==================== block 1
block_1/metal_stack.png
Scale bar: 20 um. Only two layers are drawn.
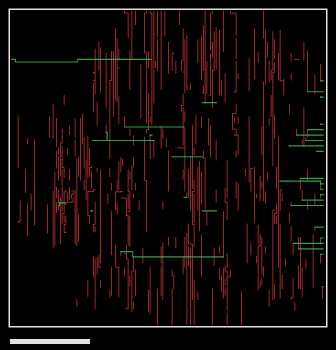

<file path="src/rtl/sseg_scan_ctrl.sv">
// Purpose: scan sequencer for the 4-digit seven-segment datapath; owns the committed display value.
// Latency: all outputs registered; a loaded value commits at the next frame boundary (1 to 4*2^DIV_BITS enabled cycles).
// Backpressure: none; load is always accepted (latest wins), en=0 freezes scanning and commits.
//
// Ports:
//   clk, rst                    rising-edge clock, async active-high reset
//   en                          scan enable (freezes prescaler, digit_sel, commits when low)
//   load                        one-cycle strobe capturing data_in/hex_dec_in/sign_in into the shadow
//   data_in, hex_dec_in, sign_in  new display value, mode and sign
//   data, hex_dec, sign         committed display value presented to the datapath
//   digit_sel                   active digit index 0..3
//   pending                     shadow holds a value not yet committed
//   tick                        pulse when digit_sel advances
//   frame_done                  pulse when digit_sel wraps 3->0

module sseg_scan_ctrl #(
    parameter int DIV_BITS = 17
) (
    input  logic        clk,
    input  logic        rst,
    input  logic        en,
    input  logic        load,
    input  logic [15:0] data_in,
    input  logic        hex_dec_in,
    input  logic        sign_in,
    output logic [15:0] data,
    output logic        hex_dec,
    output logic        sign,
    output logic [1:0]  digit_sel,
    output logic        pending,
    output logic        tick,
    output logic        frame_done
);

    logic [DIV_BITS-1:0] cnt;
    logic [15:0]         shadow_data;
    logic                shadow_hex_dec;
    logic                shadow_sign;

    logic wrap;
    logic frame_bnd;

    // A digit step happens only on an enabled cycle with the prescaler at its top value,
    // so dropping en on that exact cycle suppresses the step.
    assign wrap      = en && (cnt == {DIV_BITS{1'b1}});
    assign frame_bnd = wrap && (digit_sel == 2'd3);

    always_ff @(posedge clk or posedge rst) begin
        if (rst) begin
            cnt            <= '0;
            digit_sel      <= 2'd0;
            data           <= 16'h0000;
            hex_dec        <= 1'b0;
            sign           <= 1'b0;
            shadow_data    <= 16'h0000;
            shadow_hex_dec <= 1'b0;
            shadow_sign    <= 1'b0;
            pending        <= 1'b0;
            tick           <= 1'b0;
            frame_done     <= 1'b0;
        end else begin
            if (en) begin
                cnt <= cnt + DIV_BITS'(1);
            end

            tick       <= wrap;
            frame_done <= frame_bnd;

            if (wrap) begin
                digit_sel <= digit_sel + 2'd1;
            end

            // Commit reads the shadow as held before this edge, so a load landing on the
            // boundary cycle is not shown until the following frame.
            if (frame_bnd && pending) begin
                data    <= shadow_data;
                hex_dec <= shadow_hex_dec;
                sign    <= shadow_sign;
            end

            if (load) begin
                shadow_data    <= data_in;
                shadow_hex_dec <= hex_dec_in;
                shadow_sign    <= sign_in;
            end

            // A fresh load always leaves a value pending, even when it coincides with a commit.
            if (load) begin
                pending <= 1'b1;
            end else if (frame_bnd) begin
                pending <= 1'b0;
            end
        end
    end

endmodule

</file>
<file path="config.mk">
export PLATFORM = sky130hd
export DESIGN_NAME = sseg_scan_ctrl
export DESIGN_NICKNAME = d
export VERILOG_FILES = /design/src/rtl/sseg_scan_ctrl.sv
export SDC_FILE = /design/constraint.sdc
export NUM_CORES = 1
export LEC_CHECK = 0
export CAP_MARGIN = 10
export CORE_UTILIZATION = 40
export DETAILED_ROUTE_END_ITERATION = 10
export GPL_TIMING_DRIVEN = 0
export MAX_ROUTING_LAYER = met4
export PLACE_DENSITY_LB_ADDON = 0.15
export SYNTH_ARGS = -nofsm -noshare
export SYNTH_HDL_FRONTEND = slang
export SYNTH_SLANG_ARGS = --single-unit
</file>
<file path="constraint.sdc">
create_clock -name clk -period 3.4 [get_ports clk]
set_clock_uncertainty 0.1 [all_clocks]
set_input_delay 0.68 -clock clk [delete_from_list [all_inputs] [get_ports clk]]
set_output_delay 0.68 -clock clk [all_outputs]
set_load 0.005 [all_outputs]
</file>
==================== block 2
$ cat config.mk
export PLATFORM = sky130hd
export DESIGN_NAME = uart_receiver_flat
export DESIGN_NICKNAME = d
export VERILOG_FILES = /design/src/rtl/uart_receiver_if.sv /design/src/rtl/uart_receiver.sv /design/src/flat_wrapper.sv
export SDC_FILE = /design/constraint.sdc
export NUM_CORES = 1
export LEC_CHECK = 0
export CORE_ASPECT_RATIO = 0.9
export CORE_MARGIN = 2
export CORE_UTILIZATION = 51
export CTS_CLUSTER_SIZE = 10
export DETAILED_ROUTE_END_ITERATION = 10
export PLACE_DENSITY = 0.7
export SLEW_MARGIN = 40
export SYNTH_ARGS = -nofsm -noshare
export SYNTH_HDL_FRONTEND = slang
export SYNTH_SLANG_ARGS = --single-unit
$ cat constraint.sdc
create_clock -name clk -period 2 [get_ports clk]
set_input_delay 0.6 -clock clk [delete_from_list [all_inputs] [get_ports clk]]
set_output_delay 0.6 -clock clk [all_outputs]
set_load 0.05 [all_outputs]
$ cat src/rtl/uart_receiver_if.sv
// uart_receiver_if: serial line and byte-output bundle of the UART receiver
//  din        serial input, idle high (driven by the line side)
//  data_rx    last correctly framed byte
//  valid      one-cycle strobe, data_rx updated
//  frame_err  one-cycle strobe, stop bit sampled 0
//  busy       receiver not idle
//  master: line source / byte consumer side; slave: the receiver itself
interface uart_receiver_if;
    logic       din;
    logic [7:0] data_rx;
    logic       valid;
    logic       frame_err;
    logic       busy;
    modport master (output din, input data_rx, valid, frame_err, busy);
    modport slave  (input din, output data_rx, valid, frame_err, busy);
endinterface

$ cat src/rtl/uart_receiver.sv
// uart_receiver: 8N1 LSB-first UART receiver with mid-bit sampling and framing-error flag
//  clk   system clock, all logic on posedge
//  rst   synchronous reset, active-low
//  rx    uart_receiver_if.slave: din in; data_rx, valid, frame_err, busy out
module uart_receiver #(
    parameter int CLKS_PER_BIT = 279,
    parameter int HALF_BIT     = 139
) (
    input logic             clk,
    input logic             rst,
    uart_receiver_if.slave  rx
);
    localparam logic [1:0] IDLE  = 2'd0;
    localparam logic [1:0] START = 2'd1;
    localparam logic [1:0] DATA  = 2'd2;
    localparam logic [1:0] STOP  = 2'd3;
    localparam logic [8:0] LAST  = 9'(CLKS_PER_BIT - 1);
    localparam logic [8:0] MID   = 9'(HALF_BIT);

    logic [1:0] state;
    logic [8:0] cnt;
    logic [2:0] idx;
    logic [7:0] sh;
    logic       din_m, din_s, din_q;

    assign rx.busy = state != IDLE;

    always_ff @(posedge clk) begin
        if (!rst) begin
            state        <= IDLE;
            cnt          <= '0;
            idx          <= '0;
            sh           <= '0;
            din_m        <= 1'b1;
            din_s        <= 1'b1;
            din_q        <= 1'b1;
            rx.data_rx   <= '0;
            rx.valid     <= 1'b0;
            rx.frame_err <= 1'b0;
        end else begin
            din_m        <= rx.din;
            din_s        <= din_m;
            din_q        <= din_s;
            rx.valid     <= 1'b0;
            rx.frame_err <= 1'b0;
            case (state)
                IDLE: begin
                    // only a genuine 1->0 transition starts a frame, never a held-low line
                    if (din_q && !din_s) begin
                        state <= START;
                        cnt   <= '0;
                    end
                end
                START: begin
                    if (cnt == MID) begin
                        cnt   <= '0;
                        idx   <= '0;
                        state <= din_s ? IDLE : DATA;
                    end else
                        cnt <= cnt + 9'd1;
                end
                DATA: begin
                    if (cnt == LAST) begin
                        cnt     <= '0;
                        sh[idx] <= din_s;
                        idx     <= idx + 3'd1;
                        if (idx == 3'd7)
                            state <= STOP;
                    end else
                        cnt <= cnt + 9'd1;
                end
                default: begin
                    // leave at mid stop bit so a back-to-back start edge is not missed
                    if (cnt == LAST) begin
                        cnt   <= '0;
                        state <= IDLE;
                        if (din_s) begin
                            rx.data_rx <= sh;
                            rx.valid   <= 1'b1;
                        end else
                            rx.frame_err <= 1'b1;
                    end else
                        cnt <= cnt + 9'd1;
                end
            endcase
        end
    end
endmodule

$ cat src/flat_wrapper.sv
// flat-port wrapper written by rule: the top's interface ports become plain ports
module uart_receiver_flat 
#(
    parameter int CLKS_PER_BIT = 279,
    parameter int HALF_BIT     = 139
)
  (clk, rst, rx_din, rx_data_rx, rx_valid, rx_frame_err, rx_busy);
  uart_receiver_if rx_i ();
  input logic clk;
  input logic rst;
  input wire logic [$bits(rx_i.din)-1:0] rx_din;
  output wire logic [$bits(rx_i.data_rx)-1:0] rx_data_rx;
  output wire logic [$bits(rx_i.valid)-1:0] rx_valid;
  output wire logic [$bits(rx_i.frame_err)-1:0] rx_frame_err;
  output wire logic [$bits(rx_i.busy)-1:0] rx_busy;
  assign rx_i.din = rx_din;
  assign rx_data_rx = rx_i.data_rx;
  assign rx_valid = rx_i.valid;
  assign rx_frame_err = rx_i.frame_err;
  assign rx_busy = rx_i.busy;
  uart_receiver #(.CLKS_PER_BIT(CLKS_PER_BIT), .HALF_BIT(HALF_BIT)) u_core (.clk(clk), .rst(rst), .rx(rx_i));
endmodule
==================== block 3
==> src/rtl/mmio_timer_if.sv <==
// mmio_timer_if
// CPU data-memory bus bundle as seen by a memory-mapped peripheral.
//   memory_address          byte address from the CPU
//   memory_read_write_size  00 byte, 01 half, 10/11 word
//   memory_write_enable     write strobe, sampled on the rising clock edge
//   memory_write_value      write data, byte/half data in the low bits
//   memory_read_value       combinational read data from the peripheral
//   selected                peripheral claims the address (bus mux select)
// The master modport is the CPU side, the slave modport the peripheral side.
interface mmio_timer_if;
  logic [31:0] memory_address;
  logic [1:0]  memory_read_write_size;
  logic        memory_write_enable;
  logic [31:0] memory_write_value;
  logic [31:0] memory_read_value;
  logic        selected;

  modport master (
    output memory_address,
    output memory_read_write_size,
    output memory_write_enable,
    output memory_write_value,
    input  memory_read_value,
    input  selected
  );

  modport slave (
    input  memory_address,
    input  memory_read_write_size,
    input  memory_write_enable,
    input  memory_write_value,
    output memory_read_value,
    output selected
  );
endinterface

==> src/rtl/mmio_timer.sv <==
// mmio_timer
// Memory-mapped 64-bit timer with compare interrupt. Decodes a 64-byte
// window at BASE_ADDRESS, serves combinational reads and clocked writes.
//   clock    single clock, all state updates on the rising edge
//   reset_n  asynchronous active-low reset
//   bus      CPU data-memory bus (slave side), see mmio_timer_if
//   irq      timer interrupt request, registered
// Register map (offset = address[5:0]):
//   0x00/0x04 MTIME lo/hi, 0x08/0x0C CMP lo/hi,
//   0x10 CTRL {prescale[15:8], irq_enable[1], enable[0]},
//   0x14 STATUS {pending[0]} write-1-to-clear, 0x18..0x3C read as zero.
module mmio_timer #(
  parameter logic [31:0] BASE_ADDRESS = 32'h0000_F000
) (
  input  logic          clock,
  input  logic          reset_n,
  mmio_timer_if.slave   bus,
  output logic          irq
);

  logic [63:0] mtime;
  logic [63:0] cmp;
  logic        ctrl_enable;
  logic        ctrl_irq_enable;
  logic [7:0]  prescale;
  logic [7:0]  pre_cnt;
  logic        pending;

  logic [63:0] mtime_next;
  logic [63:0] cmp_next;
  logic        ctrl_enable_next;
  logic        ctrl_irq_enable_next;
  logic [7:0]  prescale_next;
  logic [7:0]  pre_cnt_next;
  logic        pending_next;

  logic        in_window;
  logic        aligned;
  logic        access_ok;
  logic [3:0]  reg_index;
  logic [1:0]  lane;
  logic [3:0]  lane_mask;
  logic [31:0] lane_data;
  logic [31:0] ctrl_word;
  logic [31:0] reg_word;
  logic [31:0] shifted_word;
  logic        write_active;
  logic        wr_mtime_lo;
  logic        wr_mtime_hi;
  logic        wr_cmp_lo;
  logic        wr_cmp_hi;
  logic        wr_ctrl;
  logic        wr_status;
  logic        status_clear;
  logic        compare_hit;

  // Replace only the byte lanes selected by mask, keep the rest.
  function automatic logic [31:0] merge_lanes(input logic [31:0] old_value,
                                              input logic [31:0] new_value,
                                              input logic [3:0]  mask);
    logic [31:0] result;
    result = old_value;
    for (int i = 0; i < 4; i++) begin
      if (mask[i]) result[8*i +: 8] = new_value[8*i +: 8];
    end
    return result;
  endfunction

  // Address decode: window match, register index, lane mask and alignment.
  always_comb begin
    in_window = (bus.memory_address[31:6] == BASE_ADDRESS[31:6]);
    reg_index = bus.memory_address[5:2];
    lane      = bus.memory_address[1:0];
    aligned   = 1'b1;
    lane_mask = 4'b1111;
    case (bus.memory_read_write_size)
      2'b00: begin
        aligned   = 1'b1;
        lane_mask = 4'b0001 << lane;
      end
      2'b01: begin
        aligned   = ~lane[0];
        lane_mask = lane[1] ? 4'b1100 : 4'b0011;
      end
      default: begin
        aligned   = (lane == 2'b00);
        lane_mask = 4'b1111;
      end
    endcase
    access_ok = in_window & aligned;
  end

  assign bus.selected = in_window;

  assign ctrl_word = {16'h0000, prescale, 6'b000000, ctrl_irq_enable, ctrl_enable};

  // Read path: pick the register word, move the addressed lane down to bit 0
  // and zero everything above the access size.
  always_comb begin
    case (reg_index)
      4'd0:    reg_word = mtime[31:0];
      4'd1:    reg_word = mtime[63:32];
      4'd2:    reg_word = cmp[31:0];
      4'd3:    reg_word = cmp[63:32];
      4'd4:    reg_word = ctrl_word;
      4'd5:    reg_word = {31'h0, pending};
      default: reg_word = 32'h0;
    endcase
    shifted_word = reg_word >> {lane, 3'b000};
    if (!access_ok) begin
      bus.memory_read_value = 32'h0;
    end else begin
      case (bus.memory_read_write_size)
        2'b00:   bus.memory_read_value = {24'h0, shifted_word[7:0]};
        2'b01:   bus.memory_read_value = {16'h0, shifted_word[15:0]};
        default: bus.memory_read_value = shifted_word;
      endcase
    end
  end

  // Write decode: low-aligned write data is moved up to the addressed lanes.
  always_comb begin
    lane_data    = bus.memory_write_value << {lane, 3'b000};
    write_active = bus.memory_write_enable & access_ok;
    wr_mtime_lo  = write_active & (reg_index == 4'd0);
    wr_mtime_hi  = write_active & (reg_index == 4'd1);
    wr_cmp_lo    = write_active & (reg_index == 4'd2);
    wr_cmp_hi    = write_active & (reg_index == 4'd3);
    wr_ctrl      = write_active & (reg_index == 4'd4);
    wr_status    = write_active & (reg_index == 4'd5);
    status_clear = wr_status & lane_mask[0] & lane_data[0];
  end

  // Counter and prescaler. A software write to either MTIME half takes
  // priority over counting for that cycle and restarts the prescaler, so the
  // next increment comes a full prescale period after the write.
  always_comb begin
    mtime_next   = mtime;
    pre_cnt_next = pre_cnt;
    if (wr_mtime_lo | wr_mtime_hi) begin
      if (wr_mtime_lo) mtime_next[31:0]  = merge_lanes(mtime[31:0], lane_data, lane_mask);
      if (wr_mtime_hi) mtime_next[63:32] = merge_lanes(mtime[63:32], lane_data, lane_mask);
      pre_cnt_next = 8'h00;
    end else if (ctrl_enable) begin
      if (pre_cnt == prescale) begin
        pre_cnt_next = 8'h00;
        mtime_next   = mtime + 64'd1;
      end else begin
        pre_cnt_next = pre_cnt + 8'd1;
      end
    end else begin
      pre_cnt_next = 8'h00;
    end
  end

  // Compare, control and status. The compare uses the registered values, so
  // pending rises one edge after MTIME reaches CMP, and a simultaneous
  // software clear loses against a live compare hit.
  always_comb begin
    cmp_next             = cmp;
    ctrl_enable_next     = ctrl_enable;
    ctrl_irq_enable_next = ctrl_irq_enable;
    prescale_next        = prescale;
    if (wr_cmp_lo) cmp_next[31:0]  = merge_lanes(cmp[31:0], lane_data, lane_mask);
    if (wr_cmp_hi) cmp_next[63:32] = merge_lanes(cmp[63:32], lane_data, lane_mask);
    if (wr_ctrl && lane_mask[0]) begin
      ctrl_enable_next     = lane_data[0];
      ctrl_irq_enable_next = lane_data[1];
    end
    if (wr_ctrl && lane_mask[1]) prescale_next = lane_data[15:8];
    compare_hit  = (mtime >= cmp);
    pending_next = compare_hit | (pending & ~status_clear);
  end

  // State registers. irq is registered from the next-state values so it is
  // a clean flop output that tracks pending & irq_enable without glitches.
  always_ff @(posedge clock or negedge reset_n) begin
    if (!reset_n) begin
      mtime           <= 64'h0;
      cmp             <= 64'hFFFF_FFFF_FFFF_FFFF;
      ctrl_enable     <= 1'b0;
      ctrl_irq_enable <= 1'b0;
      prescale        <= 8'h00;
      pre_cnt         <= 8'h00;
      pending         <= 1'b0;
      irq             <= 1'b0;
    end else begin
      mtime           <= mtime_next;
      cmp             <= cmp_next;
      ctrl_enable     <= ctrl_enable_next;
      ctrl_irq_enable <= ctrl_irq_enable_next;
      prescale        <= prescale_next;
      pre_cnt         <= pre_cnt_next;
      pending         <= pending_next;
      irq             <= pending_next & ctrl_irq_enable_next;
    end
  end

endmodule

==> src/flat_wrapper.sv <==
// flat-port wrapper written by rule: the top's interface ports become plain ports
module mmio_timer_flat 
#(
  parameter logic [31:0] BASE_ADDRESS = 32'h0000_F000
)
  (clock, reset_n, irq, bus_memory_address, bus_memory_read_write_size, bus_memory_write_enable, bus_memory_write_value, bus_memory_read_value, bus_selected);
  mmio_timer_if bus_i ();
  input  logic clock;
  input  logic reset_n;
  output logic irq;
  input wire logic [$bits(bus_i.memory_address)-1:0] bus_memory_address;
  input wire logic [$bits(bus_i.memory_read_write_size)-1:0] bus_memory_read_write_size;
  input wire logic [$bits(bus_i.memory_write_enable)-1:0] bus_memory_write_enable;
  input wire logic [$bits(bus_i.memory_write_value)-1:0] bus_memory_write_value;
  output wire logic [$bits(bus_i.memory_read_value)-1:0] bus_memory_read_value;
  output wire logic [$bits(bus_i.selected)-1:0] bus_selected;
  assign bus_i.memory_address = bus_memory_address;
  assign bus_i.memory_read_write_size = bus_memory_read_write_size;
  assign bus_i.memory_write_enable = bus_memory_write_enable;
  assign bus_i.memory_write_value = bus_memory_write_value;
  assign bus_memory_read_value = bus_i.memory_read_value;
  assign bus_selected = bus_i.selected;
  mmio_timer #(.BASE_ADDRESS(BASE_ADDRESS)) u_core (.clock(clock), .reset_n(reset_n), .bus(bus_i), .irq(irq));
endmodule
==> config.mk <==
export PLATFORM = sky130hd
export DESIGN_NAME = mmio_timer_flat
export DESIGN_NICKNAME = d
export VERILOG_FILES = /design/src/rtl/mmio_timer_if.sv /design/src/rtl/mmio_timer.sv /design/src/flat_wrapper.sv
export SDC_FILE = /design/constraint.sdc
export NUM_CORES = 1
export LEC_CHECK = 0
export ABC_CLOCK_PERIOD_IN_PS = 3000
export CORE_ASPECT_RATIO = 0.5
export CORE_MARGIN = 5
export CORE_UTILIZATION = 47
export CTS_CLUSTER_SIZE = 25
export DETAILED_ROUTE_END_ITERATION = 6
export PLACE_DENSITY = 0.67
export SLEW_MARGIN = 0
export SYNTH_ARGS = -nofsm -noshare
export SYNTH_HDL_FRONTEND = slang
export SYNTH_SLANG_ARGS = --single-unit
==> constraint.sdc <==
create_clock -name clock -period 3 [get_ports clock]
set_input_delay 0.6 -clock clock [delete_from_list [all_inputs] [get_ports clock]]
set_output_delay 0.6 -clock clock [all_outputs]
set_load 0.05 [all_outputs]
block_2/cell_classes.png
Scale bar: 20 um. Fill, decap, tap and diode cells in gray.
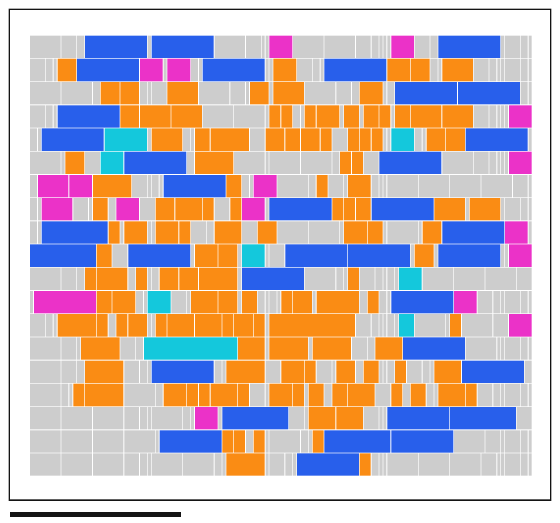
flip-flops: drawn in blue, cells 35. all other logic: drawn in orange, cells 132. clock drivers and dummy loads: drawn in cyan, cells 8. other buffers and delay cells: drawn in magenta, cells 18.
flop share of the area: 0.373
core area: 3040 sq um
cell area after layout: 1890 sq um
final core utilization: 0.622
Std-Cell Rows: 19

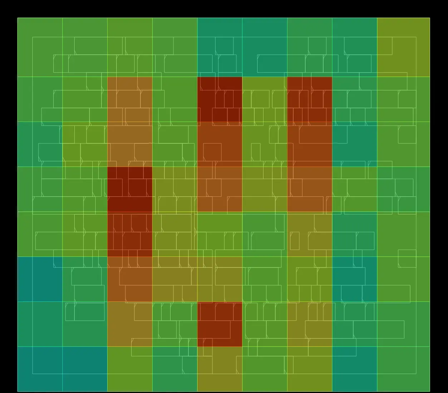
block_2/final_congestion.png
GRT busiest layer: met2
grt met3 use: 0.0552
routed length per instance: 12.5 um
met2 usage: 0.293
grt met1 use: 0.215

==> reports/qor.csv, block 2 <==
stage,metric,value,unit
status,status,completed,
power_and_ir_drop,comb_power_share,0.181,
critical_path,crit_start,u_core.state[0],
route,drt-initial-drc-count,69,
finish,clock_tree_area_fraction,0.0456,
place,dpl_cell_area,1800,sq um
finish,syn_to_final_growth,17.4,%
synth,syn_nets,184,
power_and_ir_drop,p_clk_frac,0.339,
route,met3_length,118,um
synth,synth.most_common_cell,dfxtp_1,
synth,common_cells,"35 x dfxtp_1, 18 x nor2_1, 16 x nand2_1",
synth,yosys_warnings,0,
hold_path,hold_start,u_core.din_m,
finish,largestClassByArea,combinational gates,
global_route,overflow,0,
## block 2: layout by cell type (no fill, tap or decap), types with 2 or more instances in the layout
| master | synthesis | routed |
|---|---|---|
| dfxtp_1 | 35 | 30 |
| clkbuf_4 | 0 | 5 |
| a211oi_1 | 3 | 3 |
| ha_1 | 9 | 9 |
| nand4_1 | 2 | 2 |
| and4bb_2 | 2 | 2 |
| nor3_1 | 2 | 2 |
| nand3_1 | 6 | 6 |
| nor2_1 | 18 | 18 |
| dfxtp_2 | 0 | 5 |
| buf_4 | 0 | 15 |
| mux2i_1 | 10 | 10 |
| inv_1 | 8 | 7 |
| a21boi_0 | 7 | 7 |
| o2bb2ai_1 | 3 | 3 |
| and2_1 | 3 | 3 |
| o21ai_0 | 7 | 7 |
| nand2b_1 | 6 | 6 |
| nor2b_1 | 10 | 10 |
| xor2_1 | 4 | 4 |
| nand2_1 | 16 | 16 |
| xnor2_1 | 4 | 4 |
| clkdlybuf4s50_1 | 0 | 2 |
## block 2: timing repair
item / CTS / global route
gates cloned: 0 / 0
hold buffers: 0 / 0
buffers inserted: 0 / 0
setup endpoints to repair: 1 / 19
resized: 2 / 7
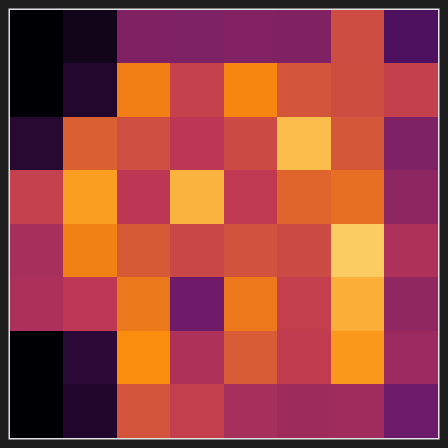
block_1/density.png
8 x 8 tiles, from black (low) to pale yellow (high), 0 to 100% covered.
The mean over all tiles is 48%. 6.2% of the tiles are nearly empty. The emptiest ninth of the die: north-west.
FP Util: 0.424
core area: 5640 sq um
final core utilization: 0.548

About block_1/metal_stack.png:
met2: drawn in red, wire length 2210 um. met3: drawn in green, wire length 195 um.

==> reports/qor.csv, block 1 <==
stage,metric,value,unit
synth,synth-xor-area-share,0.0585,
finish,seq_area_frac,0.469,
critical_path,cp.arrival,2500,ps
timing,hold_viol_final,0,
global_route,grt_pass1_wl,7270,um
floorplanning,fp.dieW,79.4,um
synth,top_logic_kind,multiplexers,
critical_path,reg2reg_to,sign,
clocking,cts_resized,0,
finish,n_clock_buffer,12,
finish,inverters,6,
finish,num_antenna_cells,0,
status,status,completed,
timing,setup_slack,1010,ps
synth,ys_cells,158,
clocking,clock.latency.late_pin,330,ps
route,vias,1428,
finish,seq_cells,58,
synth,synth_top_cell_by_area,dfrtp_1,
power_and_ir_drop,ir_drop,0.253,mV
hold_path,hp-class,reg -> reg,
[block 1: worst max-delay path: stages (launching register included)]
cell     delay (ps)
dfrtp_1         420
ha_1            270
nand4_1         110
nor4_1          210
and2_2          190
ha_1            150
and3_4          220
nand2_4         110
buf_6           190
mux2_4          300
[block 1: synthesized netlist by cell type]
cell type	count
and2_2	1
and3_4	1
buf_2	3
buf_6	2
dfrtp_1	58
ha_1	3
inv_1	6
mux2_2	29
mux2_4	10
nand2_1	6
nand2_4	1
nand3_1	1
nand4_1	5
nand4_4	3
nor2_1	1
nor3_1	4
nor4_1	7
o21bai_1	1
xnor2_1	6
xor2_1	10
[block 1: registers in the layout, indices dropped and copies added (netlist names), 2 cells and up]
register,cells
digit_sel,2
cnt,17
data,16
shadow_data,16
[block 1: cell families after synthesis]
kind of cell               Yosys count
xor gates and xnor gates            16
and+or+nand+nor                     30
buffers and inverters               11
adders and majority gates            3
DFF                                 58
AOI/OAI and AO/OA                    1
muxes                               39
[block 1: metal layers]
layer / part of all wire / up-vias
met2: 0.51 / 34
met1: 0.43 / 721
met3: 0.044 / 9
met5: 0 / -
met4: 0.018 / 0
li1: - / 664
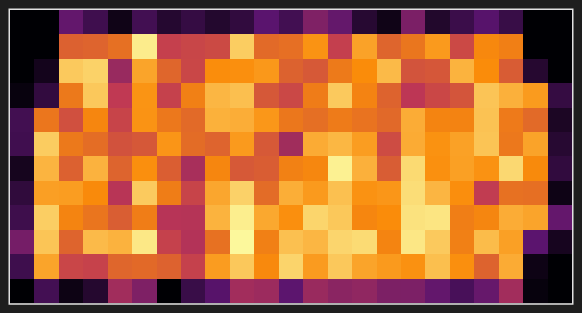
block_3/density.png
23 x 12 tiles, from black (low) to pale yellow (high), 0 to 100% covered.
5.1% of the tiles are nearly empty. 36% of the tiles are over 75% full. The fullest tile reaches 99%.
final core utilization: 0.687
core area: 24000 sq um

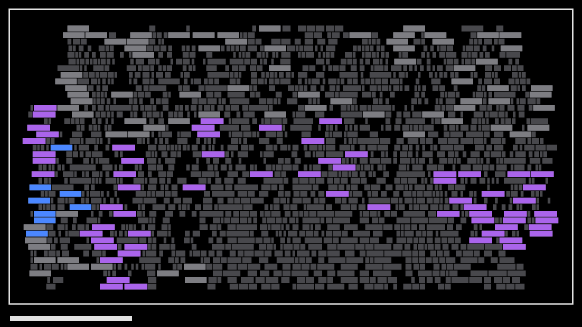
block_3/registers.png
Scale bar: 50 um. Other sequential cells in the stronger gray, the rest of the logic in the fainter gray.
`u_core.prescale`: drawn in blue, flops 8. `u_core.cmp`: drawn in purple, flops 64.
flop share of the area: 0.229
register area: 3780 sq um

==> reports/qor.csv, block 3 <==
stage,metric,value,unit
power_and_ir_drop,cell_internal_pwr,3.48,mW
critical_path,reg2reg_to,u_core.mtime[57],
critical_path,required,2400,ps
finish,fill_cells,1850,
floorplanning,fp.dieW,231,um
clocking,root_buffer,clkbuf_16,
timing,finalSetupViolCount,24,
route,drc,8,
synth,edf_count,0,
clocking,cts_made_buffers,17,
place,dp_hpwl,38700,um
status,violations,"design-rule violations, negative setup slack",
finish,comb_share,0.461,
critical_path,crit_fanout,6,
timing,setup_slack,-142,ps
synth,syn_nets,1544,
route,drt-initial-drc-count,1971,
global_route,overflow,0,
place,placedCellCount,1955,
critical_path,path_depth,11,
status,status,finished with violations,
hold_path,hp-class,in -> async,
timing,worstMarginPinSlew,741,ps
[block 3: worst max path at each step]
stage	start	end	slack [ps]
floorplan	bus_memory_address[24]	bus_memory_read_value[21]	-340
finish	bus_memory_address[5]	bus_memory_read_value[3]	-140
detailed placement	bus_memory_address[4]	bus_memory_read_value[11]	-610
global placement	bus_memory_address[5]	bus_memory_read_value[5]	-580
CTS	bus_memory_address[2]	bus_memory_read_value[3]	-80
global route	bus_memory_address[2]	bus_memory_read_value[9]	-190
[block 3: through the flow]
step | setup slack [ps] | area [sq um] | total power [mW] | util
2_1_floorplan | -342 | 11800 | 2.25 | -
3_3_place_gp | -583 | 14700 | 2.60 | 0.612
3_5_place_dp | -609 | 14700 | 2.61 | 0.612
4_1_cts | -76.6 | 15900 | 4.81 | 0.663
5_1_grt | -190 | 16500 | 4.97 | 0.687
6_report | -142 | 16500 | 4.84 | 0.687
[block 3: layer usage]
| metal | share of wire | routed length, um | vias to the layer above |
|---|---|---|---|
| met5 | 0.00050 | 26 | - |
| met2 | 0.42 | 21600 | 947 |
| met3 | 0.15 | 7790 | 159 |
| met4 | 0.037 | 1910 | 4 |
| met1 | 0.39 | 20400 | 6356 |
| li1 | - | - | 5823 |

==================== block 4
block_4/cell_classes.png
Scale bar: 100 um. Fill, decap, tap and diode cells in gray.
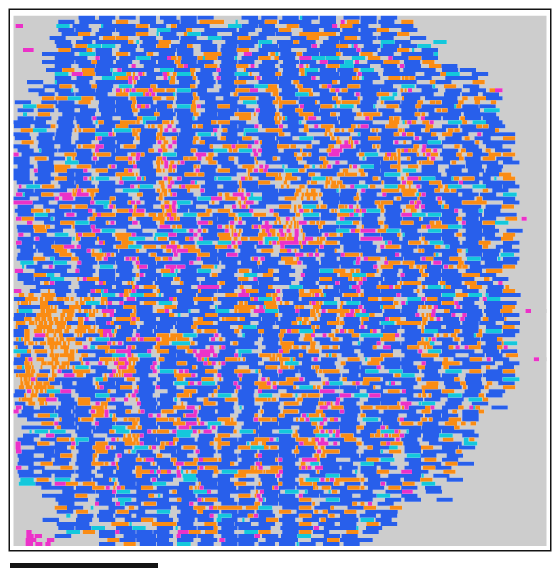

### src/rtl/irom_pkg.sv
// Shared types for the instruction ROM bank: loader states, length width, word geometry helper.
package irom_pkg;

    localparam int LEN_W = 16;

    typedef enum logic [2:0] {
        IDLE   = 3'd0,
        LEN_LO = 3'd1,
        LEN_HI = 3'd2,
        DATA   = 3'd3,
        CSUM   = 3'd4,
        DONE   = 3'd5
    } ld_state_e;

    function automatic int bytes_per_word(input int width);
        return width / 8;
    endfunction

endpackage

### src/rtl/irom_byte_assembler.sv
// Packs a little-endian byte stream into WIDTH-bit words; word_vld pulses combinationally with the final byte.
// Latency: 0 cycles from final byte to word_vld. Backpressure: none, holds a partial word while byte_vld is low.
// clr drops any partial word and restarts at byte 0.
module irom_byte_assembler
    import irom_pkg::*;
#(
    parameter int WIDTH = 8
) (
    input  logic             Clk,
    input  logic             Rst,
    input  logic             clr,
    input  logic             byte_vld,
    input  logic [7:0]       byte_dat,
    output logic             word_vld,
    output logic [WIDTH-1:0] word_dat
);

    localparam int BPW = bytes_per_word(WIDTH);

    logic [WIDTH-1:0] sr_q, sr_d;
    logic [7:0]       cnt_q, cnt_d;
    logic [WIDTH+7:0] cat;

    always_comb begin
        // New byte enters at the top; earlier bytes drift toward bit 0.
        cat      = {byte_dat, sr_q};
        word_dat = cat[WIDTH+7:8];
        word_vld = byte_vld && (cnt_q == 8'(BPW - 1));
        sr_d     = sr_q;
        cnt_d    = cnt_q;
        if (clr) begin
            cnt_d = 8'd0;
        end else if (byte_vld) begin
            sr_d  = word_dat;
            cnt_d = word_vld ? 8'd0 : cnt_q + 8'd1;
        end
    end

    always_ff @(posedge Clk) begin
        if (Rst) begin
            sr_q  <= '0;
            cnt_q <= 8'd0;
        end else begin
            sr_q  <= sr_d;
            cnt_q <= cnt_d;
        end
    end

endmodule

### src/rtl/irom_bank.sv
// Instruction ROM with byte-serial program loader; optional trailing checksum byte under IROM_CHECKSUM_EN.
// Latency: reads 1 cycle (rEN -> INS); prog_ready rises 1 cycle after the final accepted load byte.
// Backpressure: ld_ready low outside load states; reads are ignored until prog_ready.
module irom_bank
    import irom_pkg::*;
#(
    parameter int WIDTH  = 8,
    parameter int DEPTH  = 256,
    parameter int ADDR_W = 8
) (
    input  logic              Clk,
    input  logic              Rst,
    input  logic              rEN,
    input  logic [ADDR_W-1:0] PC_IN,
    output logic [WIDTH-1:0]  INS,
    input  logic              ld_start,
    input  logic              ld_valid,
    input  logic [7:0]        ld_data,
    output logic              ld_ready,
    output logic              ld_err,
    output logic              prog_ready
);

    localparam int               MEM_AW  = (DEPTH > 1) ? $clog2(DEPTH) : 1;
    localparam logic [LEN_W:0]   DEPTH_L = (LEN_W + 1)'(DEPTH);
    localparam logic [ADDR_W:0]  DEPTH_A = (ADDR_W + 1)'(DEPTH);
`ifdef IROM_CHECKSUM_EN
    localparam ld_state_e        TAIL_ST = CSUM;
`else
    localparam ld_state_e        TAIL_ST = DONE;
`endif

    logic [WIDTH-1:0] mem [DEPTH];

    ld_state_e        state_q, state_d;
    logic [LEN_W-1:0] len_q, len_d;
    logic [LEN_W-1:0] words_q, words_d;
    logic             err_q, err_d;
    logic             prog_ready_q, prog_ready_d;
    logic             ld_ready_q, ld_ready_d;
    logic [WIDTH-1:0] ins_q, ins_d;
`ifdef IROM_CHECKSUM_EN
    logic [7:0]       csum_q, csum_d;
`endif

    logic             xfer;
    logic             data_vld;
    logic             word_vld;
    logic [WIDTH-1:0] word_dat;
    logic             mem_we;

    // A start pulse wins over any byte presented in the same cycle.
    assign xfer     = ld_valid && ld_ready_q && !ld_start;
    assign data_vld = xfer && (state_q == DATA);
    assign mem_we   = word_vld && ({1'b0, words_q} < DEPTH_L);

    irom_byte_assembler #(.WIDTH(WIDTH)) u_asm (
        .Clk      (Clk),
        .Rst      (Rst),
        .clr      (ld_start),
        .byte_vld (data_vld),
        .byte_dat (ld_data),
        .word_vld (word_vld),
        .word_dat (word_dat)
    );

    always_comb begin
        state_d      = state_q;
        len_d        = len_q;
        words_d      = words_q;
        err_d        = err_q;
        prog_ready_d = prog_ready_q;
`ifdef IROM_CHECKSUM_EN
        csum_d       = csum_q;
`endif
        if (ld_start) begin
            state_d      = LEN_LO;
            words_d      = '0;
            err_d        = 1'b0;
            prog_ready_d = 1'b0;
`ifdef IROM_CHECKSUM_EN
            csum_d       = 8'd0;
`endif
        end else begin
            case (state_q)
                LEN_LO: if (xfer) begin
                    len_d[7:0] = ld_data;
                    state_d    = LEN_HI;
                end
                LEN_HI: if (xfer) begin
                    len_d[15:8] = ld_data;
                    if ({1'b0, ld_data, len_q[7:0]} > DEPTH_L) err_d = 1'b1;
                    state_d = ({ld_data, len_q[7:0]} == '0) ? TAIL_ST : DATA;
                end
                DATA: if (xfer) begin
`ifdef IROM_CHECKSUM_EN
                    csum_d = csum_q + ld_data;
`endif
                    if (word_vld) begin
                        words_d = words_q + 1'b1;
                        if (words_q == len_q - 1'b1) state_d = TAIL_ST;
                    end
                end
`ifdef IROM_CHECKSUM_EN
                CSUM: if (xfer) begin
                    if (8'(csum_q + ld_data) != 8'd0) err_d = 1'b1;
                    state_d = DONE;
                end
`endif
                DONE: begin
                    state_d      = IDLE;
                    prog_ready_d = 1'b1;
                end
                default: state_d = IDLE;
            endcase
        end
        ld_ready_d = (state_d == LEN_LO) || (state_d == LEN_HI) ||
                     (state_d == DATA)   || (state_d == CSUM);

        ins_d = ins_q;
        if (rEN && prog_ready_q) begin
            ins_d = ({1'b0, PC_IN} < DEPTH_A) ? mem[PC_IN[MEM_AW-1:0]] : '0;
        end
    end

    always_ff @(posedge Clk) begin
        if (Rst) begin
            state_q      <= IDLE;
            len_q        <= '0;
            words_q      <= '0;
            err_q        <= 1'b0;
            prog_ready_q <= 1'b0;
            ld_ready_q   <= 1'b0;
            ins_q        <= '0;
`ifdef IROM_CHECKSUM_EN
            csum_q       <= 8'd0;
`endif
        end else begin
            state_q      <= state_d;
            len_q        <= len_d;
            words_q      <= words_d;
            err_q        <= err_d;
            prog_ready_q <= prog_ready_d;
            ld_ready_q   <= ld_ready_d;
            ins_q        <= ins_d;
`ifdef IROM_CHECKSUM_EN
            csum_q       <= csum_d;
`endif
        end
    end

    // Program storage survives reset so a partial image stays visible.
    always_ff @(posedge Clk) begin
        if (mem_we) mem[words_q[MEM_AW-1:0]] <= word_dat;
    end

    assign INS        = ins_q;
    assign ld_ready   = ld_ready_q;
    assign ld_err     = err_q;
    assign prog_ready = prog_ready_q;

endmodule
### config.mk
export PLATFORM = sky130hd
export DESIGN_NAME = irom_bank
export DESIGN_NICKNAME = d
export VERILOG_FILES = /design/src/rtl/irom_pkg.sv /design/src/rtl/irom_byte_assembler.sv /design/src/rtl/irom_bank.sv
export SDC_FILE = /design/constraint.sdc
export NUM_CORES = 2
export LEC_CHECK = 0
export CORE_MARGIN = 2
export CORE_UTILIZATION = 63
export DETAILED_ROUTE_END_ITERATION = 16
export HOLD_SLACK_MARGIN = 0.08
export PLACE_DENSITY = 0.79
export SKIP_LAST_GASP = 1
export SLEW_MARGIN = 20
export SYNTH_ARGS = -nofsm -noshare
export SYNTH_HDL_FRONTEND = slang
export SYNTH_SLANG_ARGS = --single-unit
### constraint.sdc
create_clock -name Clk -period 3.4 [get_ports Clk]
set_input_delay 0.34 -clock Clk [delete_from_list [all_inputs] [get_ports Clk]]
set_output_delay 0.34 -clock Clk [all_outputs]
set_load 0.02 [all_outputs]
==================== block 5
$ cat src/rtl/cu_pkg.sv
// Shared definitions for the parametrised computational unit: ALU function
// codes, multiplier FSM states and the data_bus source-code layout.
package cu_pkg;

  localparam logic [2:0] FN_NEG  = 3'b000;
  localparam logic [2:0] FN_SUB  = 3'b001;
  localparam logic [2:0] FN_ADD  = 3'b010;
  localparam logic [2:0] FN_MULH = 3'b011;
  localparam logic [2:0] FN_MULL = 3'b100;
  localparam logic [2:0] FN_XOR  = 3'b101;
  localparam logic [2:0] FN_AND  = 3'b110;
  localparam logic [2:0] FN_NOT  = 3'b111;

  typedef enum logic [1:0] {IDLE, MUL, DONE} mul_state_t;

  // Slots that follow the X and Y registers on the source map.
  localparam int SRC_R    = 0;
  localparam int SRC_M    = 1;
  localparam int SRC_I    = 2;
  localparam int SRC_DM   = 3;
  localparam int SRC_PM   = 4;
  localparam int SRC_PINS = 5;

  function automatic int src_code(input int nx, input int ny, input int slot);
    return nx + ny + slot;
  endfunction

endpackage

$ cat src/rtl/seq_multiplier.sv
// Shift-add multiplier: one partial product per cycle, DW steps, then a DONE cycle.
// busy is high from the cycle after start until the DONE cycle completes; start is ignored while busy.
module seq_multiplier
  import cu_pkg::*;
#(
  parameter int DW = 4
) (
  input  logic            clk,
  input  logic            reset,
  input  logic            start,
  input  logic [DW-1:0]   a,
  input  logic [DW-1:0]   b,
  output logic            busy,
  output logic            done,
  output logic [2*DW-1:0] product
);

  localparam int CW = $clog2(DW + 1);

  mul_state_t      state_q, state_d;
  logic [2*DW-1:0] acc;
  logic [2*DW-1:0] a_sh;
  logic [DW-1:0]   b_sh;
  logic [CW-1:0]   cnt;

  always_ff @(posedge clk or posedge reset) begin
    if (reset) begin
      state_q <= IDLE;
      acc     <= '0;
      a_sh    <= '0;
      b_sh    <= '0;
      cnt     <= '0;
    end else begin
      state_q <= state_d;
      case (state_q)
        IDLE: begin
          if (start) begin
            acc  <= '0;
            a_sh <= {{DW{1'b0}}, a};
            b_sh <= b;
            cnt  <= CW'(DW);
          end
        end
        MUL: begin
          if (b_sh[0]) acc <= acc + a_sh;
          a_sh <= a_sh << 1;
          b_sh <= b_sh >> 1;
          cnt  <= cnt - 1'b1;
        end
        default: ;
      endcase
    end
  end

  always_comb begin
    state_d = state_q;
    busy    = (state_q != IDLE);
    done    = 1'b0;
    case (state_q)
      IDLE:    if (start) state_d = MUL;
      MUL:     if (cnt == CW'(1)) state_d = DONE;
      DONE: begin
        done    = 1'b1;
        state_d = IDLE;
      end
      default: state_d = IDLE;
    endcase
  end

  assign product = acc;

endmodule

$ cat src/rtl/param_computational_unit.sv
// Datapath register file + ALU with a sequential multiplier; single-cycle ops write r on the next edge.
// Multiplies hold busy for DW+1 cycles, during which every load enable is ignored.
module param_computational_unit
  import cu_pkg::*;
#(
  parameter int DW    = 4,
  parameter int NX    = 2,
  parameter int NY    = 2,
  parameter int SRC_W = 4
) (
  input  logic                   clk,
  input  logic                   reset,
  input  logic [DW-1:0]          i_pins,
  input  logic [DW-1:0]          dm,
  input  logic [3:0]             ir_nibble,
  input  logic [SRC_W-1:0]       source_sel,
  input  logic [$clog2(NX)-1:0]  x_sel,
  input  logic [$clog2(NY)-1:0]  y_sel,
  input  logic                   i_sel,
  input  logic [NX-1:0]          x_en,
  input  logic [NY-1:0]          y_en,
  input  logic                   r_en,
  input  logic                   m_en,
  input  logic                   i_en,
  input  logic                   o_en,
  output logic [DW-1:0]          data_bus,
  output logic [DW-1:0]          r,
  output logic [DW-1:0]          m,
  output logic [DW-1:0]          i,
  output logic [DW-1:0]          o_reg,
  output logic [2*DW-1:0]        from_CU,
  output logic                   r_eq_0,
  output logic                   r_carry,
  output logic                   busy
);

  localparam int XSW = $clog2(NX);
  localparam int YSW = $clog2(NY);

  logic [DW-1:0]   x_q [NX];
  logic [DW-1:0]   y_q [NY];
  logic [DW-1:0]   pm_data;
  logic [DW-1:0]   alu_x, alu_y, alu_res, mul_res;
  logic [DW:0]     ext;
  logic            alu_c;
  logic [2:0]      fn;
  logic            h;
  logic            fn_is_mul, mul_start, mul_done, mul_hi;
  logic [2*DW-1:0] product;

  assign fn        = ir_nibble[2:0];
  assign h         = ir_nibble[3];
  assign pm_data   = DW'(ir_nibble);
  assign fn_is_mul = (fn == FN_MULH) || (fn == FN_MULL);
  assign mul_start = r_en && fn_is_mul && !busy;
  assign from_CU   = {x_q[1], x_q[0]};
  assign mul_res   = mul_hi ? product[2*DW-1:DW] : product[DW-1:0];

  always_comb begin
    data_bus = '0;
    for (int k = 0; k < NX; k++)
      if (source_sel == SRC_W'(k)) data_bus = x_q[k];
    for (int k = 0; k < NY; k++)
      if (source_sel == SRC_W'(NX + k)) data_bus = y_q[k];
    if (source_sel == SRC_W'(src_code(NX, NY, SRC_R)))    data_bus = r;
    if (source_sel == SRC_W'(src_code(NX, NY, SRC_M)))    data_bus = m;
    if (source_sel == SRC_W'(src_code(NX, NY, SRC_I)))    data_bus = i;
    if (source_sel == SRC_W'(src_code(NX, NY, SRC_DM)))   data_bus = dm;
    if (source_sel == SRC_W'(src_code(NX, NY, SRC_PM)))   data_bus = pm_data;
    if (source_sel == SRC_W'(src_code(NX, NY, SRC_PINS))) data_bus = i_pins;
  end

  // Out-of-range selects fall through to register 0.
  always_comb begin
    alu_x = x_q[0];
    alu_y = y_q[0];
    for (int k = 1; k < NX; k++)
      if (x_sel == XSW'(k)) alu_x = x_q[k];
    for (int k = 1; k < NY; k++)
      if (y_sel == YSW'(k)) alu_y = y_q[k];
  end

  always_comb begin
    alu_res = '0;
    alu_c   = 1'b0;
    ext     = '0;
    case (fn)
      FN_NEG:  alu_res = h ? r : -alu_x;
      FN_SUB: begin
        ext     = {1'b0, alu_x} - {1'b0, alu_y};
        alu_res = ext[DW-1:0];
        alu_c   = ext[DW];
      end
      FN_ADD: begin
        ext     = {1'b0, alu_x} + {1'b0, alu_y};
        alu_res = ext[DW-1:0];
        alu_c   = ext[DW];
      end
      FN_XOR:  alu_res = alu_x ^ alu_y;
      FN_AND:  alu_res = alu_x & alu_y;
      FN_NOT:  alu_res = h ? r : ~alu_x;
      default: alu_res = '0;
    endcase
  end

  seq_multiplier #(.DW(DW)) u_mul (
    .clk     (clk),
    .reset   (reset),
    .start   (mul_start),
    .a       (alu_x),
    .b       (alu_y),
    .busy    (busy),
    .done    (mul_done),
    .product (product)
  );

  always_ff @(posedge clk or posedge reset) begin
    if (reset) begin
      for (int k = 0; k < NX; k++) x_q[k] <= '0;
      for (int k = 0; k < NY; k++) y_q[k] <= '0;
      r       <= '0;
      m       <= '0;
      i       <= '0;
      o_reg   <= '0;
      r_eq_0  <= 1'b1;
      r_carry <= 1'b0;
      mul_hi  <= 1'b0;
    end else if (mul_done) begin
      r      <= mul_res;
      r_eq_0 <= (mul_res == '0);
    end else if (!busy) begin
      for (int k = 0; k < NX; k++)
        if (x_en[k]) x_q[k] <= data_bus;
      for (int k = 0; k < NY; k++)
        if (y_en[k]) y_q[k] <= data_bus;
      if (r_en) begin
        if (fn_is_mul) begin
          mul_hi <= (fn == FN_MULH);
        end else begin
          r      <= alu_res;
          r_eq_0 <= (alu_res == '0);
          if (fn == FN_ADD || fn == FN_SUB) r_carry <= alu_c;
        end
      end
      if (m_en) m <= data_bus;
      if (i_en) i <= i_sel ? i + m : data_bus;
      if (o_en) o_reg <= data_bus;
    end
  end

endmodule

$ cat config.mk
export PLATFORM = sky130hd
export DESIGN_NAME = param_computational_unit
export DESIGN_NICKNAME = d
export VERILOG_FILES = /design/src/rtl/cu_pkg.sv /design/src/rtl/seq_multiplier.sv /design/src/rtl/param_computational_unit.sv
export SDC_FILE = /design/constraint.sdc
export NUM_CORES = 1
export LEC_CHECK = 0
export ABC_AREA = 1
export ABC_CLOCK_PERIOD_IN_PS = 3150
export CELL_PAD_IN_SITES_DETAIL_PLACEMENT = 0
export CELL_PAD_IN_SITES_GLOBAL_PLACEMENT = 2
export CORE_UTILIZATION = 32
export CTS_BUF_LIST = sky130_fd_sc_hd__clkbuf_4
export CTS_CLUSTER_DIAMETER = 50
export DETAILED_ROUTE_END_ITERATION = 8
export PLACE_DENSITY = 0.8
export SLEW_MARGIN = 20
export SYNTH_ARGS = -nofsm -noshare
export SYNTH_HDL_FRONTEND = slang
export SYNTH_SLANG_ARGS = --single-unit
export TNS_END_PERCENT = 10
$ cat constraint.sdc
create_clock -name clk -period 3.15 [get_ports clk]
set_clock_uncertainty 0.2 [all_clocks]
set_input_delay 0.315 -clock clk [delete_from_list [all_inputs] [get_ports clk]]
set_output_delay 0.315 -clock clk [all_outputs]
set_load 0.01 [all_outputs]
==================== block 6
--- src/rtl/wb_arb2.sv ---
// rtl/wb_arb2.sv - two-master Wishbone arbiter with alternating priority and bus-stall timeout
//
// Ports:
//   i_clk, i_rst            clock; asynchronous active-high reset
//   mN_cyc/stb/we/adr/      master N request side (N = 0, 1)
//   mN_o_dat/sel
//   mN_i_dat                read data to master N (always wb_i_dat)
//   mN_ack/mN_err           termination to master N (only the owner sees it)
//   wb_cyc/stb/we/adr/      shared-bus request side, follows the owner while BUSY
//   wb_o_dat/sel
//   wb_i_dat/ack/err        shared-bus response
//   o_grant                 one-hot owner, 2'b00 while IDLE
//
// TIMEOUT: stall cycles tolerated before the owner is aborted with an error; 0 disables.

`ifndef WB_ADDR_W
`define WB_ADDR_W 16
`endif

module wb_arb2 #(
    parameter logic [7:0] TIMEOUT = 8'd255
) (
    input  logic                  i_clk,
    input  logic                  i_rst,
    input  logic                  m0_cyc,
    input  logic                  m0_stb,
    input  logic                  m0_we,
    input  logic [`WB_ADDR_W-1:0] m0_adr,
    input  logic [15:0]           m0_o_dat,
    input  logic [1:0]            m0_sel,
    output logic [15:0]           m0_i_dat,
    output logic                  m0_ack,
    output logic                  m0_err,
    input  logic                  m1_cyc,
    input  logic                  m1_stb,
    input  logic                  m1_we,
    input  logic [`WB_ADDR_W-1:0] m1_adr,
    input  logic [15:0]           m1_o_dat,
    input  logic [1:0]            m1_sel,
    output logic [15:0]           m1_i_dat,
    output logic                  m1_ack,
    output logic                  m1_err,
    output logic                  wb_cyc,
    output logic                  wb_stb,
    output logic                  wb_we,
    output logic [`WB_ADDR_W-1:0] wb_adr,
    output logic [15:0]           wb_o_dat,
    output logic [1:0]            wb_sel,
    input  logic [15:0]           wb_i_dat,
    input  logic                  wb_ack,
    input  logic                  wb_err,
    output logic [1:0]            o_grant
);

    typedef enum logic [1:0] {
        S_IDLE  = 2'd0,
        S_BUSY  = 2'd1,
        S_ABORT = 2'd2
    } state_t;

    state_t     state_q, state_d;
    logic       g_q, g_d;       // owner index
    logic       lp_q, lp_d;     // last owner, loses the next tie
    logic [7:0] cnt_q, cnt_d;   // stall counter

    // Signals of the master selected by g_q.
    logic                  mg_cyc;
    logic                  mg_stb;
    logic                  mg_we;
    logic [`WB_ADDR_W-1:0] mg_adr;
    logic [15:0]           mg_o_dat;
    logic [1:0]            mg_sel;

    logic resp_ack;
    logic resp_err;

    always_comb begin
        mg_cyc   = g_q ? m1_cyc   : m0_cyc;
        mg_stb   = g_q ? m1_stb   : m0_stb;
        mg_we    = g_q ? m1_we    : m0_we;
        mg_adr   = g_q ? m1_adr   : m0_adr;
        mg_o_dat = g_q ? m1_o_dat : m0_o_dat;
        mg_sel   = g_q ? m1_sel   : m0_sel;
    end

    // Read data needs no steering: only the owner gets an ack to qualify it.
    assign m0_i_dat = wb_i_dat;
    assign m1_i_dat = wb_i_dat;

    always_comb begin
        state_d  = state_q;
        g_d      = g_q;
        lp_d     = lp_q;
        cnt_d    = 8'd0;
        wb_cyc   = 1'b0;
        wb_stb   = 1'b0;
        wb_we    = 1'b0;
        wb_adr   = '0;
        wb_o_dat = 16'd0;
        wb_sel   = 2'b00;
        resp_ack = 1'b0;
        resp_err = 1'b0;
        o_grant  = 2'b00;

        case (state_q)
            S_IDLE: begin
                if (m0_cyc || m1_cyc) begin
                    // On a tie the master that did not own the bus last wins.
                    if (m0_cyc && m1_cyc) begin
                        g_d = ~lp_q;
                    end else begin
                        g_d = m1_cyc;
                    end
                    lp_d    = g_d;
                    state_d = S_BUSY;
                end
            end

            S_BUSY: begin
                o_grant  = g_q ? 2'b10 : 2'b01;
                wb_cyc   = mg_cyc;
                wb_stb   = mg_stb;
                wb_we    = mg_we;
                wb_adr   = mg_adr;
                wb_o_dat = mg_o_dat;
                wb_sel   = mg_sel;
                resp_ack = wb_ack;
                resp_err = wb_err;

                if (!mg_cyc) begin
                    // Owner gave up the bus; a pending stall is simply dropped.
                    state_d = S_IDLE;
                end else if ((TIMEOUT != 8'd0) && (cnt_q == TIMEOUT) && !wb_ack && !wb_err) begin
                    resp_err = 1'b1;
                    state_d  = S_ABORT;
                end

                if (mg_stb && !wb_ack && !wb_err) begin
                    cnt_d = (cnt_q == 8'hFF) ? cnt_q : cnt_q + 8'd1;
                end
            end

            S_ABORT: begin
                // Bus released; wait for the aborted master to end its cycle.
                o_grant = g_q ? 2'b10 : 2'b01;
                if (!mg_cyc) begin
                    state_d = S_IDLE;
                end
            end

            default: begin
                state_d = S_IDLE;
            end
        endcase

        m0_ack = resp_ack & ~g_q;
        m1_ack = resp_ack &  g_q;
        m0_err = resp_err & ~g_q;
        m1_err = resp_err &  g_q;
    end

    always_ff @(posedge i_clk or posedge i_rst) begin
        if (i_rst) begin
            state_q <= S_IDLE;
            g_q     <= 1'b0;
            lp_q    <= 1'b1;
            cnt_q   <= 8'd0;
        end else begin
            state_q <= state_d;
            g_q     <= g_d;
            lp_q    <= lp_d;
            cnt_q   <= cnt_d;
        end
    end

endmodule

--- config.mk ---
export PLATFORM = sky130hd
export DESIGN_NAME = wb_arb2
export DESIGN_NICKNAME = d
export VERILOG_FILES = /design/src/rtl/wb_arb2.sv
export SDC_FILE = /design/constraint.sdc
export NUM_CORES = 1
export LEC_CHECK = 0
export CORE_ASPECT_RATIO = 1.5
export CORE_MARGIN = 8
export CORE_UTILIZATION = 29
export CTS_BUF_LIST = sky130_fd_sc_hd__clkbuf_16
export DETAILED_ROUTE_END_ITERATION = 6
export GPL_ROUTABILITY_DRIVEN = 0
export PLACE_DENSITY_LB_ADDON = 0.15
export SLEW_MARGIN = 20
export SYNTH_ARGS = -nofsm -noshare
export SYNTH_HDL_FRONTEND = slang
export SYNTH_SLANG_ARGS = --single-unit
--- constraint.sdc ---
create_clock -name i_clk -period 1.9 [get_ports i_clk]
set_clock_uncertainty 0.05 [all_clocks]
set_input_delay 0.285 -clock i_clk [delete_from_list [all_inputs] [get_ports i_clk]]
set_output_delay 0.285 -clock i_clk [all_outputs]
set_load 0.05 [all_outputs]
==================== block 7
===== config.mk =====
export PLATFORM = sky130hd
export DESIGN_NAME = expr_eval
export DESIGN_NICKNAME = d
export VERILOG_FILES = /design/src/rtl/expr_pkg.sv /design/src/rtl/char_classify.sv /design/src/rtl/expr_eval.sv
export SDC_FILE = /design/constraint.sdc
export NUM_CORES = 1
export LEC_CHECK = 0
export CAP_MARGIN = 20
export CELL_PAD_IN_SITES_DETAIL_PLACEMENT = 0
export CELL_PAD_IN_SITES_GLOBAL_PLACEMENT = 2
export CORE_MARGIN = 2
export CORE_UTILIZATION = 37
export DETAILED_ROUTE_END_ITERATION = 6
export PLACE_DENSITY = 0.79
export SETUP_SLACK_MARGIN = 0.3
export SLEW_MARGIN = 20
export SYNTH_ARGS = -nofsm -noshare
export SYNTH_HDL_FRONTEND = slang
export SYNTH_SLANG_ARGS = --single-unit

===== constraint.sdc =====
create_clock -name clk -period 3.95 [get_ports clk]
set_input_delay 0.9875 -clock clk [delete_from_list [all_inputs] [get_ports clk]]
set_output_delay 0.9875 -clock clk [all_outputs]
set_load 0.01 [all_outputs]

===== src/rtl/expr_pkg.sv =====
// Shared types and character constants for the expression evaluator.
package expr_pkg;

    typedef enum logic [1:0] {
        S_EMPTY = 2'd0,
        S_OPND  = 2'd1,
        S_OPR   = 2'd2,
        S_ERR   = 2'd3
    } state_t;

    localparam logic [7:0] CH_0    = 8'h30;
    localparam logic [7:0] CH_9    = 8'h39;
    localparam logic [7:0] CH_PLUS = 8'h2B;
    localparam logic [7:0] CH_MUL  = 8'h2A;

endpackage


===== src/rtl/char_classify.sv =====
// Combinational ASCII classifier shared by the string checker and the evaluator.
module char_classify
    import expr_pkg::*;
(
    input  logic [7:0] in,
    output logic       is_digit,
    output logic       is_plus,
    output logic       is_mul,
    output logic [3:0] dval
);

    // Decode the character class; '0'..'9' carry their value in the low nibble.
    always_comb begin
        is_digit = (in >= CH_0) && (in <= CH_9);
        is_plus  = (in == CH_PLUS);
        is_mul   = (in == CH_MUL);
        dval     = is_digit ? in[3:0] : 4'd0;
    end

endmodule


===== src/rtl/expr_eval.sv =====
// Byte-serial evaluator for digit (op digit)* with '*' binding tighter than '+'.
//
// state   | meaning
// --------+-----------------------------------------------------------
// S_EMPTY | nothing accepted since reset/start
// S_OPND  | last char was a digit; expression is complete and legal
// S_OPR   | last char was an operator; waiting for its right operand
// S_ERR   | syntax error seen; absorbing until clr or start
module expr_eval
    import expr_pkg::*;
#(
    parameter int W = 16
) (
    input  logic         clk,
    input  logic         clr,
    input  logic         start,
    input  logic         in_valid,
    input  logic [7:0]   in,
    output logic [W-1:0] result,
    output logic         legal,
    output logic         err
);

    state_t       state_q, state_d;
    logic [W-1:0] sum_q, sum_d;
    logic [W-1:0] term_q, term_d;
    logic         mul_q, mul_d;

    logic         is_digit, is_plus, is_mul;
    logic [3:0]   dval;
    logic [W-1:0] dval_w;
    logic [W-1:0] prod;

    char_classify u_class (
        .in       (in),
        .is_digit (is_digit),
        .is_plus  (is_plus),
        .is_mul   (is_mul),
        .dval     (dval)
    );

    // The low W bits of term*d depend only on the low W bits of the operands,
    // so the truncated product is formed directly at W bits.
    always_comb begin
        dval_w = W'(dval);
        prod   = term_q * dval_w;
    end

    // Next-state and datapath update; registers hold unless a char is accepted.
    always_comb begin
        state_d = state_q;
        sum_d   = sum_q;
        term_d  = term_q;
        mul_d   = mul_q;
        if (start) begin
            state_d = S_EMPTY;
            sum_d   = '0;
            term_d  = '0;
            mul_d   = 1'b0;
        end else if (in_valid) begin
            unique case (state_q)
                S_EMPTY: begin
                    if (is_digit) begin
                        term_d  = dval_w;
                        mul_d   = 1'b0;
                        state_d = S_OPND;
                    end else begin
                        state_d = S_ERR;
                    end
                end
                S_OPND: begin
                    if (is_plus) begin
                        sum_d   = sum_q + term_q;
                        term_d  = '0;
                        mul_d   = 1'b0;
                        state_d = S_OPR;
                    end else if (is_mul) begin
                        mul_d   = 1'b1;
                        state_d = S_OPR;
                    end else begin
                        state_d = S_ERR;
                    end
                end
                S_OPR: begin
                    if (is_digit) begin
                        term_d  = mul_q ? prod : dval_w;
                        state_d = S_OPND;
                    end else begin
                        state_d = S_ERR;
                    end
                end
                S_ERR: begin
                    state_d = S_ERR;
                end
                default: begin
                    state_d = S_ERR;
                end
            endcase
        end
    end

    // State and datapath registers with asynchronous active-low clear.
    always_ff @(posedge clk or negedge clr) begin
        if (!clr) begin
            state_q <= S_EMPTY;
            sum_q   <= '0;
            term_q  <= '0;
            mul_q   <= 1'b0;
        end else begin
            state_q <= state_d;
            sum_q   <= sum_d;
            term_q  <= term_d;
            mul_q   <= mul_d;
        end
    end

    // Outputs decode registers only.
    always_comb begin
        result = sum_q + term_q;
        legal  = (state_q == S_OPND);
        err    = (state_q == S_ERR);
    end

endmodule


block_4/density.png
37 x 37 tiles, from black (low) to pale yellow (high), 0 to 100% covered.
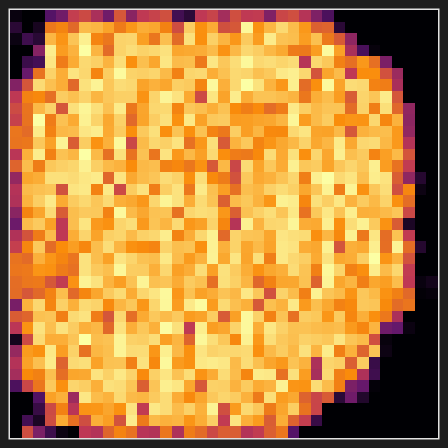
The fullest tile reaches 100%. The mean over all tiles is 69%. 11% of the tiles are nearly empty. 63% of the tiles are over 75% full. The emptiest ninth of the die: south-east.
final core utilization: 0.731
FP Util: 0.636
core area: 130000 sq um

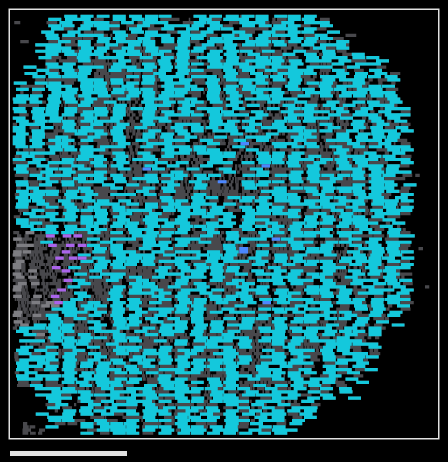
block_4/registers.png
Scale bar: 100 um. Other sequential cells in the stronger gray, the rest of the logic in the fainter gray.
`words_q`: drawn in purple, flops 16, where west. `INS`: drawn in blue, flops 8, where center. `mem`: drawn in cyan, flops 2048, where spread over the die.
Another 30 sequential cells are not colored.
register area: 62600 sq um
flop share of the area: 0.661
sequential power: 28.4 mW

## Picture notes: block_4/cell_classes.png
clock drivers and dummy loads: drawn in cyan, cells 366. flip-flops: drawn in blue, cells 2102. other buffers and delay cells: drawn in magenta, cells 620. all other logic: drawn in orange, cells 1884.

==> reports/qor.csv, block 4 <==
stage,metric,value,unit
finish,fill_cells,7048,
synth,synth.most_common_cell,edfxtp_1,
hold_path,hp-class,in -> reg,
critical_path,crit_slowest_cell,a2111oi_0,
timing,worstMarginPinSlew,1300,ps
global_route,grt_pass1_wl,328000,um
synth,ff_type,edfxtp_1,
synth,synth.area.top_cells,"edfxtp_1 75%, mux4_2 10%, mux2i_1 3.6%, nor2_1 1.6%, dfxtp_1 1.3%",
global_route,use_met2,0.517,
power_and_ir_drop,p_per_area,550,nW/um^2
global_route,first_global_vias,46800,
place,place_ws,-438,ps
critical_path,critPathBufInv,0,
synth,synthAdderAreaFrac,0.00106,
synth,common_cells,"2048 x edfxtp_1, 384 x mux4_2, 341 x nor2_1",
critical_path,required,4160,ps
floorplanning,die_area,134000,sq um
status,status,completed,
route,avgViaCountPerCell,6.99,
synth,numSynthFlops,2102,
## block 4: flip-flops by register name (all words and copies together), names as in the netlist
name and flops:
state_q 3, ld_ready 1, mem 2048, ld_err 1, INS 8, len_q 16
prog_ready 1, u_asm.cnt_q 8, words_q 16
## block 4: layout by cell type (no fill, tap or decap), drive strengths merged, types with 70 or more instances in the layout
cell,n
nand2,113
clkbuf,268
buf,588
mux2i,296
a22oi,70
o22ai,93
clkinv,79
edfxtp,2048
nand3,70
nor2,341
mux4,384
## block 4: layout make-up
| type | count | share of cell area |
|---|---|---|
| clock buffer | 260 | 0.0558 |
| inverter | 11 | 0.000449 |
| clock inverter | 106 | 0.00875 |
| sequential | 2102 | 0.661 |
| tap | 1742 | 0.0230 |
| antenna | 7 | 0.000185 |
| multi-input combinational | 1873 | 0.194 |
| timing repair buffer | 620 | 0.0568 |
## block 4: where the power goes
part / internal [mW] / total [mW] / switching (mW)
logic: 0.938 / 2.64 / 1.70
clock network: 11.7 / 21.1 / 9.38
registers: 28.4 / 28.4 / 0.00428
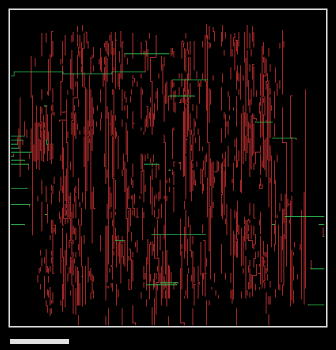
block_7/metal_stack.png
Scale bar: 20 um. Only two layers are drawn.
met2: drawn in red, wire length 5250 um. met3: drawn in green, wire length 214 um.
routed length per instance: 16.0 um
vias: 3560

==> reports/qor.csv, block 7 <==
stage,metric,value,unit
route,ant_nets,0,
finish,n_clock_buffer,5,
critical_path,startpoint_type,primary input,
power_and_ir_drop,seq_power_share,0.460,
timing,setup_slack,-287,ps
critical_path,crit_start,in[5],
global_route,grtUsageMet1,0.286,
floorplanning,fp_util,0.380,
synth,yosysUniqueCellTypes,53,
timing,finalSetupViolCount,8,
critical_path,required,4140,ps
clocking,clock.latency.late_pin,300,ps
finish,fill_cells,961,
global_route,first_global_vias,3549,
status,violations,negative setup slack,
status,status,finished with violations,
job,drv_cap,0,
finish,post-route-util,0.520,
power_and_ir_drop,p_clk_frac,0.426,
floorplanning,rows,37,
global_route,antenna_found_initial,0,
==> block 7: tightest hold or removal path: stages, from the launching register on <==
cell	delay (ps)
dfrtp_1	360
nand3b_1	80
nand3_1	70
==> block 7: state kept, by name (all words and copies together), names as in the netlist <==
name,count
mul_q,1
term_q,16
sum_q,16
state_q,2
==> block 7: logic make-up after synthesis <==
kind of cell / share of synthesized area
and+or+nand+nor: 0.206
AOI/OAI and AO/OA: 0.181
buffers and inverters: 0.0683
adders and majority gates: 0.244
DFF: 0.223
xor gates and xnor gates: 0.0670
muxes: 0.0102
==> block 7: metal layers <==
layer,share of wire,wire length [um]
met1,0.49,5460
met2,0.47,5250
met3,0.019,213
met4,0.015,163
met5,0,0
==> block 7: worst min path at each step <==
stage | cells after the start | startpoint | slack [ps] | end
finish | 2 | sum_q[11] | 540 | sum_q[11]
global route | 2 | sum_q[10] | 570 | sum_q[10]
CTS | 2 | sum_q[11] | 540 | sum_q[11]
detailed placement | 2 | sum_q[11] | 520 | sum_q[11]
global placement | 2 | sum_q[11] | 500 | sum_q[11]
floorplan | 2 | term_q[14] | 480 | term_q[14]
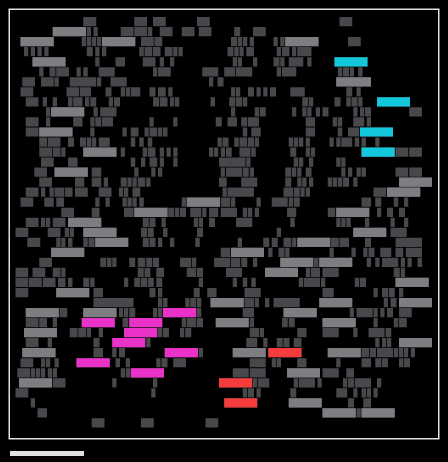
block_5/registers.png
Scale bar: 20 um. Other sequential cells in the stronger gray, the rest of the logic in the fainter gray.
`r`: drawn in cyan, flops 4, where north-east. `y_q`: drawn in magenta, flops 8. `u_mul.cnt`: drawn in red, flops 3.
Another 45 sequential cells are not colored.
flop share of the area: 0.291
final core utilization: 0.407

==> reports/qor.csv, block 5 <==
stage,metric,value,unit
timing,setup_slack,305,ps
route,avgViaCountPerCell,4.74,
power_and_ir_drop,cell_internal_pwr,2.41,mW
critical_path,required,2630,ps
place,dp_hpwl,9630,um
power_and_ir_drop,p_per_area,866,nW/um^2
status,status,completed,
synth,ys_cells,572,
clocking,clock.latency.late_pin,430,ps
power_and_ir_drop,p_switching,2.05,mW
finish,num_antenna_cells,0,
critical_path,crit_slowest_cell,clkdlybuf4s50_1,
route,ant_nets,0,
synth,ys_seq_frac,0.361,
global_route,antenna_found_initial,0,
timing,worstMarginPinSlew,813,ps
critical_path,crit_type,in -> out,
finish,lay_top_cells,"168 x nand2_1, 81 x inv_1, 59 x dfrtp_1, 59 x clkdlybuf4s50_1, 46 x nor2_1",
floorplanning,fp.dieW,116,um
global_route,gr-usage-met3,0.0340,
synth,yosysUniqueCellTypes,45,
power_and_ir_drop,comb_power_share,0.549,
[block 5: routing by layer]
metal	routed length [um]	part of all wire
met4	131	0.011
met1	5710	0.47
met3	568	0.046
met2	5820	0.48
met5	0	0
[block 5: power groups by stage]
stage          Combinational, mW  Sequential (mW)  Clock, mW
2_1_floorplan               1.56             1.42          0
5_1_grt                     2.78             1.49      0.632
3_5_place_dp                2.47             1.46          0
4_1_cts                     2.49             1.45      0.598
3_3_place_gp                2.46             1.46          0
6_report                    2.45             1.44      0.570
[block 5: kinds of logic after synthesis]
group           Yosys count  synth area share
compound gates          103             0.155
flops                    60             0.361
xor+xnor                  5            0.0105
simple gates            282             0.295
fa+ha+maj                25            0.0824
buf+inv                  97            0.0968
[block 5: area by class of cell]
class | instances | area (sq um)
clock buffer | 10 | 75.1
clock inverter | 6 | 65.1
fill | 1376 | 7510
inverter | 89 | 342
multi-input combinational | 415 | 2260
sequential | 60 | 1500
tap | 172 | 215
timing repair buffer | 74 | 703
[block 5: worst max-delay path, delay by kind of cell]
family	cells	cell delay, ps
AND/OR/NAND/NOR	7	860
buffers and inverters	3	1160
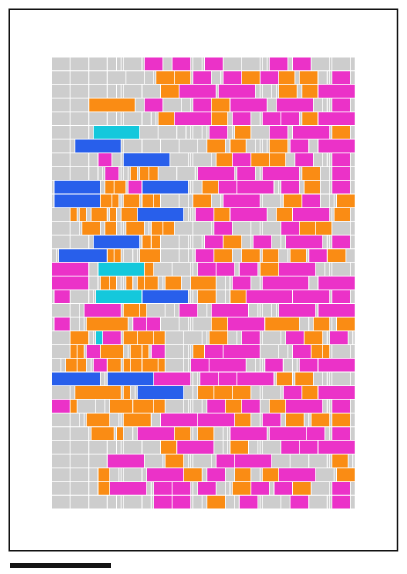
block_6/cell_classes.png
Scale bar: 20 um. Fill, decap, tap and diode cells in gray.
flip-flops: drawn in blue, cells 12. all other logic: drawn in orange, cells 139. clock drivers and dummy loads: drawn in cyan, cells 4. other buffers and delay cells: drawn in magenta, cells 132.
final core utilization: 0.633
core area: 5410 sq um
flop share of the area: 0.0884
cell area after layout: 3430 sq um

==> reports/qor.csv, block 6 <==
stage,metric,value,unit
route,wl,6910,um
timing,max_freq,532,MHz
route,avgViaCountPerCell,4.77,
route,wl_met1,2820,um
synth,ys_sh_simple,0.278,
critical_path,crit_fanout,4,
global_route,first_global_vias,1682,
synth,syn_nets,291,
global_route,grt_max_degree,43,
timing,hold_viol_final,0,
global_route,grt_pass1_wl,9850,um
route,wl_met2,3440,um
timing,slew_violations,0,
timing,holdWs,307,ps
critical_path,cp.arrival,1550,ps
route,ant_nets,0,
synth,ys_seq_frac,0.187,
route,drt-wirelength-per-cell,19.4,um
status,status,completed,
critical_path,end_kind,output pin,
-- block 6: layout make-up --
cell class / count / area [sq um]
flip-flops and latches: 12 / 303
fillers: 434 / 1980
inverters: 3 / 11.3
repair buffers: 132 / 1780
multi-input cells: 136 / 1170
clock inverters: 1 / 3.75
well taps: 70 / 87.6
clock buffers: 3 / 75.1
-- block 6: how the worst min path moves through the flow --
| stage | end | slack, ps |
|---|---|---|
| floorplan | cnt_q[0] | 100 |
| detailed placement | cnt_q[7] | 460 |
| CTS | state_q[1] | 330 |
| global route | state_q[1] | 380 |
| global placement | cnt_q[7] | 460 |
| finish | state_q[1] | 310 |
-- block 6: report_power, final --
group	switching, mW	internal [mW]
Sequential	0.0607	0.303
Combinational	2.45	2.39
Clock	0.111	0.277
-- block 6: layer usage --
layer | global-route usage | vias to the layer above
li1 | - | 808
met1 | 0.182 | 804
met2 | 0.253 | 78
met3 | 0.0393 | 14
met4 | 0.0525 | 0
met5 | 0 | -
-- block 6: metrics by stage --
stage          utilization  std cells
3_5_place_dp         0.596        348
6_report             0.633        357
5_1_grt              0.633        357
4_1_cts              0.619        354
2_1_floorplan            -        192
3_3_place_gp         0.596        348

==================== block 8
block_8/cell_classes.png
Scale bar: 20 um. Fill, decap, tap and diode cells in gray.
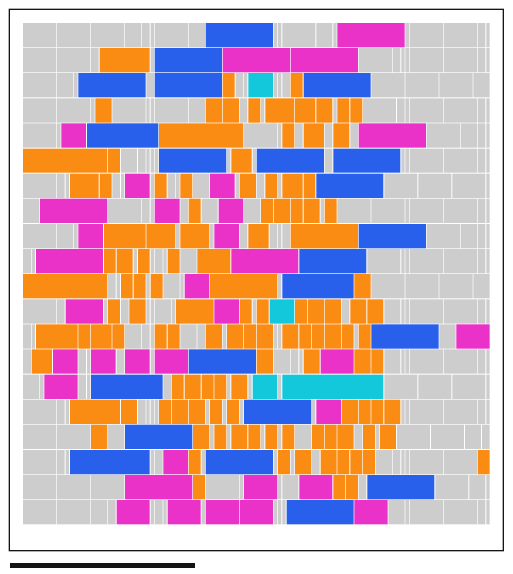

==> config.mk <==
export PLATFORM = sky130hd
export DESIGN_NAME = serial_adder_ctrl_flat
export DESIGN_NICKNAME = d
export VERILOG_FILES = /design/src/rtl/serial_adder_ctrl_if.sv /design/src/rtl/serial_adder_ctrl.sv /design/src/flat_wrapper.sv
export SDC_FILE = /design/constraint.sdc
export NUM_CORES = 1
export LEC_CHECK = 0
export ABC_AREA = 1
export CAP_MARGIN = 20
export CORE_ASPECT_RATIO = 1.1
export CORE_UTILIZATION = 40
export DETAILED_ROUTE_END_ITERATION = 10
export PLACE_DENSITY = 0.78
export SYNTH_ARGS = -nofsm -noshare
export SYNTH_HDL_FRONTEND = slang
export SYNTH_SLANG_ARGS = --single-unit
==> constraint.sdc <==
create_clock -name clk -period 1.2 [get_ports clk]
set_input_delay 0.24 -clock clk [delete_from_list [all_inputs] [get_ports clk]]
set_output_delay 0.24 -clock clk [all_outputs]
set_load 0.05 [all_outputs]
==> src/rtl/serial_adder_ctrl_if.sv <==
// Parallel-bus side of the serial adder sequencer: operand request and result signals.
// master drives the request, slave (the sequencer) drives the result.
interface serial_adder_ctrl_if #(
    parameter int unsigned WIDTH = 4
);
    logic             start;
    logic [WIDTH-1:0] a;
    logic [WIDTH-1:0] b;
    logic             cin;
    logic             busy;
    logic             done;
    logic [WIDTH-1:0] sum;
    logic             cout;
    logic             ovf;

    modport master (
        output start, a, b, cin,
        input  busy, done, sum, cout, ovf
    );

    modport slave (
        input  start, a, b, cin,
        output busy, done, sum, cout, ovf
    );
endinterface

==> src/rtl/serial_adder_ctrl.sv <==
// Bit-serial adder sequencer: shifts a captured operand pair LSB-first through a full adder.
// Optional signed-overflow output enabled by defining SERIAL_ADDER_CTRL_OVF_EN.
module serial_adder_ctrl #(
    parameter int unsigned WIDTH = 4
) (
    input  logic               clk,
    input  logic               reset,
    serial_adder_ctrl_if.slave bus
);
    localparam int unsigned     CntW    = $clog2(WIDTH) + 1;
    localparam logic [CntW-1:0] LastCnt = CntW'(WIDTH - 1);

    typedef enum logic [1:0] {StIdle, StShift, StDone} state_e;

    state_e           state_q, state_d;
    logic [CntW-1:0]  cnt_q, cnt_d;
    logic [WIDTH-1:0] a_q, a_d;
    logic [WIDTH-1:0] b_q, b_d;
    logic [WIDTH-1:0] sum_q, sum_d;
    logic             c_q, c_d;
    logic             cout_q, cout_d;

    logic             s;
    logic             c_next;
    logic             accept;
    logic             last;
    logic [WIDTH-1:0] sum_shift;

    assign accept = (state_q == StIdle) && bus.start;
    assign last   = (state_q == StShift) && (cnt_q == LastCnt);
    assign s      = a_q[0] ^ b_q[0] ^ c_q;
    assign c_next = (a_q[0] & b_q[0]) | (a_q[0] & c_q) | (b_q[0] & c_q);

    always_ff @(posedge clk) begin
        if (reset) begin
            state_q <= StIdle;
        end else begin
            state_q <= state_d;
        end
    end

    always_comb begin
        state_d = state_q;
        case (state_q)
            StIdle:  if (bus.start) state_d = StShift;
            StShift: if (cnt_q == LastCnt) state_d = StDone;
            StDone:  state_d = StIdle;
            default: state_d = StIdle;
        endcase
    end

    always_comb begin
        bus.busy = 1'b0;
        bus.done = 1'b0;
        case (state_q)
            StShift: bus.busy = 1'b1;
            StDone: begin
                bus.busy = 1'b1;
                bus.done = 1'b1;
            end
            default: ;
        endcase
    end

    // Partial sum holds the WIDTH-1 bits already produced; the current bit s completes it.
    if (WIDTH == 1) begin : g_sum_w1
        assign sum_shift = s;
    end else begin : g_sum_wn
        logic [WIDTH-2:0] psum_q, psum_d;

        always_comb begin
            psum_d = psum_q;
            if (accept) begin
                psum_d = '0;
            end else if (state_q == StShift) begin
                psum_d = sum_shift[WIDTH-1:1];
            end
        end

        always_ff @(posedge clk) begin
            if (reset) begin
                psum_q <= '0;
            end else begin
                psum_q <= psum_d;
            end
        end

        assign sum_shift = {s, psum_q};
    end

    always_comb begin
        a_d    = a_q;
        b_d    = b_q;
        c_d    = c_q;
        cnt_d  = cnt_q;
        sum_d  = sum_q;
        cout_d = cout_q;
        if (accept) begin
            a_d   = bus.a;
            b_d   = bus.b;
            c_d   = bus.cin;
            cnt_d = '0;
        end else if (state_q == StShift) begin
            a_d   = a_q >> 1;
            b_d   = b_q >> 1;
            c_d   = c_next;
            cnt_d = cnt_q + CntW'(1);
            if (last) begin
                sum_d  = sum_shift;
                cout_d = c_next;
            end
        end
    end

    always_ff @(posedge clk) begin
        if (reset) begin
            a_q    <= '0;
            b_q    <= '0;
            c_q    <= 1'b0;
            cnt_q  <= '0;
            sum_q  <= '0;
            cout_q <= 1'b0;
        end else begin
            a_q    <= a_d;
            b_q    <= b_d;
            c_q    <= c_d;
            cnt_q  <= cnt_d;
            sum_q  <= sum_d;
            cout_q <= cout_d;
        end
    end

    assign bus.sum  = sum_q;
    assign bus.cout = cout_q;

`ifdef SERIAL_ADDER_CTRL_OVF_EN
    logic ovf_q, ovf_d;

    // Carry into the MSB is a^b^s of that bit; overflow when it differs from the carry out.
    always_comb begin
        ovf_d = ovf_q;
        if (last) begin
            ovf_d = a_q[0] ^ b_q[0] ^ s ^ c_next;
        end
    end

    always_ff @(posedge clk) begin
        if (reset) begin
            ovf_q <= 1'b0;
        end else begin
            ovf_q <= ovf_d;
        end
    end

    assign bus.ovf = ovf_q;
`else
    assign bus.ovf = 1'b0;
`endif
endmodule

==> src/flat_wrapper.sv <==
// flat-port wrapper written by rule: the top's interface ports become plain ports
module serial_adder_ctrl_flat 
#(
    parameter int unsigned WIDTH = 4
)
  (clk, reset, bus_start, bus_a, bus_b, bus_cin, bus_busy, bus_done, bus_sum, bus_cout, bus_ovf);
  serial_adder_ctrl_if #(.WIDTH(WIDTH)) bus_i ();
  input  logic clk;
  input  logic reset;
  input wire logic [$bits(bus_i.start)-1:0] bus_start;
  input wire logic [$bits(bus_i.a)-1:0] bus_a;
  input wire logic [$bits(bus_i.b)-1:0] bus_b;
  input wire logic [$bits(bus_i.cin)-1:0] bus_cin;
  output wire logic [$bits(bus_i.busy)-1:0] bus_busy;
  output wire logic [$bits(bus_i.done)-1:0] bus_done;
  output wire logic [$bits(bus_i.sum)-1:0] bus_sum;
  output wire logic [$bits(bus_i.cout)-1:0] bus_cout;
  output wire logic [$bits(bus_i.ovf)-1:0] bus_ovf;
  assign bus_i.start = bus_start;
  assign bus_i.a = bus_a;
  assign bus_i.b = bus_b;
  assign bus_i.cin = bus_cin;
  assign bus_busy = bus_i.busy;
  assign bus_done = bus_i.done;
  assign bus_sum = bus_i.sum;
  assign bus_cout = bus_i.cout;
  assign bus_ovf = bus_i.ovf;
  serial_adder_ctrl #(.WIDTH(WIDTH)) u_core (.clk(clk), .reset(reset), .bus(bus_i));
endmodule
==================== block 9
File: src/rtl/tc_timer_pkg.sv
// Shared definitions for the tc_timer memory-mapped countdown timer:
// register offsets, CTRL field layout, mode encodings and FSM states.
package tc_timer_pkg;

  localparam logic [3:0] CTRL_OFF   = 4'h0;
  localparam logic [3:0] PRESET_OFF = 4'h4;
  localparam logic [3:0] COUNT_OFF  = 4'h8;

  localparam int CTRL_EN       = 0;
  localparam int CTRL_MODE_LSB = 1;
  localparam int CTRL_IM       = 3;

  localparam logic [1:0] MODE_ONESHOT = 2'd0;
  localparam logic [1:0] MODE_RELOAD  = 2'd1;

  typedef enum logic [1:0] {
    S_IDLE = 2'd0,
    S_LOAD = 2'd1,
    S_CNT  = 2'd2,
    S_INT  = 2'd3
  } state_t;

  // Packed so the field order matches the CTRL bit positions above.
  typedef struct packed {
    logic       im;
    logic [1:0] mode;
    logic       en;
  } ctrl_t;

endpackage

File: src/rtl/tc_timer.sv
// Memory-mapped countdown timer on the CPU data port: CTRL/PRESET/COUNT
// registers, combinational read-back and a one-shot/auto-reload IRQ source.
module tc_timer
  import tc_timer_pkg::*;
#(
  parameter logic [31:0] BASE = 32'h0000_7F00
) (
  input  logic        clk,
  input  logic        reset,
  input  logic [31:0] addr,
  input  logic [3:0]  byteen,
  input  logic [31:0] wdata,
  output logic [31:0] rdata,
  output logic        irq
);

  localparam logic [29:0] BASE_WORD = BASE[31:2];

  ctrl_t       ctrl_q;
  logic [31:0] preset_q;
  logic [31:0] count_q;
  logic        irqf_q;
  state_t      state_q;
  state_t      state_d;

  logic sel_ctrl, sel_preset, sel_count;
  logic full_word;
  logic ctrl_we, preset_we;
  logic load_count, dec_count, set_irqf, clr_irqf_reload, clr_en;
  logic oneshot;

  // Byte offset within the word plays no part in decode.
  logic [1:0] unused_addr_lsb;
  assign unused_addr_lsb = addr[1:0];

  assign sel_ctrl   = (addr[31:2] == BASE_WORD + 30'(CTRL_OFF >> 2));
  assign sel_preset = (addr[31:2] == BASE_WORD + 30'(PRESET_OFF >> 2));
  assign sel_count  = (addr[31:2] == BASE_WORD + 30'(COUNT_OFF >> 2));
  assign full_word  = (byteen == 4'b1111);

  // COUNT is read-only, so only CTRL and PRESET have write strobes.
  assign ctrl_we   = sel_ctrl & full_word;
  assign preset_we = sel_preset & full_word;

  assign oneshot = (ctrl_q.mode != MODE_RELOAD);

  always_comb begin
    rdata = '0;
    if (sel_ctrl)        rdata = {28'd0, ctrl_q};
    else if (sel_preset) rdata = preset_q;
    else if (sel_count)  rdata = count_q;
  end

  // NOTE: every combinational output gets a default before the case so no
  // path leaves it unassigned; otherwise synthesis infers a latch.
  always_comb begin
    state_d         = state_q;
    load_count      = 1'b0;
    dec_count       = 1'b0;
    set_irqf        = 1'b0;
    clr_irqf_reload = 1'b0;
    clr_en          = 1'b0;
    unique case (state_q)
      S_IDLE: if (ctrl_q.en) state_d = S_LOAD;
      S_LOAD: begin
        load_count = 1'b1;
        state_d    = S_CNT;
      end
      S_CNT: begin
        if (!ctrl_q.en) begin
          state_d = S_IDLE;
        end else if (count_q == '0) begin
          set_irqf = 1'b1;
          state_d  = S_INT;
        end else begin
          dec_count = 1'b1;
        end
      end
      S_INT: begin
        if (oneshot) begin
          clr_en  = 1'b1;
          state_d = S_IDLE;
        end else begin
          clr_irqf_reload = 1'b1;
          state_d         = S_LOAD;
        end
      end
      default: state_d = S_IDLE;
    endcase
  end

  // NOTE: sequential state uses non-blocking assignments so every register
  // samples the pre-edge values regardless of statement order.
  always_ff @(posedge clk) begin
    if (reset) begin
      state_q  <= S_IDLE;
      ctrl_q   <= '0;
      preset_q <= '0;
      count_q  <= '0;
      irqf_q   <= 1'b0;
    end else begin
      state_q <= state_d;

      // A CPU write to CTRL takes priority over the one-shot EN clear.
      if (ctrl_we)     ctrl_q    <= ctrl_t'(wdata[3:0]);
      else if (clr_en) ctrl_q.en <= 1'b0;

      if (preset_we) preset_q <= wdata;

      if (load_count)     count_q <= preset_q;
      else if (dec_count) count_q <= count_q - 32'd1;

      // An expiry on the same edge as a CTRL write is not lost.
      if (set_irqf)                                 irqf_q <= 1'b1;
      else if (clr_irqf_reload || (ctrl_we && oneshot)) irqf_q <= 1'b0;
    end
  end

  assign irq = ctrl_q.im & irqf_q;

endmodule

File: config.mk
export PLATFORM = sky130hd
export DESIGN_NAME = tc_timer
export DESIGN_NICKNAME = d
export VERILOG_FILES = /design/src/rtl/tc_timer_pkg.sv /design/src/rtl/tc_timer.sv
export SDC_FILE = /design/constraint.sdc
export NUM_CORES = 1
export LEC_CHECK = 0
export CORE_ASPECT_RATIO = 0.7
export CORE_MARGIN = 2
export CORE_UTILIZATION = 44
export DETAILED_ROUTE_END_ITERATION = 10
export PLACE_DENSITY = 0.85
export SLEW_MARGIN = 20
export SYNTH_ARGS = -nofsm -noshare
export SYNTH_HDL_FRONTEND = slang
export SYNTH_SLANG_ARGS = --single-unit
File: constraint.sdc
create_clock -name clk -period 2.35 [get_ports clk]
set_input_delay 0.3525 -clock clk [delete_from_list [all_inputs] [get_ports clk]]
set_output_delay 0.3525 -clock clk [all_outputs]
set_load 0.02 [all_outputs]

==> notes/layouts.md <==
Pictures saved along the way, in no particular order.

Sequential cells colored by netlist name.
Scale bar: 20 um. Other sequential cells in the stronger gray, the rest of the logic in the fainter gray.
Plate I
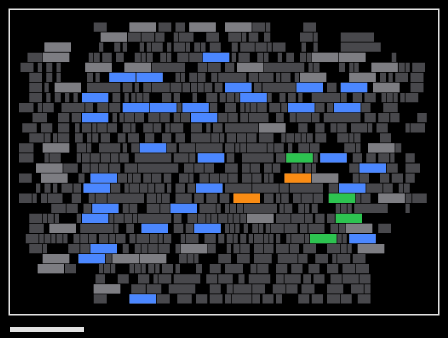
Plate II
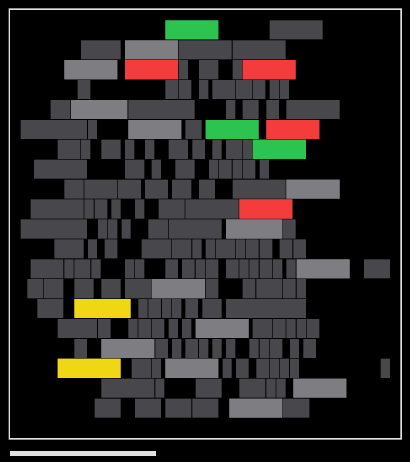
- block 9 = Plate I
- block 8 = Plate II

Key to Plate I:
`state_q`: drawn in orange, flops 2. `count_q`: drawn in blue, flops 32. `ctrl_q`: drawn in green, flops 4.
Another 33 sequential cells are not colored.

block_8/density.png
11 x 12 tiles, from black (low) to pale yellow (high), 0 to 100% covered.
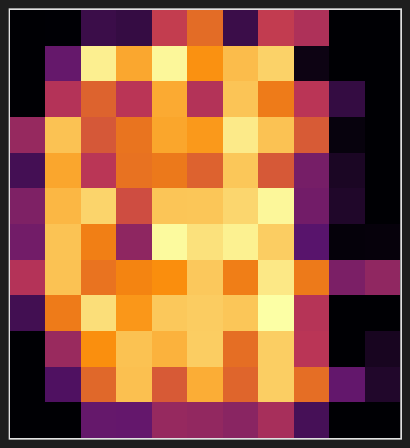
33% of the tiles are over 75% full. 17% of the tiles are nearly empty. The emptiest ninth of the die: north-east. The fullest tile reaches 100%.
core area: 2750 sq um
final core utilization: 0.585
FP Util: 0.421

## Picture notes: block_8/cell_classes.png
clock drivers and dummy loads: drawn in cyan, cells 4. flip-flops: drawn in blue, cells 22. all other logic: drawn in orange, cells 119. other buffers and delay cells: drawn in magenta, cells 34.

==> reports/qor.csv, block 8 <==
stage,metric,value,unit
route,avgViaCountPerCell,5.01,
route,routed.top_layer,met4,
clocking,ctsLongestPathBuffers,2,
finish,final_cells,212,
critical_path,critPathBufInv,2,
floorplanning,die_area,3120,sq um
global_route,track_usage,0.188,
finish,final_layout_size_suffix_gt1_frac,0.251,
critical_path,cpPeakStageDelay,380,ps
route,drc,2,
synth,synth.most_common_cell,nand2_1,
clocking,cts.htree.levels,1,
critical_path,worst-r2r-cell-count,7,
global_route,use_met2,0.334,
synth,yosysUniqueCellTypes,20,
synth,ff_type,dfxtp_1,
timing,setup_slack,-187,ps
status,violations,"design-rule violations, negative setup slack",
critical_path,reg2reg_slack,-140,ps
critical_path,end_kind,output pin,
floorplanning,fp.dieH,58.5,um
status,status,finished with violations,
timing,min_period,1390,ps
clocking,clock.latency.late_pin,320,ps
finish,fill_cells,251,
timing,finalSetupViolCount,19,
finish,nets,200,
[block 8: power by group]
group / switching [mW] / leakage [nW] / total, mW / internal, mW
Sequential: 0.114 / 0.181 / 1.01 / 0.901
Clock: 0.240 / 0.0279 / 0.578 / 0.338
Combinational: 1.00 / 0.466 / 1.88 / 0.883
Total: 1.35 / 0.676 / 3.48 / 2.12
[block 8: area by class of cell]
class                           instances  share of cell area
Clock inverter                          1              0.0187
Multi-Input combinational cell        102               0.380
Sequential cell                        22               0.278
Clock buffer                            3              0.0140
Tap cell                               33              0.0257
Timing Repair Buffer                   34               0.240
Inverter                               17              0.0428
[block 8: worst min-delay path by stage]
stage | endpoint | cells after the start
finish | u_core.a_q[3] | 3
global route | u_core.b_q[3] | 3
CTS | u_core.a_q[3] | 3
detailed placement | u_core.g_sum_wn.psum_q[0] | 2
global placement | u_core.cnt_q[2] | 2
floorplan | u_core.a_q[3] | 1
[block 8: worst register-to-register path: cells and delay by family (launching register included)]
family                     cells  cell delay (ps)
AOI/OAI and AO/OA              1              120
adders and majority gates      1              260
DFF                            1              380
buffers and inverters          2              310
and+or+nand+nor                3              220
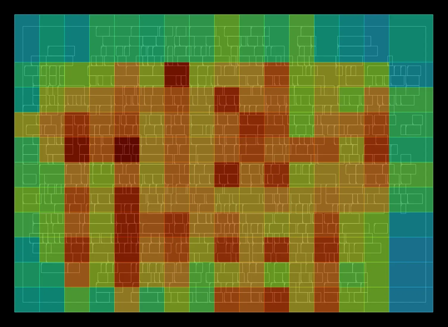
block_9/final_congestion.png
final core utilization: 0.706
routed length per instance: 18.0 um

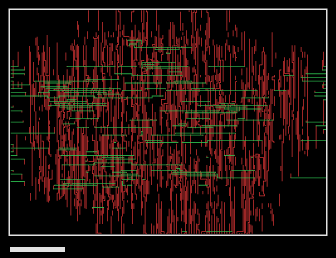
block_9/metal_stack.png
Scale bar: 20 um. Only two layers are drawn.
met3: drawn in green, wire length 1320 um. met2: drawn in red, wire length 6390 um.
DRT Wirelength: 13900 um
Total Routing Usage GR: 0.297
vias: 4619

==> reports/qor.csv, block 9 <==
stage,metric,value,unit
synth,ys_seq_frac,0.370,
synth,ff_type,dfxtp_1,
floorplanning,core,8480,sq um
power_and_ir_drop,p_per_area,492,nW/um^2
clocking,clkSinkCount,71,
critical_path,cp_cell_sequence,buf_6 > or4bb_4 > nor3_4 > buf_6 > nand2b_4 > nor2b_4 > buf_12 > buf_8 > a22o_1 > buf_6,
place,dpl_cell_area,5360,sq um
critical_path,reg2reg_to,count_q[16],
status,violations,negative setup slack,
synth,yosys_warnings,0,
synth,common_cells,"102 x nand2_1, 71 x dfxtp_1, 49 x a21oi_1",
hold_path,hold_start,reset,
critical_path,crit_fanout,7,
timing,setup_slack,-125,ps
clocking,cts.htree.levels,3,
place,place_congestion,0.895,
status,status,finished with violations,
floorplanning,fp.dieW,116,um
floorplanning,fp.dieH,82.1,um
synth,netlist_instances,494,
clocking,tritoncts,done,
floorplanning,rows,28,
timing,finalSetupViolCount,28,
critical_path,required,2000,ps
place,portBuffers,100,
synth,edf_count,0,
finish,final_layout_size_suffix_gt1_frac,0.258,
block 9: cells by family (layout without fill, tap and decap cells):
logic type	Yosys count	in the layout	share of synthesized area
AND-OR/OR-AND	137	137	0.244
XOR/XNOR	5	5	0.0114
adder cells (fa/ha/maj)	1	1	0.00326
buffers and inverters	40	200	0.0440
flip-flops	71	71	0.370
multiplexers	8	8	0.0212
AND/OR/NAND/NOR	232	232	0.306
block 9: per-layer routing:
metal | global-route usage | up-vias
li1 | - | 2144
met2 | 0.474 | 267
met4 | 0.0619 | 0
met1 | 0.410 | 2181
met5 | 0 | -
met3 | 0.0781 | 27
block 9: timing repair:
item	CTS	global route
resized	244	17
setup endpoints to repair	68	42
setup buffers	7	5
cloned	4	0
pin swaps	17	11
block 9: cell type report:
class	instances	area, sq um	share of cell area
inverters	5	18.8	0.00314
well taps	120	150	0.0251
clock buffers	10	239	0.0399
multi-input cells	383	2380	0.398
repair buffers	179	1660	0.278
clock inverters	6	108	0.0180
flip-flops and latches	71	1420	0.238
block 9: power breakdown:
group          total (mW)   switching (mW)  internal (mW)
sequential           1.20  0.0000000000561           1.20
clock                1.59            0.526           1.06
combinational       0.152           0.0540         0.0984

==================== block 10
<file path="src/rtl/mem_bus_defs.sv">
// mem_bus_defs: shared definitions for the two-port memory bus arbiter.
//   - Bus width defaults (16-bit address, 16-bit data).
//   - FSM state encodings: IDLE, ISSUE, WAIT, DONE.
//   - Port identifiers: PORT_I (instruction fetch) = 0, PORT_D (data) = 1.
//   - pick_data_port(): grant decision when leaving IDLE.
package mem_bus_defs;

  localparam int BUS_ADDR_W = 16;
  localparam int BUS_DATA_W = 16;

  localparam logic [1:0] ST_IDLE  = 2'd0;
  localparam logic [1:0] ST_ISSUE = 2'd1;
  localparam logic [1:0] ST_WAIT  = 2'd2;
  localparam logic [1:0] ST_DONE  = 2'd3;

  localparam logic PORT_I = 1'b0;
  localparam logic PORT_D = 1'b1;

  // A lone requester always wins. On a tie, the port that did not
  // receive the previous grant wins, so held requests alternate.
  function automatic logic pick_data_port(input logic i_req,
                                          input logic d_req,
                                          input logic last_grant);
    return d_req && (!i_req || (last_grant == PORT_I));
  endfunction

endpackage

</file>
<file path="src/rtl/mem_arb_timer.sv">
// mem_arb_timer: loadable down-counter with an expiry flag.
// It is used by mem_bus_arbiter only when MEM_ARB_TIMEOUT_EN is defined.
//   clock      : rising-edge clock
//   reset      : asynchronous, active-high
//   load       : load load_value on the next edge (takes priority)
//   load_value : start count
//   expired    : high while the count equals one, which is the last cycle of the window
module mem_arb_timer #(
  parameter int CNT_W = 4
) (
  input  logic             clock,
  input  logic             reset,
  input  logic             load,
  input  logic [CNT_W-1:0] load_value,
  output logic             expired
);

  logic [CNT_W-1:0] count_r;

  // The counter loads on request, otherwise counts down and saturates at zero.
  always_ff @(posedge clock or posedge reset) begin
    if (reset) begin
      count_r <= {CNT_W{1'b0}};
    end else if (load) begin
      count_r <= load_value;
    end else if (count_r != {CNT_W{1'b0}}) begin
      count_r <= count_r - CNT_W'(1);
    end else begin
      count_r <= count_r;
    end
  end

  assign expired = (count_r == CNT_W'(1));

endmodule

</file>
<file path="src/rtl/mem_bus_arbiter.sv">
// mem_bus_arbiter: two-port master for the 16-bit memory bus.
// The instruction-fetch port (read-only) and the data port (read/write)
// issue level-held requests. Each granted request becomes a one-cycle
// mem_read or mem_write strobe. The arbiter waits for mem_ack and then
// returns a one-cycle port ack together with the captured read data.
// All outputs are registered.
//
// Ports:
//   clock, reset                  rising-edge clock, async active-high reset
//   i_req, i_addr                 fetch request and address
//   i_ack, i_data                 fetch completion pulse and fetched word
//   d_req, d_we, d_addr, d_wdata  data request
//   d_ack, d_rdata                data completion pulse and read data
//   bus_err                       set with the ack of an aborted transfer
//   mem_read, mem_write           memory strobes
//   mem_addr, mem_data_out        memory address and write data
//   mem_data_in, mem_ack          memory read data and ack
//
// Optional build macro:
//   MEM_ARB_TIMEOUT_EN  abort a WAIT after TIMEOUT_CYCLES cycles without
//                       mem_ack. Without the macro, WAIT waits indefinitely
//                       and bus_err is tied low.
module mem_bus_arbiter
  import mem_bus_defs::*;
#(
  parameter int ADDR_W         = BUS_ADDR_W,
  parameter int DATA_W         = BUS_DATA_W,
  parameter int TIMEOUT_CYCLES = 15
) (
  input  logic              clock,
  input  logic              reset,
  input  logic              i_req,
  input  logic [ADDR_W-1:0] i_addr,
  output logic              i_ack,
  output logic [DATA_W-1:0] i_data,
  input  logic              d_req,
  input  logic              d_we,
  input  logic [ADDR_W-1:0] d_addr,
  input  logic [DATA_W-1:0] d_wdata,
  output logic              d_ack,
  output logic [DATA_W-1:0] d_rdata,
  output logic              bus_err,
  output logic              mem_read,
  output logic              mem_write,
  output logic [ADDR_W-1:0] mem_addr,
  output logic [DATA_W-1:0] mem_data_out,
  input  logic [DATA_W-1:0] mem_data_in,
  input  logic              mem_ack
);

  if (TIMEOUT_CYCLES < 1) begin : g_bad_timeout
    $error("mem_bus_arbiter: TIMEOUT_CYCLES must be at least 1");
  end

  logic [1:0] state_r;
  logic       grant_r;   // last granted port; it also owns the transfer in flight
  logic       we_r;      // the transfer in flight is a write
  logic       pick_d_s;

  assign pick_d_s = pick_data_port(i_req, d_req, grant_r);

`ifdef MEM_ARB_TIMEOUT_EN
  localparam int TMR_W = $clog2(TIMEOUT_CYCLES + 1);

  logic timer_load_s;
  logic expired_s;
  logic bus_err_r;

  // The timer is armed during ISSUE, so the count starts fresh on WAIT entry.
  assign timer_load_s = (state_r == ST_ISSUE);

  mem_arb_timer #(
    .CNT_W(TMR_W)
  ) u_timer (
    .clock     (clock),
    .reset     (reset),
    .load      (timer_load_s),
    .load_value(TMR_W'(TIMEOUT_CYCLES)),
    .expired   (expired_s)
  );

  // The abort flag is set together with the port ack of a timed-out transfer.
  always_ff @(posedge clock or posedge reset) begin
    if (reset) begin
      bus_err_r <= 1'b0;
    end else if ((state_r == ST_WAIT) && !mem_ack && expired_s) begin
      bus_err_r <= 1'b1;
    end else if (state_r == ST_DONE) begin
      bus_err_r <= 1'b0;
    end else begin
      bus_err_r <= bus_err_r;
    end
  end

  assign bus_err = bus_err_r;
`else
  assign bus_err = 1'b0;
`endif

  // Arbitration FSM and registered bus/port outputs.
  always_ff @(posedge clock or posedge reset) begin
    if (reset) begin
      state_r      <= ST_IDLE;
      grant_r      <= PORT_I;
      we_r         <= 1'b0;
      i_ack        <= 1'b0;
      d_ack        <= 1'b0;
      i_data       <= {DATA_W{1'b0}};
      d_rdata      <= {DATA_W{1'b0}};
      mem_read     <= 1'b0;
      mem_write    <= 1'b0;
      mem_addr     <= {ADDR_W{1'b0}};
      mem_data_out <= {DATA_W{1'b0}};
    end else begin
      case (state_r)
        ST_IDLE: begin
          if (i_req || d_req) begin
            state_r <= ST_ISSUE;
            if (pick_d_s) begin
              grant_r      <= PORT_D;
              we_r         <= d_we;
              mem_addr     <= d_addr;
              mem_data_out <= d_wdata;
              mem_read     <= ~d_we;
              mem_write    <= d_we;
            end else begin
              grant_r   <= PORT_I;
              we_r      <= 1'b0;
              mem_addr  <= i_addr;
              mem_read  <= 1'b1;
              mem_write <= 1'b0;
            end
          end else begin
            state_r <= ST_IDLE;
          end
        end
        ST_ISSUE: begin
          // The strobe lasts exactly one cycle. mem_ack is not sampled here.
          mem_read  <= 1'b0;
          mem_write <= 1'b0;
          state_r   <= ST_WAIT;
        end
        ST_WAIT: begin
          if (mem_ack) begin
            state_r <= ST_DONE;
            if (grant_r == PORT_D) begin
              d_ack <= 1'b1;
              if (!we_r) begin
                d_rdata <= mem_data_in;
              end
            end else begin
              i_ack  <= 1'b1;
              i_data <= mem_data_in;
            end
          end
`ifdef MEM_ARB_TIMEOUT_EN
          else if (expired_s) begin
            // Abort: the port is released with all-ones read data.
            state_r <= ST_DONE;
            if (grant_r == PORT_D) begin
              d_ack <= 1'b1;
              if (!we_r) begin
                d_rdata <= {DATA_W{1'b1}};
              end
            end else begin
              i_ack  <= 1'b1;
              i_data <= {DATA_W{1'b1}};
            end
          end
`endif
          else begin
            state_r <= ST_WAIT;
          end
        end
        ST_DONE: begin
          // No grant is made here. A request still held high is taken only from IDLE.
          i_ack   <= 1'b0;
          d_ack   <= 1'b0;
          state_r <= ST_IDLE;
        end
        default: begin
          i_ack     <= 1'b0;
          d_ack     <= 1'b0;
          mem_read  <= 1'b0;
          mem_write <= 1'b0;
          state_r   <= ST_IDLE;
        end
      endcase
    end
  end

endmodule
</file>
<file path="config.mk">
export PLATFORM = sky130hd
export DESIGN_NAME = mem_bus_arbiter
export DESIGN_NICKNAME = d
export VERILOG_FILES = /design/src/rtl/mem_bus_defs.sv /design/src/rtl/mem_arb_timer.sv /design/src/rtl/mem_bus_arbiter.sv
export SDC_FILE = /design/constraint.sdc
export NUM_CORES = 1
export LEC_CHECK = 0
export ABC_AREA = 1
export CAP_MARGIN = 20
export CELL_PAD_IN_SITES_DETAIL_PLACEMENT = 1
export CELL_PAD_IN_SITES_GLOBAL_PLACEMENT = 1
export CORE_MARGIN = 5
export CORE_UTILIZATION = 32
export DETAILED_ROUTE_END_ITERATION = 8
export PLACE_DENSITY_LB_ADDON = 0.1
export SLEW_MARGIN = 20
export SYNTH_ARGS = -nofsm -noshare
export SYNTH_HDL_FRONTEND = slang
export SYNTH_SLANG_ARGS = --single-unit
</file>
<file path="constraint.sdc">
create_clock -name clock -period 3.34 [get_ports clock]
set_input_delay 0.668 -clock clock [delete_from_list [all_inputs] [get_ports clock]]
set_output_delay 0.668 -clock clock [all_outputs]
set_load 0.03 [all_outputs]
</file>
==================== block 11
`config.mk`:
```
export PLATFORM = sky130hd
export DESIGN_NAME = order_emit
export DESIGN_NICKNAME = d
export VERILOG_FILES = /design/src/rtl/order_emit.sv
export SDC_FILE = /design/constraint.sdc
export NUM_CORES = 1
export LEC_CHECK = 0
export CORE_MARGIN = 2
export CORE_UTILIZATION = 49
export CTS_CLUSTER_DIAMETER = 50
export DETAILED_ROUTE_END_ITERATION = 12
export GPL_TIMING_DRIVEN = 0
export PLACE_DENSITY = 0.76
export SLEW_MARGIN = 20
export SYNTH_ARGS = -nofsm -noshare
export SYNTH_HDL_FRONTEND = slang
export SYNTH_SLANG_ARGS = --single-unit
export TNS_END_PERCENT = 1
```
`constraint.sdc`:
```
create_clock -name clk -period 2.7 [get_ports clk]
set_clock_uncertainty 0.05 [all_clocks]
set_input_delay 0.54 -clock clk [delete_from_list [all_inputs] [get_ports clk]]
set_output_delay 0.54 -clock clk [all_outputs]
set_load 0.02 [all_outputs]
```
`src/rtl/order_emit.sv`:
```
// order_emit: snapshots six symbol ranks and counts, inverts the rank map,
// checks that it is a permutation of 0..5, then streams the symbols in
// ascending rank order over a valid/ready handshake.
//
// state  | meaning
// -------+------------------------------------------------------------
// IDLE   | waiting for start_emit_flg; order_err holds the last verdict
// BUILD  | one snapshot rank per cycle folded into inv[] and seen mask
// CHECK  | permutation verdict: go to EMIT or ERR
// EMIT   | item for current rank presented, advances on valid&&ready
// DONE   | emit_cmp_flg pulse, then back to IDLE
// ERR    | order_err raised, no items emitted, then back to IDLE
module order_emit (
    input  logic       clk,
    input  logic       reset,
    input  logic       start_emit_flg,
    input  logic [2:0] order1,
    input  logic [2:0] order2,
    input  logic [2:0] order3,
    input  logic [2:0] order4,
    input  logic [2:0] order5,
    input  logic [2:0] order6,
    input  logic [7:0] CNT1,
    input  logic [7:0] CNT2,
    input  logic [7:0] CNT3,
    input  logic [7:0] CNT4,
    input  logic [7:0] CNT5,
    input  logic [7:0] CNT6,
    input  logic       out_ready,
    output logic       out_valid,
    output logic [2:0] out_sym,
    output logic [7:0] out_cnt,
    output logic       out_last,
    output logic       busy,
    output logic       emit_cmp_flg,
    output logic       order_err
);

    typedef enum logic [2:0] {
        S_IDLE,
        S_BUILD,
        S_CHECK,
        S_EMIT,
        S_DONE,
        S_ERR
    } state_t;

    state_t     state_q;
    logic [2:0] rank_snap_q [6];
    logic [7:0] cnt_snap_q  [6];
    logic [2:0] inv_q       [6];
    logic [5:0] seen_q;
    logic       bad_q;
    logic [2:0] ptr_q;
    logic [2:0] rank_q;
    logic       out_valid_q;
    logic [2:0] out_sym_q;
    logic [7:0] out_cnt_q;
    logic       out_last_q;
    logic       emit_cmp_q;
    logic       order_err_q;

    logic [2:0] ord_in [6];
    logic [7:0] cnt_in [6];
    logic [2:0] cur_rank_d;
    logic       cur_bad_d;
    logic [2:0] rank_d;

    assign ord_in[0] = order1;
    assign ord_in[1] = order2;
    assign ord_in[2] = order3;
    assign ord_in[3] = order4;
    assign ord_in[4] = order5;
    assign ord_in[5] = order6;
    assign cnt_in[0] = CNT1;
    assign cnt_in[1] = CNT2;
    assign cnt_in[2] = CNT3;
    assign cnt_in[3] = CNT4;
    assign cnt_in[4] = CNT5;
    assign cnt_in[5] = CNT6;

    // Rank under inspection in BUILD; out-of-range ranks never touch seen/inv.
    always_comb begin
        cur_rank_d = rank_snap_q[ptr_q];
        cur_bad_d  = (cur_rank_d > 3'd5) ? 1'b1 : seen_q[cur_rank_d];
        rank_d     = rank_q + 3'd1;
    end

    // Sequencer: snapshot, inverse-map build, verdict and handshake emission.
    always_ff @(posedge clk) begin
        if (!reset) begin
            state_q     <= S_IDLE;
            seen_q      <= '0;
            bad_q       <= 1'b0;
            ptr_q       <= '0;
            rank_q      <= '0;
            out_valid_q <= 1'b0;
            out_sym_q   <= '0;
            out_cnt_q   <= '0;
            out_last_q  <= 1'b0;
            emit_cmp_q  <= 1'b0;
            order_err_q <= 1'b0;
            for (int i = 0; i < 6; i++) begin
                rank_snap_q[i] <= '0;
                cnt_snap_q[i]  <= '0;
                inv_q[i]       <= '0;
            end
        end else begin
            case (state_q)
                S_IDLE: begin
                    emit_cmp_q <= 1'b0;
                    if (start_emit_flg) begin
                        for (int i = 0; i < 6; i++) begin
                            rank_snap_q[i] <= ord_in[i];
                            cnt_snap_q[i]  <= cnt_in[i];
                        end
                        seen_q      <= '0;
                        bad_q       <= 1'b0;
                        order_err_q <= 1'b0;
                        ptr_q       <= '0;
                        state_q     <= S_BUILD;
                    end
                end
                S_BUILD: begin
                    if (cur_bad_d) begin
                        bad_q <= 1'b1;
                    end else begin
                        inv_q[cur_rank_d]  <= ptr_q;
                        seen_q[cur_rank_d] <= 1'b1;
                    end
                    if (ptr_q == 3'd5) begin
                        ptr_q   <= '0;
                        state_q <= S_CHECK;
                    end else begin
                        ptr_q <= ptr_q + 3'd1;
                    end
                end
                S_CHECK: begin
                    if (bad_q || (seen_q != 6'b111111)) begin
                        order_err_q <= 1'b1;
                        state_q     <= S_ERR;
                    end else begin
                        rank_q      <= '0;
                        out_valid_q <= 1'b1;
                        out_sym_q   <= inv_q[0] + 3'd1;
                        out_cnt_q   <= cnt_snap_q[inv_q[0]];
                        out_last_q  <= 1'b0;
                        state_q     <= S_EMIT;
                    end
                end
                S_EMIT: begin
                    if (out_valid_q && out_ready) begin
                        if (rank_q == 3'd5) begin
                            rank_q      <= '0;
                            out_valid_q <= 1'b0;
                            out_sym_q   <= '0;
                            out_cnt_q   <= '0;
                            out_last_q  <= 1'b0;
                            emit_cmp_q  <= 1'b1;
                            state_q     <= S_DONE;
                        end else begin
                            rank_q     <= rank_d;
                            out_sym_q  <= inv_q[rank_d] + 3'd1;
                            out_cnt_q  <= cnt_snap_q[inv_q[rank_d]];
                            out_last_q <= (rank_d == 3'd5);
                        end
                    end
                end
                S_DONE: begin
                    emit_cmp_q <= 1'b0;
                    state_q    <= S_IDLE;
                end
                S_ERR: begin
                    state_q <= S_IDLE;
                end
                default: begin
                    state_q <= S_IDLE;
                end
            endcase
        end
    end

    assign out_valid    = out_valid_q;
    assign out_sym      = out_sym_q;
    assign out_cnt      = out_cnt_q;
    assign out_last     = out_last_q;
    assign busy         = (state_q != S_IDLE);
    assign emit_cmp_flg = emit_cmp_q;
    assign order_err    = order_err_q;

endmodule

```
block_10/registers.png
Scale bar: 20 um. Other sequential cells in the stronger gray, the rest of the logic in the fainter gray.
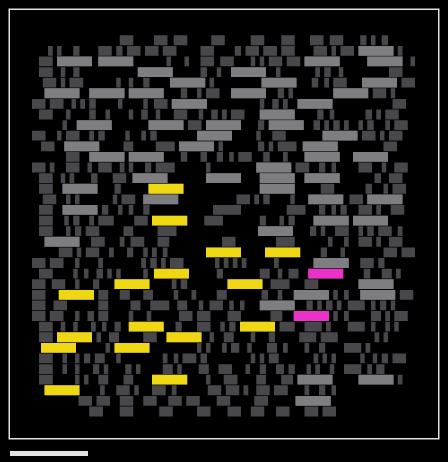
`mem_addr`: drawn in yellow, flops 16. `state_r`: drawn in magenta, flops 2.
Another 54 sequential cells are not colored.

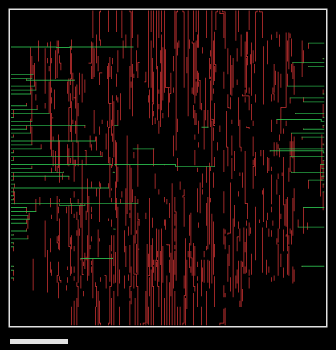
block_10/metal_stack.png
Scale bar: 20 um. Only two layers are drawn.
met2: drawn in red, wire length 4600 um. met3: drawn in green, wire length 721 um.
vias: 2867
DRT Wirelength: 9430 um
routed length per instance: 14.7 um
Total Routing Usage GR: 0.162

==> reports/qor.csv, block 10 <==
stage,metric,value,unit
status,status,completed,
place,place_ws,834,ps
power_and_ir_drop,seq_power_share,0.324,
floorplanning,taps,133,
clocking,clkSinkCount,72,
power_and_ir_drop,p_per_area,962,nW/um^2
clocking,root_buffer,clkbuf_8,
route,wl_met2,4600,um
hold_path,min_to,mem_addr[2],
critical_path,path_depth,7,
power_and_ir_drop,p_switching,2.12,mW
critical_path,crit_type,in -> reg,
finish,buf_share,0.293,
critical_path,end_kind,register,
finish,largestClassByArea,registers,
power_and_ir_drop,power_switching_share,0.453,
finish,flop_area,1800,sq um
global_route,overflow,0,
power_and_ir_drop,cell_internal_pwr,2.56,mW
synth,syn_nets,447,
critical_path,required,3570,ps
route,drt-initial-drc-count,77,
timing,rsz0062_at_grt,false,
finish,final_layout_size_suffix_gt1_frac,0.0529,
finish,comb_share,0.234,
-- block 10: registers in the layout, indices dropped and copies added (netlist names) --
register	flops
mem_addr	16
we_r	1
d_ack	1
i_data	16
grant_r	1
d_rdata	16
mem_write	1
mem_read	1
state_r	2
mem_data_out	16
i_ack	1
-- block 10: cell families after synthesis --
family | synth area share
AOI/OAI and AO/OA | 0.0868
adders and majority gates | 0.0275
buffers and inverters | 0.0770
DFF | 0.566
other | 0.00118
and+or+nand+nor | 0.242
-- block 10: Yosys cell counts --
library cell | count | area [sq um]
o21ai_1 | 16 | 80.1
buf_1 | 2 | 7.51
a21oi_1 | 2 | 10.0
nand3b_1 | 16 | 120
inv_2 | 1 | 3.75
nor2_4 | 2 | 22.5
ha_1 | 7 | 87.6
o21ai_0 | 34 | 170
conb_1 | 1 | 3.75
inv_1 | 41 | 154
o21ai_2 | 1 | 8.76
dfrtp_1 | 72 | 1800
nand3_1 | 21 | 105
nand2_1 | 127 | 477
clkbuf_1 | 6 | 22.5
buf_2 | 7 | 35.0
nor2_1 | 7 | 26.3
buf_4 | 3 | 22.5
nand4_1 | 1 | 6.26
a21boi_0 | 1 | 7.51
nand2_2 | 2 | 12.5
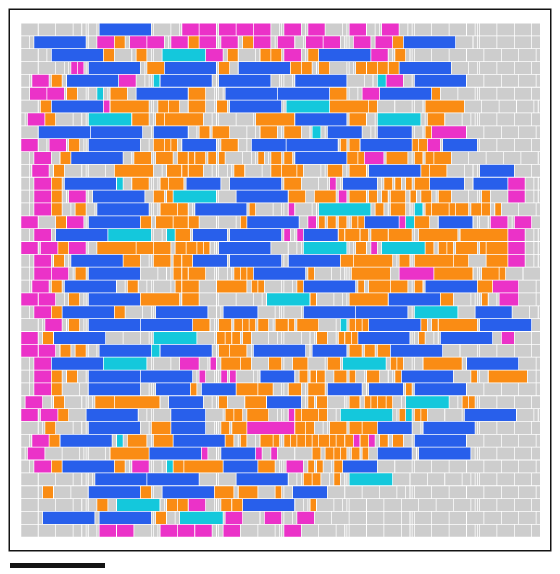
block_11/cell_classes.png
Scale bar: 20 um. Fill, decap, tap and diode cells in gray.
other buffers and delay cells: drawn in magenta, cells 115. clock drivers and dummy loads: drawn in cyan, cells 32. all other logic: drawn in orange, cells 343. flip-flops: drawn in blue, cells 124.

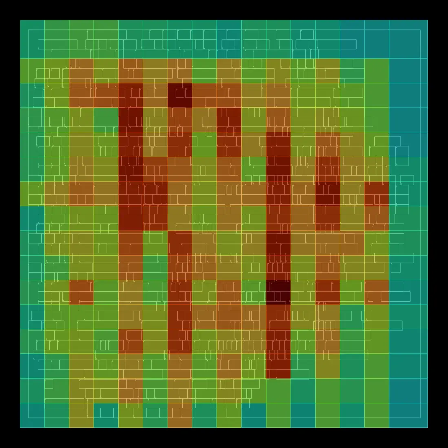
block_11/final_congestion.png
GRT busiest layer: met2
final core utilization: 0.645
met2 usage: 0.371
Total Routing Usage GR: 0.231

==> reports/qor.csv, block 11 <==
stage,metric,value,unit
synth,netlist_instances,487,
route,met3_length,929,um
timing,hold_viol_final,0,
synth,yosys_warnings,0,
timing,setup_slack,-8.54,ps
timing,max_freq,369,MHz
route,dr.pass1.iters,5,
synth,top_area_frac,0.454,
timing,relSlewSlack,0.282,
clocking,tritoncts,done,
critical_path,end_kind,register,
power_and_ir_drop,cell_internal_pwr,3.79,mW
synth,ys_seq_frac,0.568,
synth,numSynthFlops,124,
power_and_ir_drop,leakagePower,2.92,nW
timing,finalSetupViolCount,3,
synth,synth.area.top_cells,"edfxtp_1 45%, dfxtp_1 11%, and2_1 6.9%, mux4_2 6.0%, mux2i_1 5.9%",
synth,async_reset_ff_frac,0,
synth,edf_count,90,
clocking,cts.htree.levels,4,
clocking,cts_resized,6,
status,violations,negative setup slack,
synth,ys_cells,487,
floorplanning,fp_util,0.498,
timing,worstMarginPinSlew,1070,ps
status,status,finished with violations,
synth,synth.most_common_cell,edfxtp_1,
finish,seq_area_frac,0.438,
timing,finalCritPeriodShare,1.00,
power_and_ir_drop,p_clk_frac,0.431,
-- block 11: registers in the layout, indices dropped and copies added (netlist names), 3 cells and up, named ones only --
| name | cells |
|---|---|
| state_q | 3 |
| cnt_snap_q | 48 |
| ptr_q | 3 |
| out_cnt | 8 |
| inv_q | 24 |
| seen_q | 6 |
| out_sym | 3 |
| rank_q | 3 |
| rank_snap_q | 18 |
-- block 11: stage by stage --
stage               std cells  total power, mW  instance area, sq um   util
floorplan                 492             2.58                  5990      -
global placement          724             2.79                  7030  0.588
detailed placement        725             2.81                  7060  0.590
CTS                       761             4.92                  7680  0.642
global route              761             5.07                  7720  0.645
finish                    761             4.91                  7720  0.645
-- block 11: layer usage --
layer / track usage / vias up
met5: 0 / -
met4: 0.117 / 0
met3: 0.0556 / 31
met2: 0.371 / 176
met1: 0.295 / 2122
li1: - / 2020
-- block 11: path summary, 6_finish.rpt --
kind / from / end / slack, ps / depth (start not counted)
max reg2reg: register / inv_q[7][0] / -9 / 7
max: register / inv_q[7][0] / -9 / 7
min: bad_q / bad_q / 410 / 1
min reg2reg: bad_q / bad_q / 410 / 1

==================== block 12
===== config.mk =====
export PLATFORM = sky130hd
export DESIGN_NAME = cpu_fetch_unit_flat
export DESIGN_NICKNAME = d
export VERILOG_FILES = /design/src/rtl/cpu_fetch_unit_if.sv /design/src/rtl/cpu_fetch_unit.sv /design/src/flat_wrapper.sv
export SDC_FILE = /design/constraint.sdc
export NUM_CORES = 1
export LEC_CHECK = 0
export CAP_MARGIN = 20
export CORE_ASPECT_RATIO = 0.7
export CORE_UTILIZATION = 41
export DETAILED_ROUTE_END_ITERATION = 7
export PLACE_DENSITY_LB_ADDON = 0.15
export SETUP_SLACK_MARGIN = 0.05
export SYNTH_ARGS = -nofsm -noshare
export SYNTH_HDL_FRONTEND = slang
export SYNTH_SLANG_ARGS = --single-unit

===== constraint.sdc =====
create_clock -name clk -period 2.9 [get_ports clk]
set_input_delay 0.725 -clock clk [delete_from_list [all_inputs] [get_ports clk]]
set_output_delay 0.725 -clock clk [all_outputs]
set_load 0.02 [all_outputs]

===== src/rtl/cpu_fetch_unit_if.sv =====
// Instruction-memory read port: address/request out of the fetch unit,
// data/ready back from memory.
interface cpu_fetch_unit_if #(
  parameter int AW = 16
);
  logic [AW-1:0] imem_addr;
  logic          imem_req;
  logic [15:0]   imem_rdata;
  logic          imem_ready;

  modport master (
    output imem_addr,
    output imem_req,
    input  imem_rdata,
    input  imem_ready
  );

  modport slave (
    input  imem_addr,
    input  imem_req,
    output imem_rdata,
    output imem_ready
  );
endinterface


===== src/rtl/cpu_fetch_unit.sv =====
// Fetch unit: owns PC, IR and the decoder State bit. It fetches over the
// imem req/ready handshake, then lets the decoder's PS/IR_L/NS/K outputs
// decide the next PC, whether to refetch, and whether to halt.
module cpu_fetch_unit #(
  parameter int            AW       = 16,
  parameter logic [AW-1:0] RESET_PC = '0
) (
  input  logic              clk,
  input  logic              reset,
  input  logic [1:0]        PS,
  input  logic              IR_L,
  input  logic              NS,
  input  logic [15:0]       K,
  input  logic [AW-1:0]     RA,
  input  logic              Stall,
  cpu_fetch_unit_if.master  mem,
  output logic [15:0]       IR,
  output logic              State,
  output logic              IR_valid,
  output logic [AW-1:0]     PC,
  output logic              Halted
);

  typedef enum logic [1:0] {FETCH = 2'd0, EXEC = 2'd1, HALT = 2'd2} phase_t;

  phase_t        phase, phase_d;
  logic [AW-1:0] pc_d, next_pc, k_ext;
  logic [15:0]   ir_d;
  logic          state_d, ir_valid_d, halted_d;

  // K is a 16-bit signed offset; fit it to the address width
  if (AW <= 16) begin : g_k_trunc
    assign k_ext = K[AW-1:0];
  end else begin : g_k_sext
    assign k_ext = {{(AW-16){K[15]}}, K};
  end

  // Address is the PC itself; request only while fetching and never in reset
  assign mem.imem_addr = PC;
  assign mem.imem_req  = (phase == FETCH) && !reset;

  // Next-PC select, wraps modulo 2^AW
  always_comb begin
    next_pc = PC;
    case (PS)
      2'b00:   next_pc = PC;
      2'b01:   next_pc = PC + AW'(1);
      2'b10:   next_pc = PC + AW'(1) + k_ext;
      default: next_pc = RA;
    endcase
  end

  // Phase sequencing and next values of all architectural state
  always_comb begin
    phase_d    = phase;
    pc_d       = PC;
    ir_d       = IR;
    state_d    = State;
    ir_valid_d = IR_valid;
    halted_d   = Halted;
    case (phase)
      FETCH: begin
        // rdata is only captured on the handshake cycle; Stall has no effect here
        if (mem.imem_ready) begin
          ir_d       = mem.imem_rdata;
          ir_valid_d = 1'b1;
          phase_d    = EXEC;
        end
      end
      EXEC: begin
        if (!Stall) begin
          if (NS) begin
            // multi-cycle instruction: PC held, PS ignored
            state_d = 1'b1;
          end else begin
            state_d = 1'b0;
            pc_d    = next_pc;
            if (IR_L) begin
              ir_valid_d = 1'b0;
              phase_d    = FETCH;
            end else begin
              halted_d = 1'b1;
              phase_d  = HALT;
            end
          end
        end
      end
      HALT: ; // frozen until reset
      default: phase_d = FETCH;
    endcase
  end

  // State register; reset overrides any in-flight fetch or execute
  always_ff @(posedge clk) begin
    if (reset) begin
      phase    <= FETCH;
      PC       <= RESET_PC;
      IR       <= 16'h0000;
      State    <= 1'b0;
      IR_valid <= 1'b0;
      Halted   <= 1'b0;
    end else begin
      phase    <= phase_d;
      PC       <= pc_d;
      IR       <= ir_d;
      State    <= state_d;
      IR_valid <= ir_valid_d;
      Halted   <= halted_d;
    end
  end

endmodule


===== src/flat_wrapper.sv =====
// flat-port wrapper written by rule: the top's interface ports become plain ports
module cpu_fetch_unit_flat 
#(
  parameter int            AW       = 16,
  parameter logic [AW-1:0] RESET_PC = '0
)
  (clk, reset, PS, IR_L, NS, K, RA, Stall, IR, State, IR_valid, PC, Halted, mem_imem_addr, mem_imem_req, mem_imem_rdata, mem_imem_ready);
  cpu_fetch_unit_if #(.AW(AW)) mem_i ();
  input  logic clk;
  input  logic reset;
  input  logic [1:0] PS;
  input  logic IR_L;
  input  logic NS;
  input  logic [15:0] K;
  input  logic [AW-1:0] RA;
  input  logic Stall;
  output logic [15:0] IR;
  output logic State;
  output logic IR_valid;
  output logic [AW-1:0] PC;
  output logic Halted;
  output wire logic [$bits(mem_i.imem_addr)-1:0] mem_imem_addr;
  output wire logic [$bits(mem_i.imem_req)-1:0] mem_imem_req;
  input wire logic [$bits(mem_i.imem_rdata)-1:0] mem_imem_rdata;
  input wire logic [$bits(mem_i.imem_ready)-1:0] mem_imem_ready;
  assign mem_imem_addr = mem_i.imem_addr;
  assign mem_imem_req = mem_i.imem_req;
  assign mem_i.imem_rdata = mem_imem_rdata;
  assign mem_i.imem_ready = mem_imem_ready;
  cpu_fetch_unit #(.AW(AW), .RESET_PC(RESET_PC)) u_core (.clk(clk), .reset(reset), .PS(PS), .IR_L(IR_L), .NS(NS), .K(K), .RA(RA), .Stall(Stall), .mem(mem_i), .IR(IR), .State(State), .IR_valid(IR_valid), .PC(PC), .Halted(Halted));
endmodule

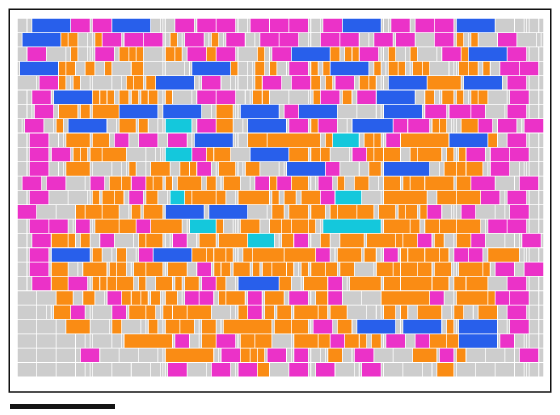
block_12/cell_classes.png
Scale bar: 20 um. Fill, decap, tap and diode cells in gray.
all other logic: drawn in orange, cells 311. other buffers and delay cells: drawn in magenta, cells 160. flip-flops: drawn in blue, cells 37. clock drivers and dummy loads: drawn in cyan, cells 8.

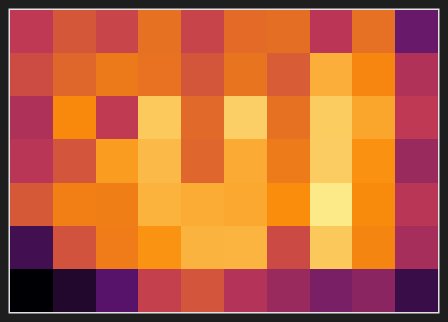
block_12/density.png
10 x 7 tiles, from black (low) to pale yellow (high), 0 to 100% covered.
1.4% of the tiles are nearly empty. The densest ninth of the die: center. 27% of the tiles are over 75% full. The mean over all tiles is 62%. The emptiest ninth of the die: south-west.
core area: 6790 sq um
final core utilization: 0.689
FP Util: 0.426

==> reports/qor.csv <==
stage,metric,value,unit
power_and_ir_drop,leakagePower,1.83,nW
global_route,grtUsageMet1,0.370,
critical_path,startpoint_type,primary input,
status,status,completed,
synth,edf_count,0,
timing,rsz0062_at_grt,true,
finish,flop_area,747,sq um
route,wl,9980,um
floorplanning,rows,25,
critical_path,crit_start,K[1],
finish,combGateArea,2160,sq um
critical_path,crit_slowest_cell,clkdlybuf4s50_1,
timing,min_period,2790,ps
synth,numSynthFlops,37,
power_and_ir_drop,p_switching,0.477,mW
critical_path,cp_cell_sequence,clkdlybuf4s50_1 > ha_1 > a211oi_1 > buf_4 > o211ai_1 > nand3_2 > or4_1 > a31o_2 > a21oi_1,
route,dr.pass1.iters,7,
route,vias,3432,
global_route,first_global_vias,3088,
synth,yosys-stat-area,2890,sq um
critical_path,worst-r2r-cell-count,11,
metrics by stage:
step	std cells	cell area [sq um]	util
CTS	602	4370	0.644
global placement	593	4210	0.621
global route	610	4680	0.689
detailed placement	593	4210	0.621
floorplan	384	2900	-
finish	610	4680	0.689
cell families (layout without fill, tap and decap cells):
| kind of cell | Yosys count | count (layout) | synth area share |
|---|---|---|---|
| and+or+nand+nor | 141 | 141 | 0.226 |
| AOI/OAI and AO/OA | 107 | 107 | 0.246 |
| buffers and inverters | 49 | 181 | 0.0869 |
| DFF | 37 | 37 | 0.256 |
| adders and majority gates | 23 | 23 | 0.102 |
| xor gates and xnor gates | 23 | 23 | 0.0696 |
| muxes | 4 | 4 | 0.0138 |
flip-flops by register name, summed over array words and instances (netlist names):
| name | cells |
|---|---|
| u_core.IR | 16 |
| u_core.PC | 16 |
| u_core.phase | 2 |
| u_core.Halted | 1 |
| u_core.IR_valid | 1 |
| u_core.State | 1 |
final cells by class:
class                   count  area share
clock buffers               6      0.0177
clock inverters             2     0.00802
inverters                  13      0.0104
multi-input cells         298       0.462
flip-flops and latches     37       0.160
well taps                  94      0.0251
repair buffers            160       0.317


==> gallery <==
Track usage over the die.
shot_01.png
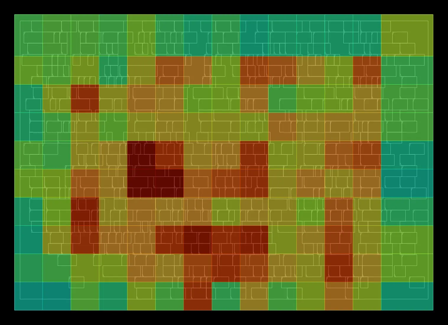
shot_02.png
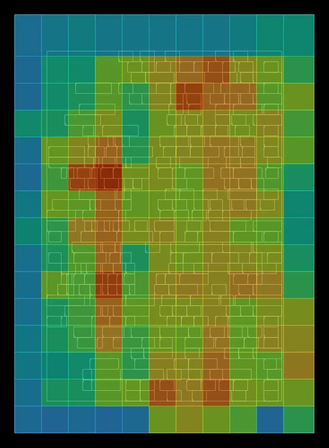
shot_03.png
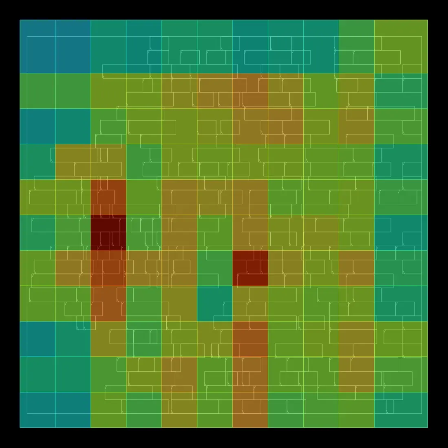
shot_04.png
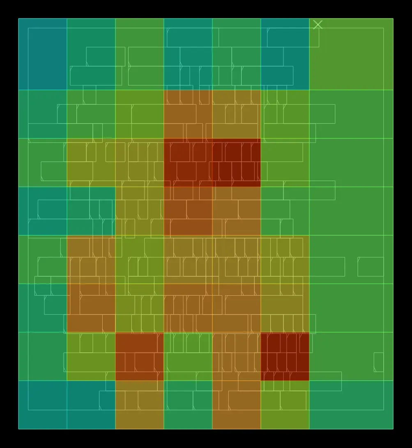
shot_05.png
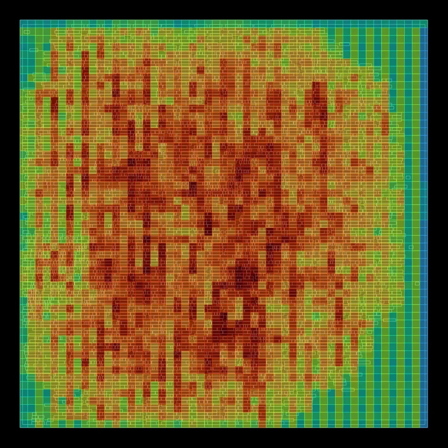
shot_06.png
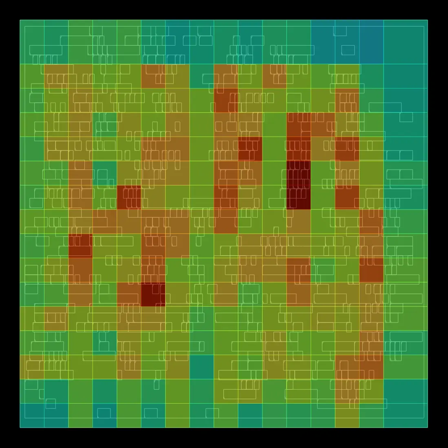
For block 8, see shot_04.png.
For block 12, see shot_01.png.
For block 1, see shot_03.png.
For block 6, see shot_02.png.
For block 4, see shot_05.png.
For block 5, see shot_06.png.
- lowest utilization: shot_06.png
- most wire per cell: shot_05.png


==> gallery <==
Routed metal, one color a layer.
(a)
Scale bar: 20 um. Only two layers are drawn.
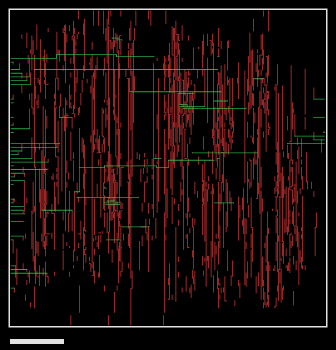
(b)
Scale bar: 20 um. Only two layers are drawn.
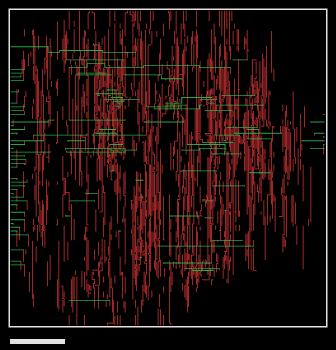
(c)
Scale bar: 20 um. Only two layers are drawn.
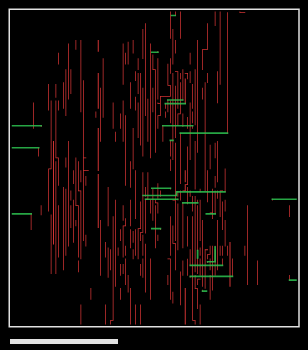
(d)
Scale bar: 20 um. Only two layers are drawn.
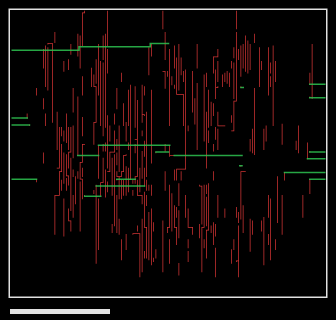
(e)
Scale bar: 20 um. Only two layers are drawn.
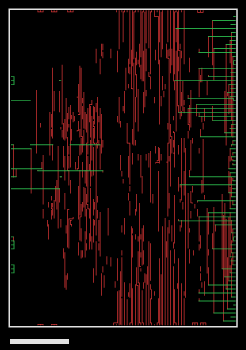
(f)
Scale bar: 50 um. Only two layers are drawn.
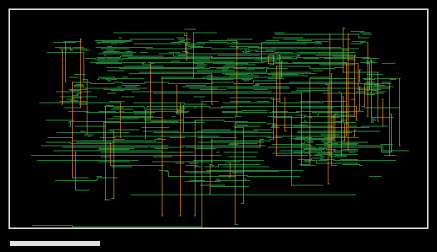
(b): block 11
(e): block 6
(f): block 3
(c): block 8
(a): block 5
(d): block 2
Of these, largest die: (f)
Of these, most wire: (f)

Power is estimated from default activity; no workload was simulated.
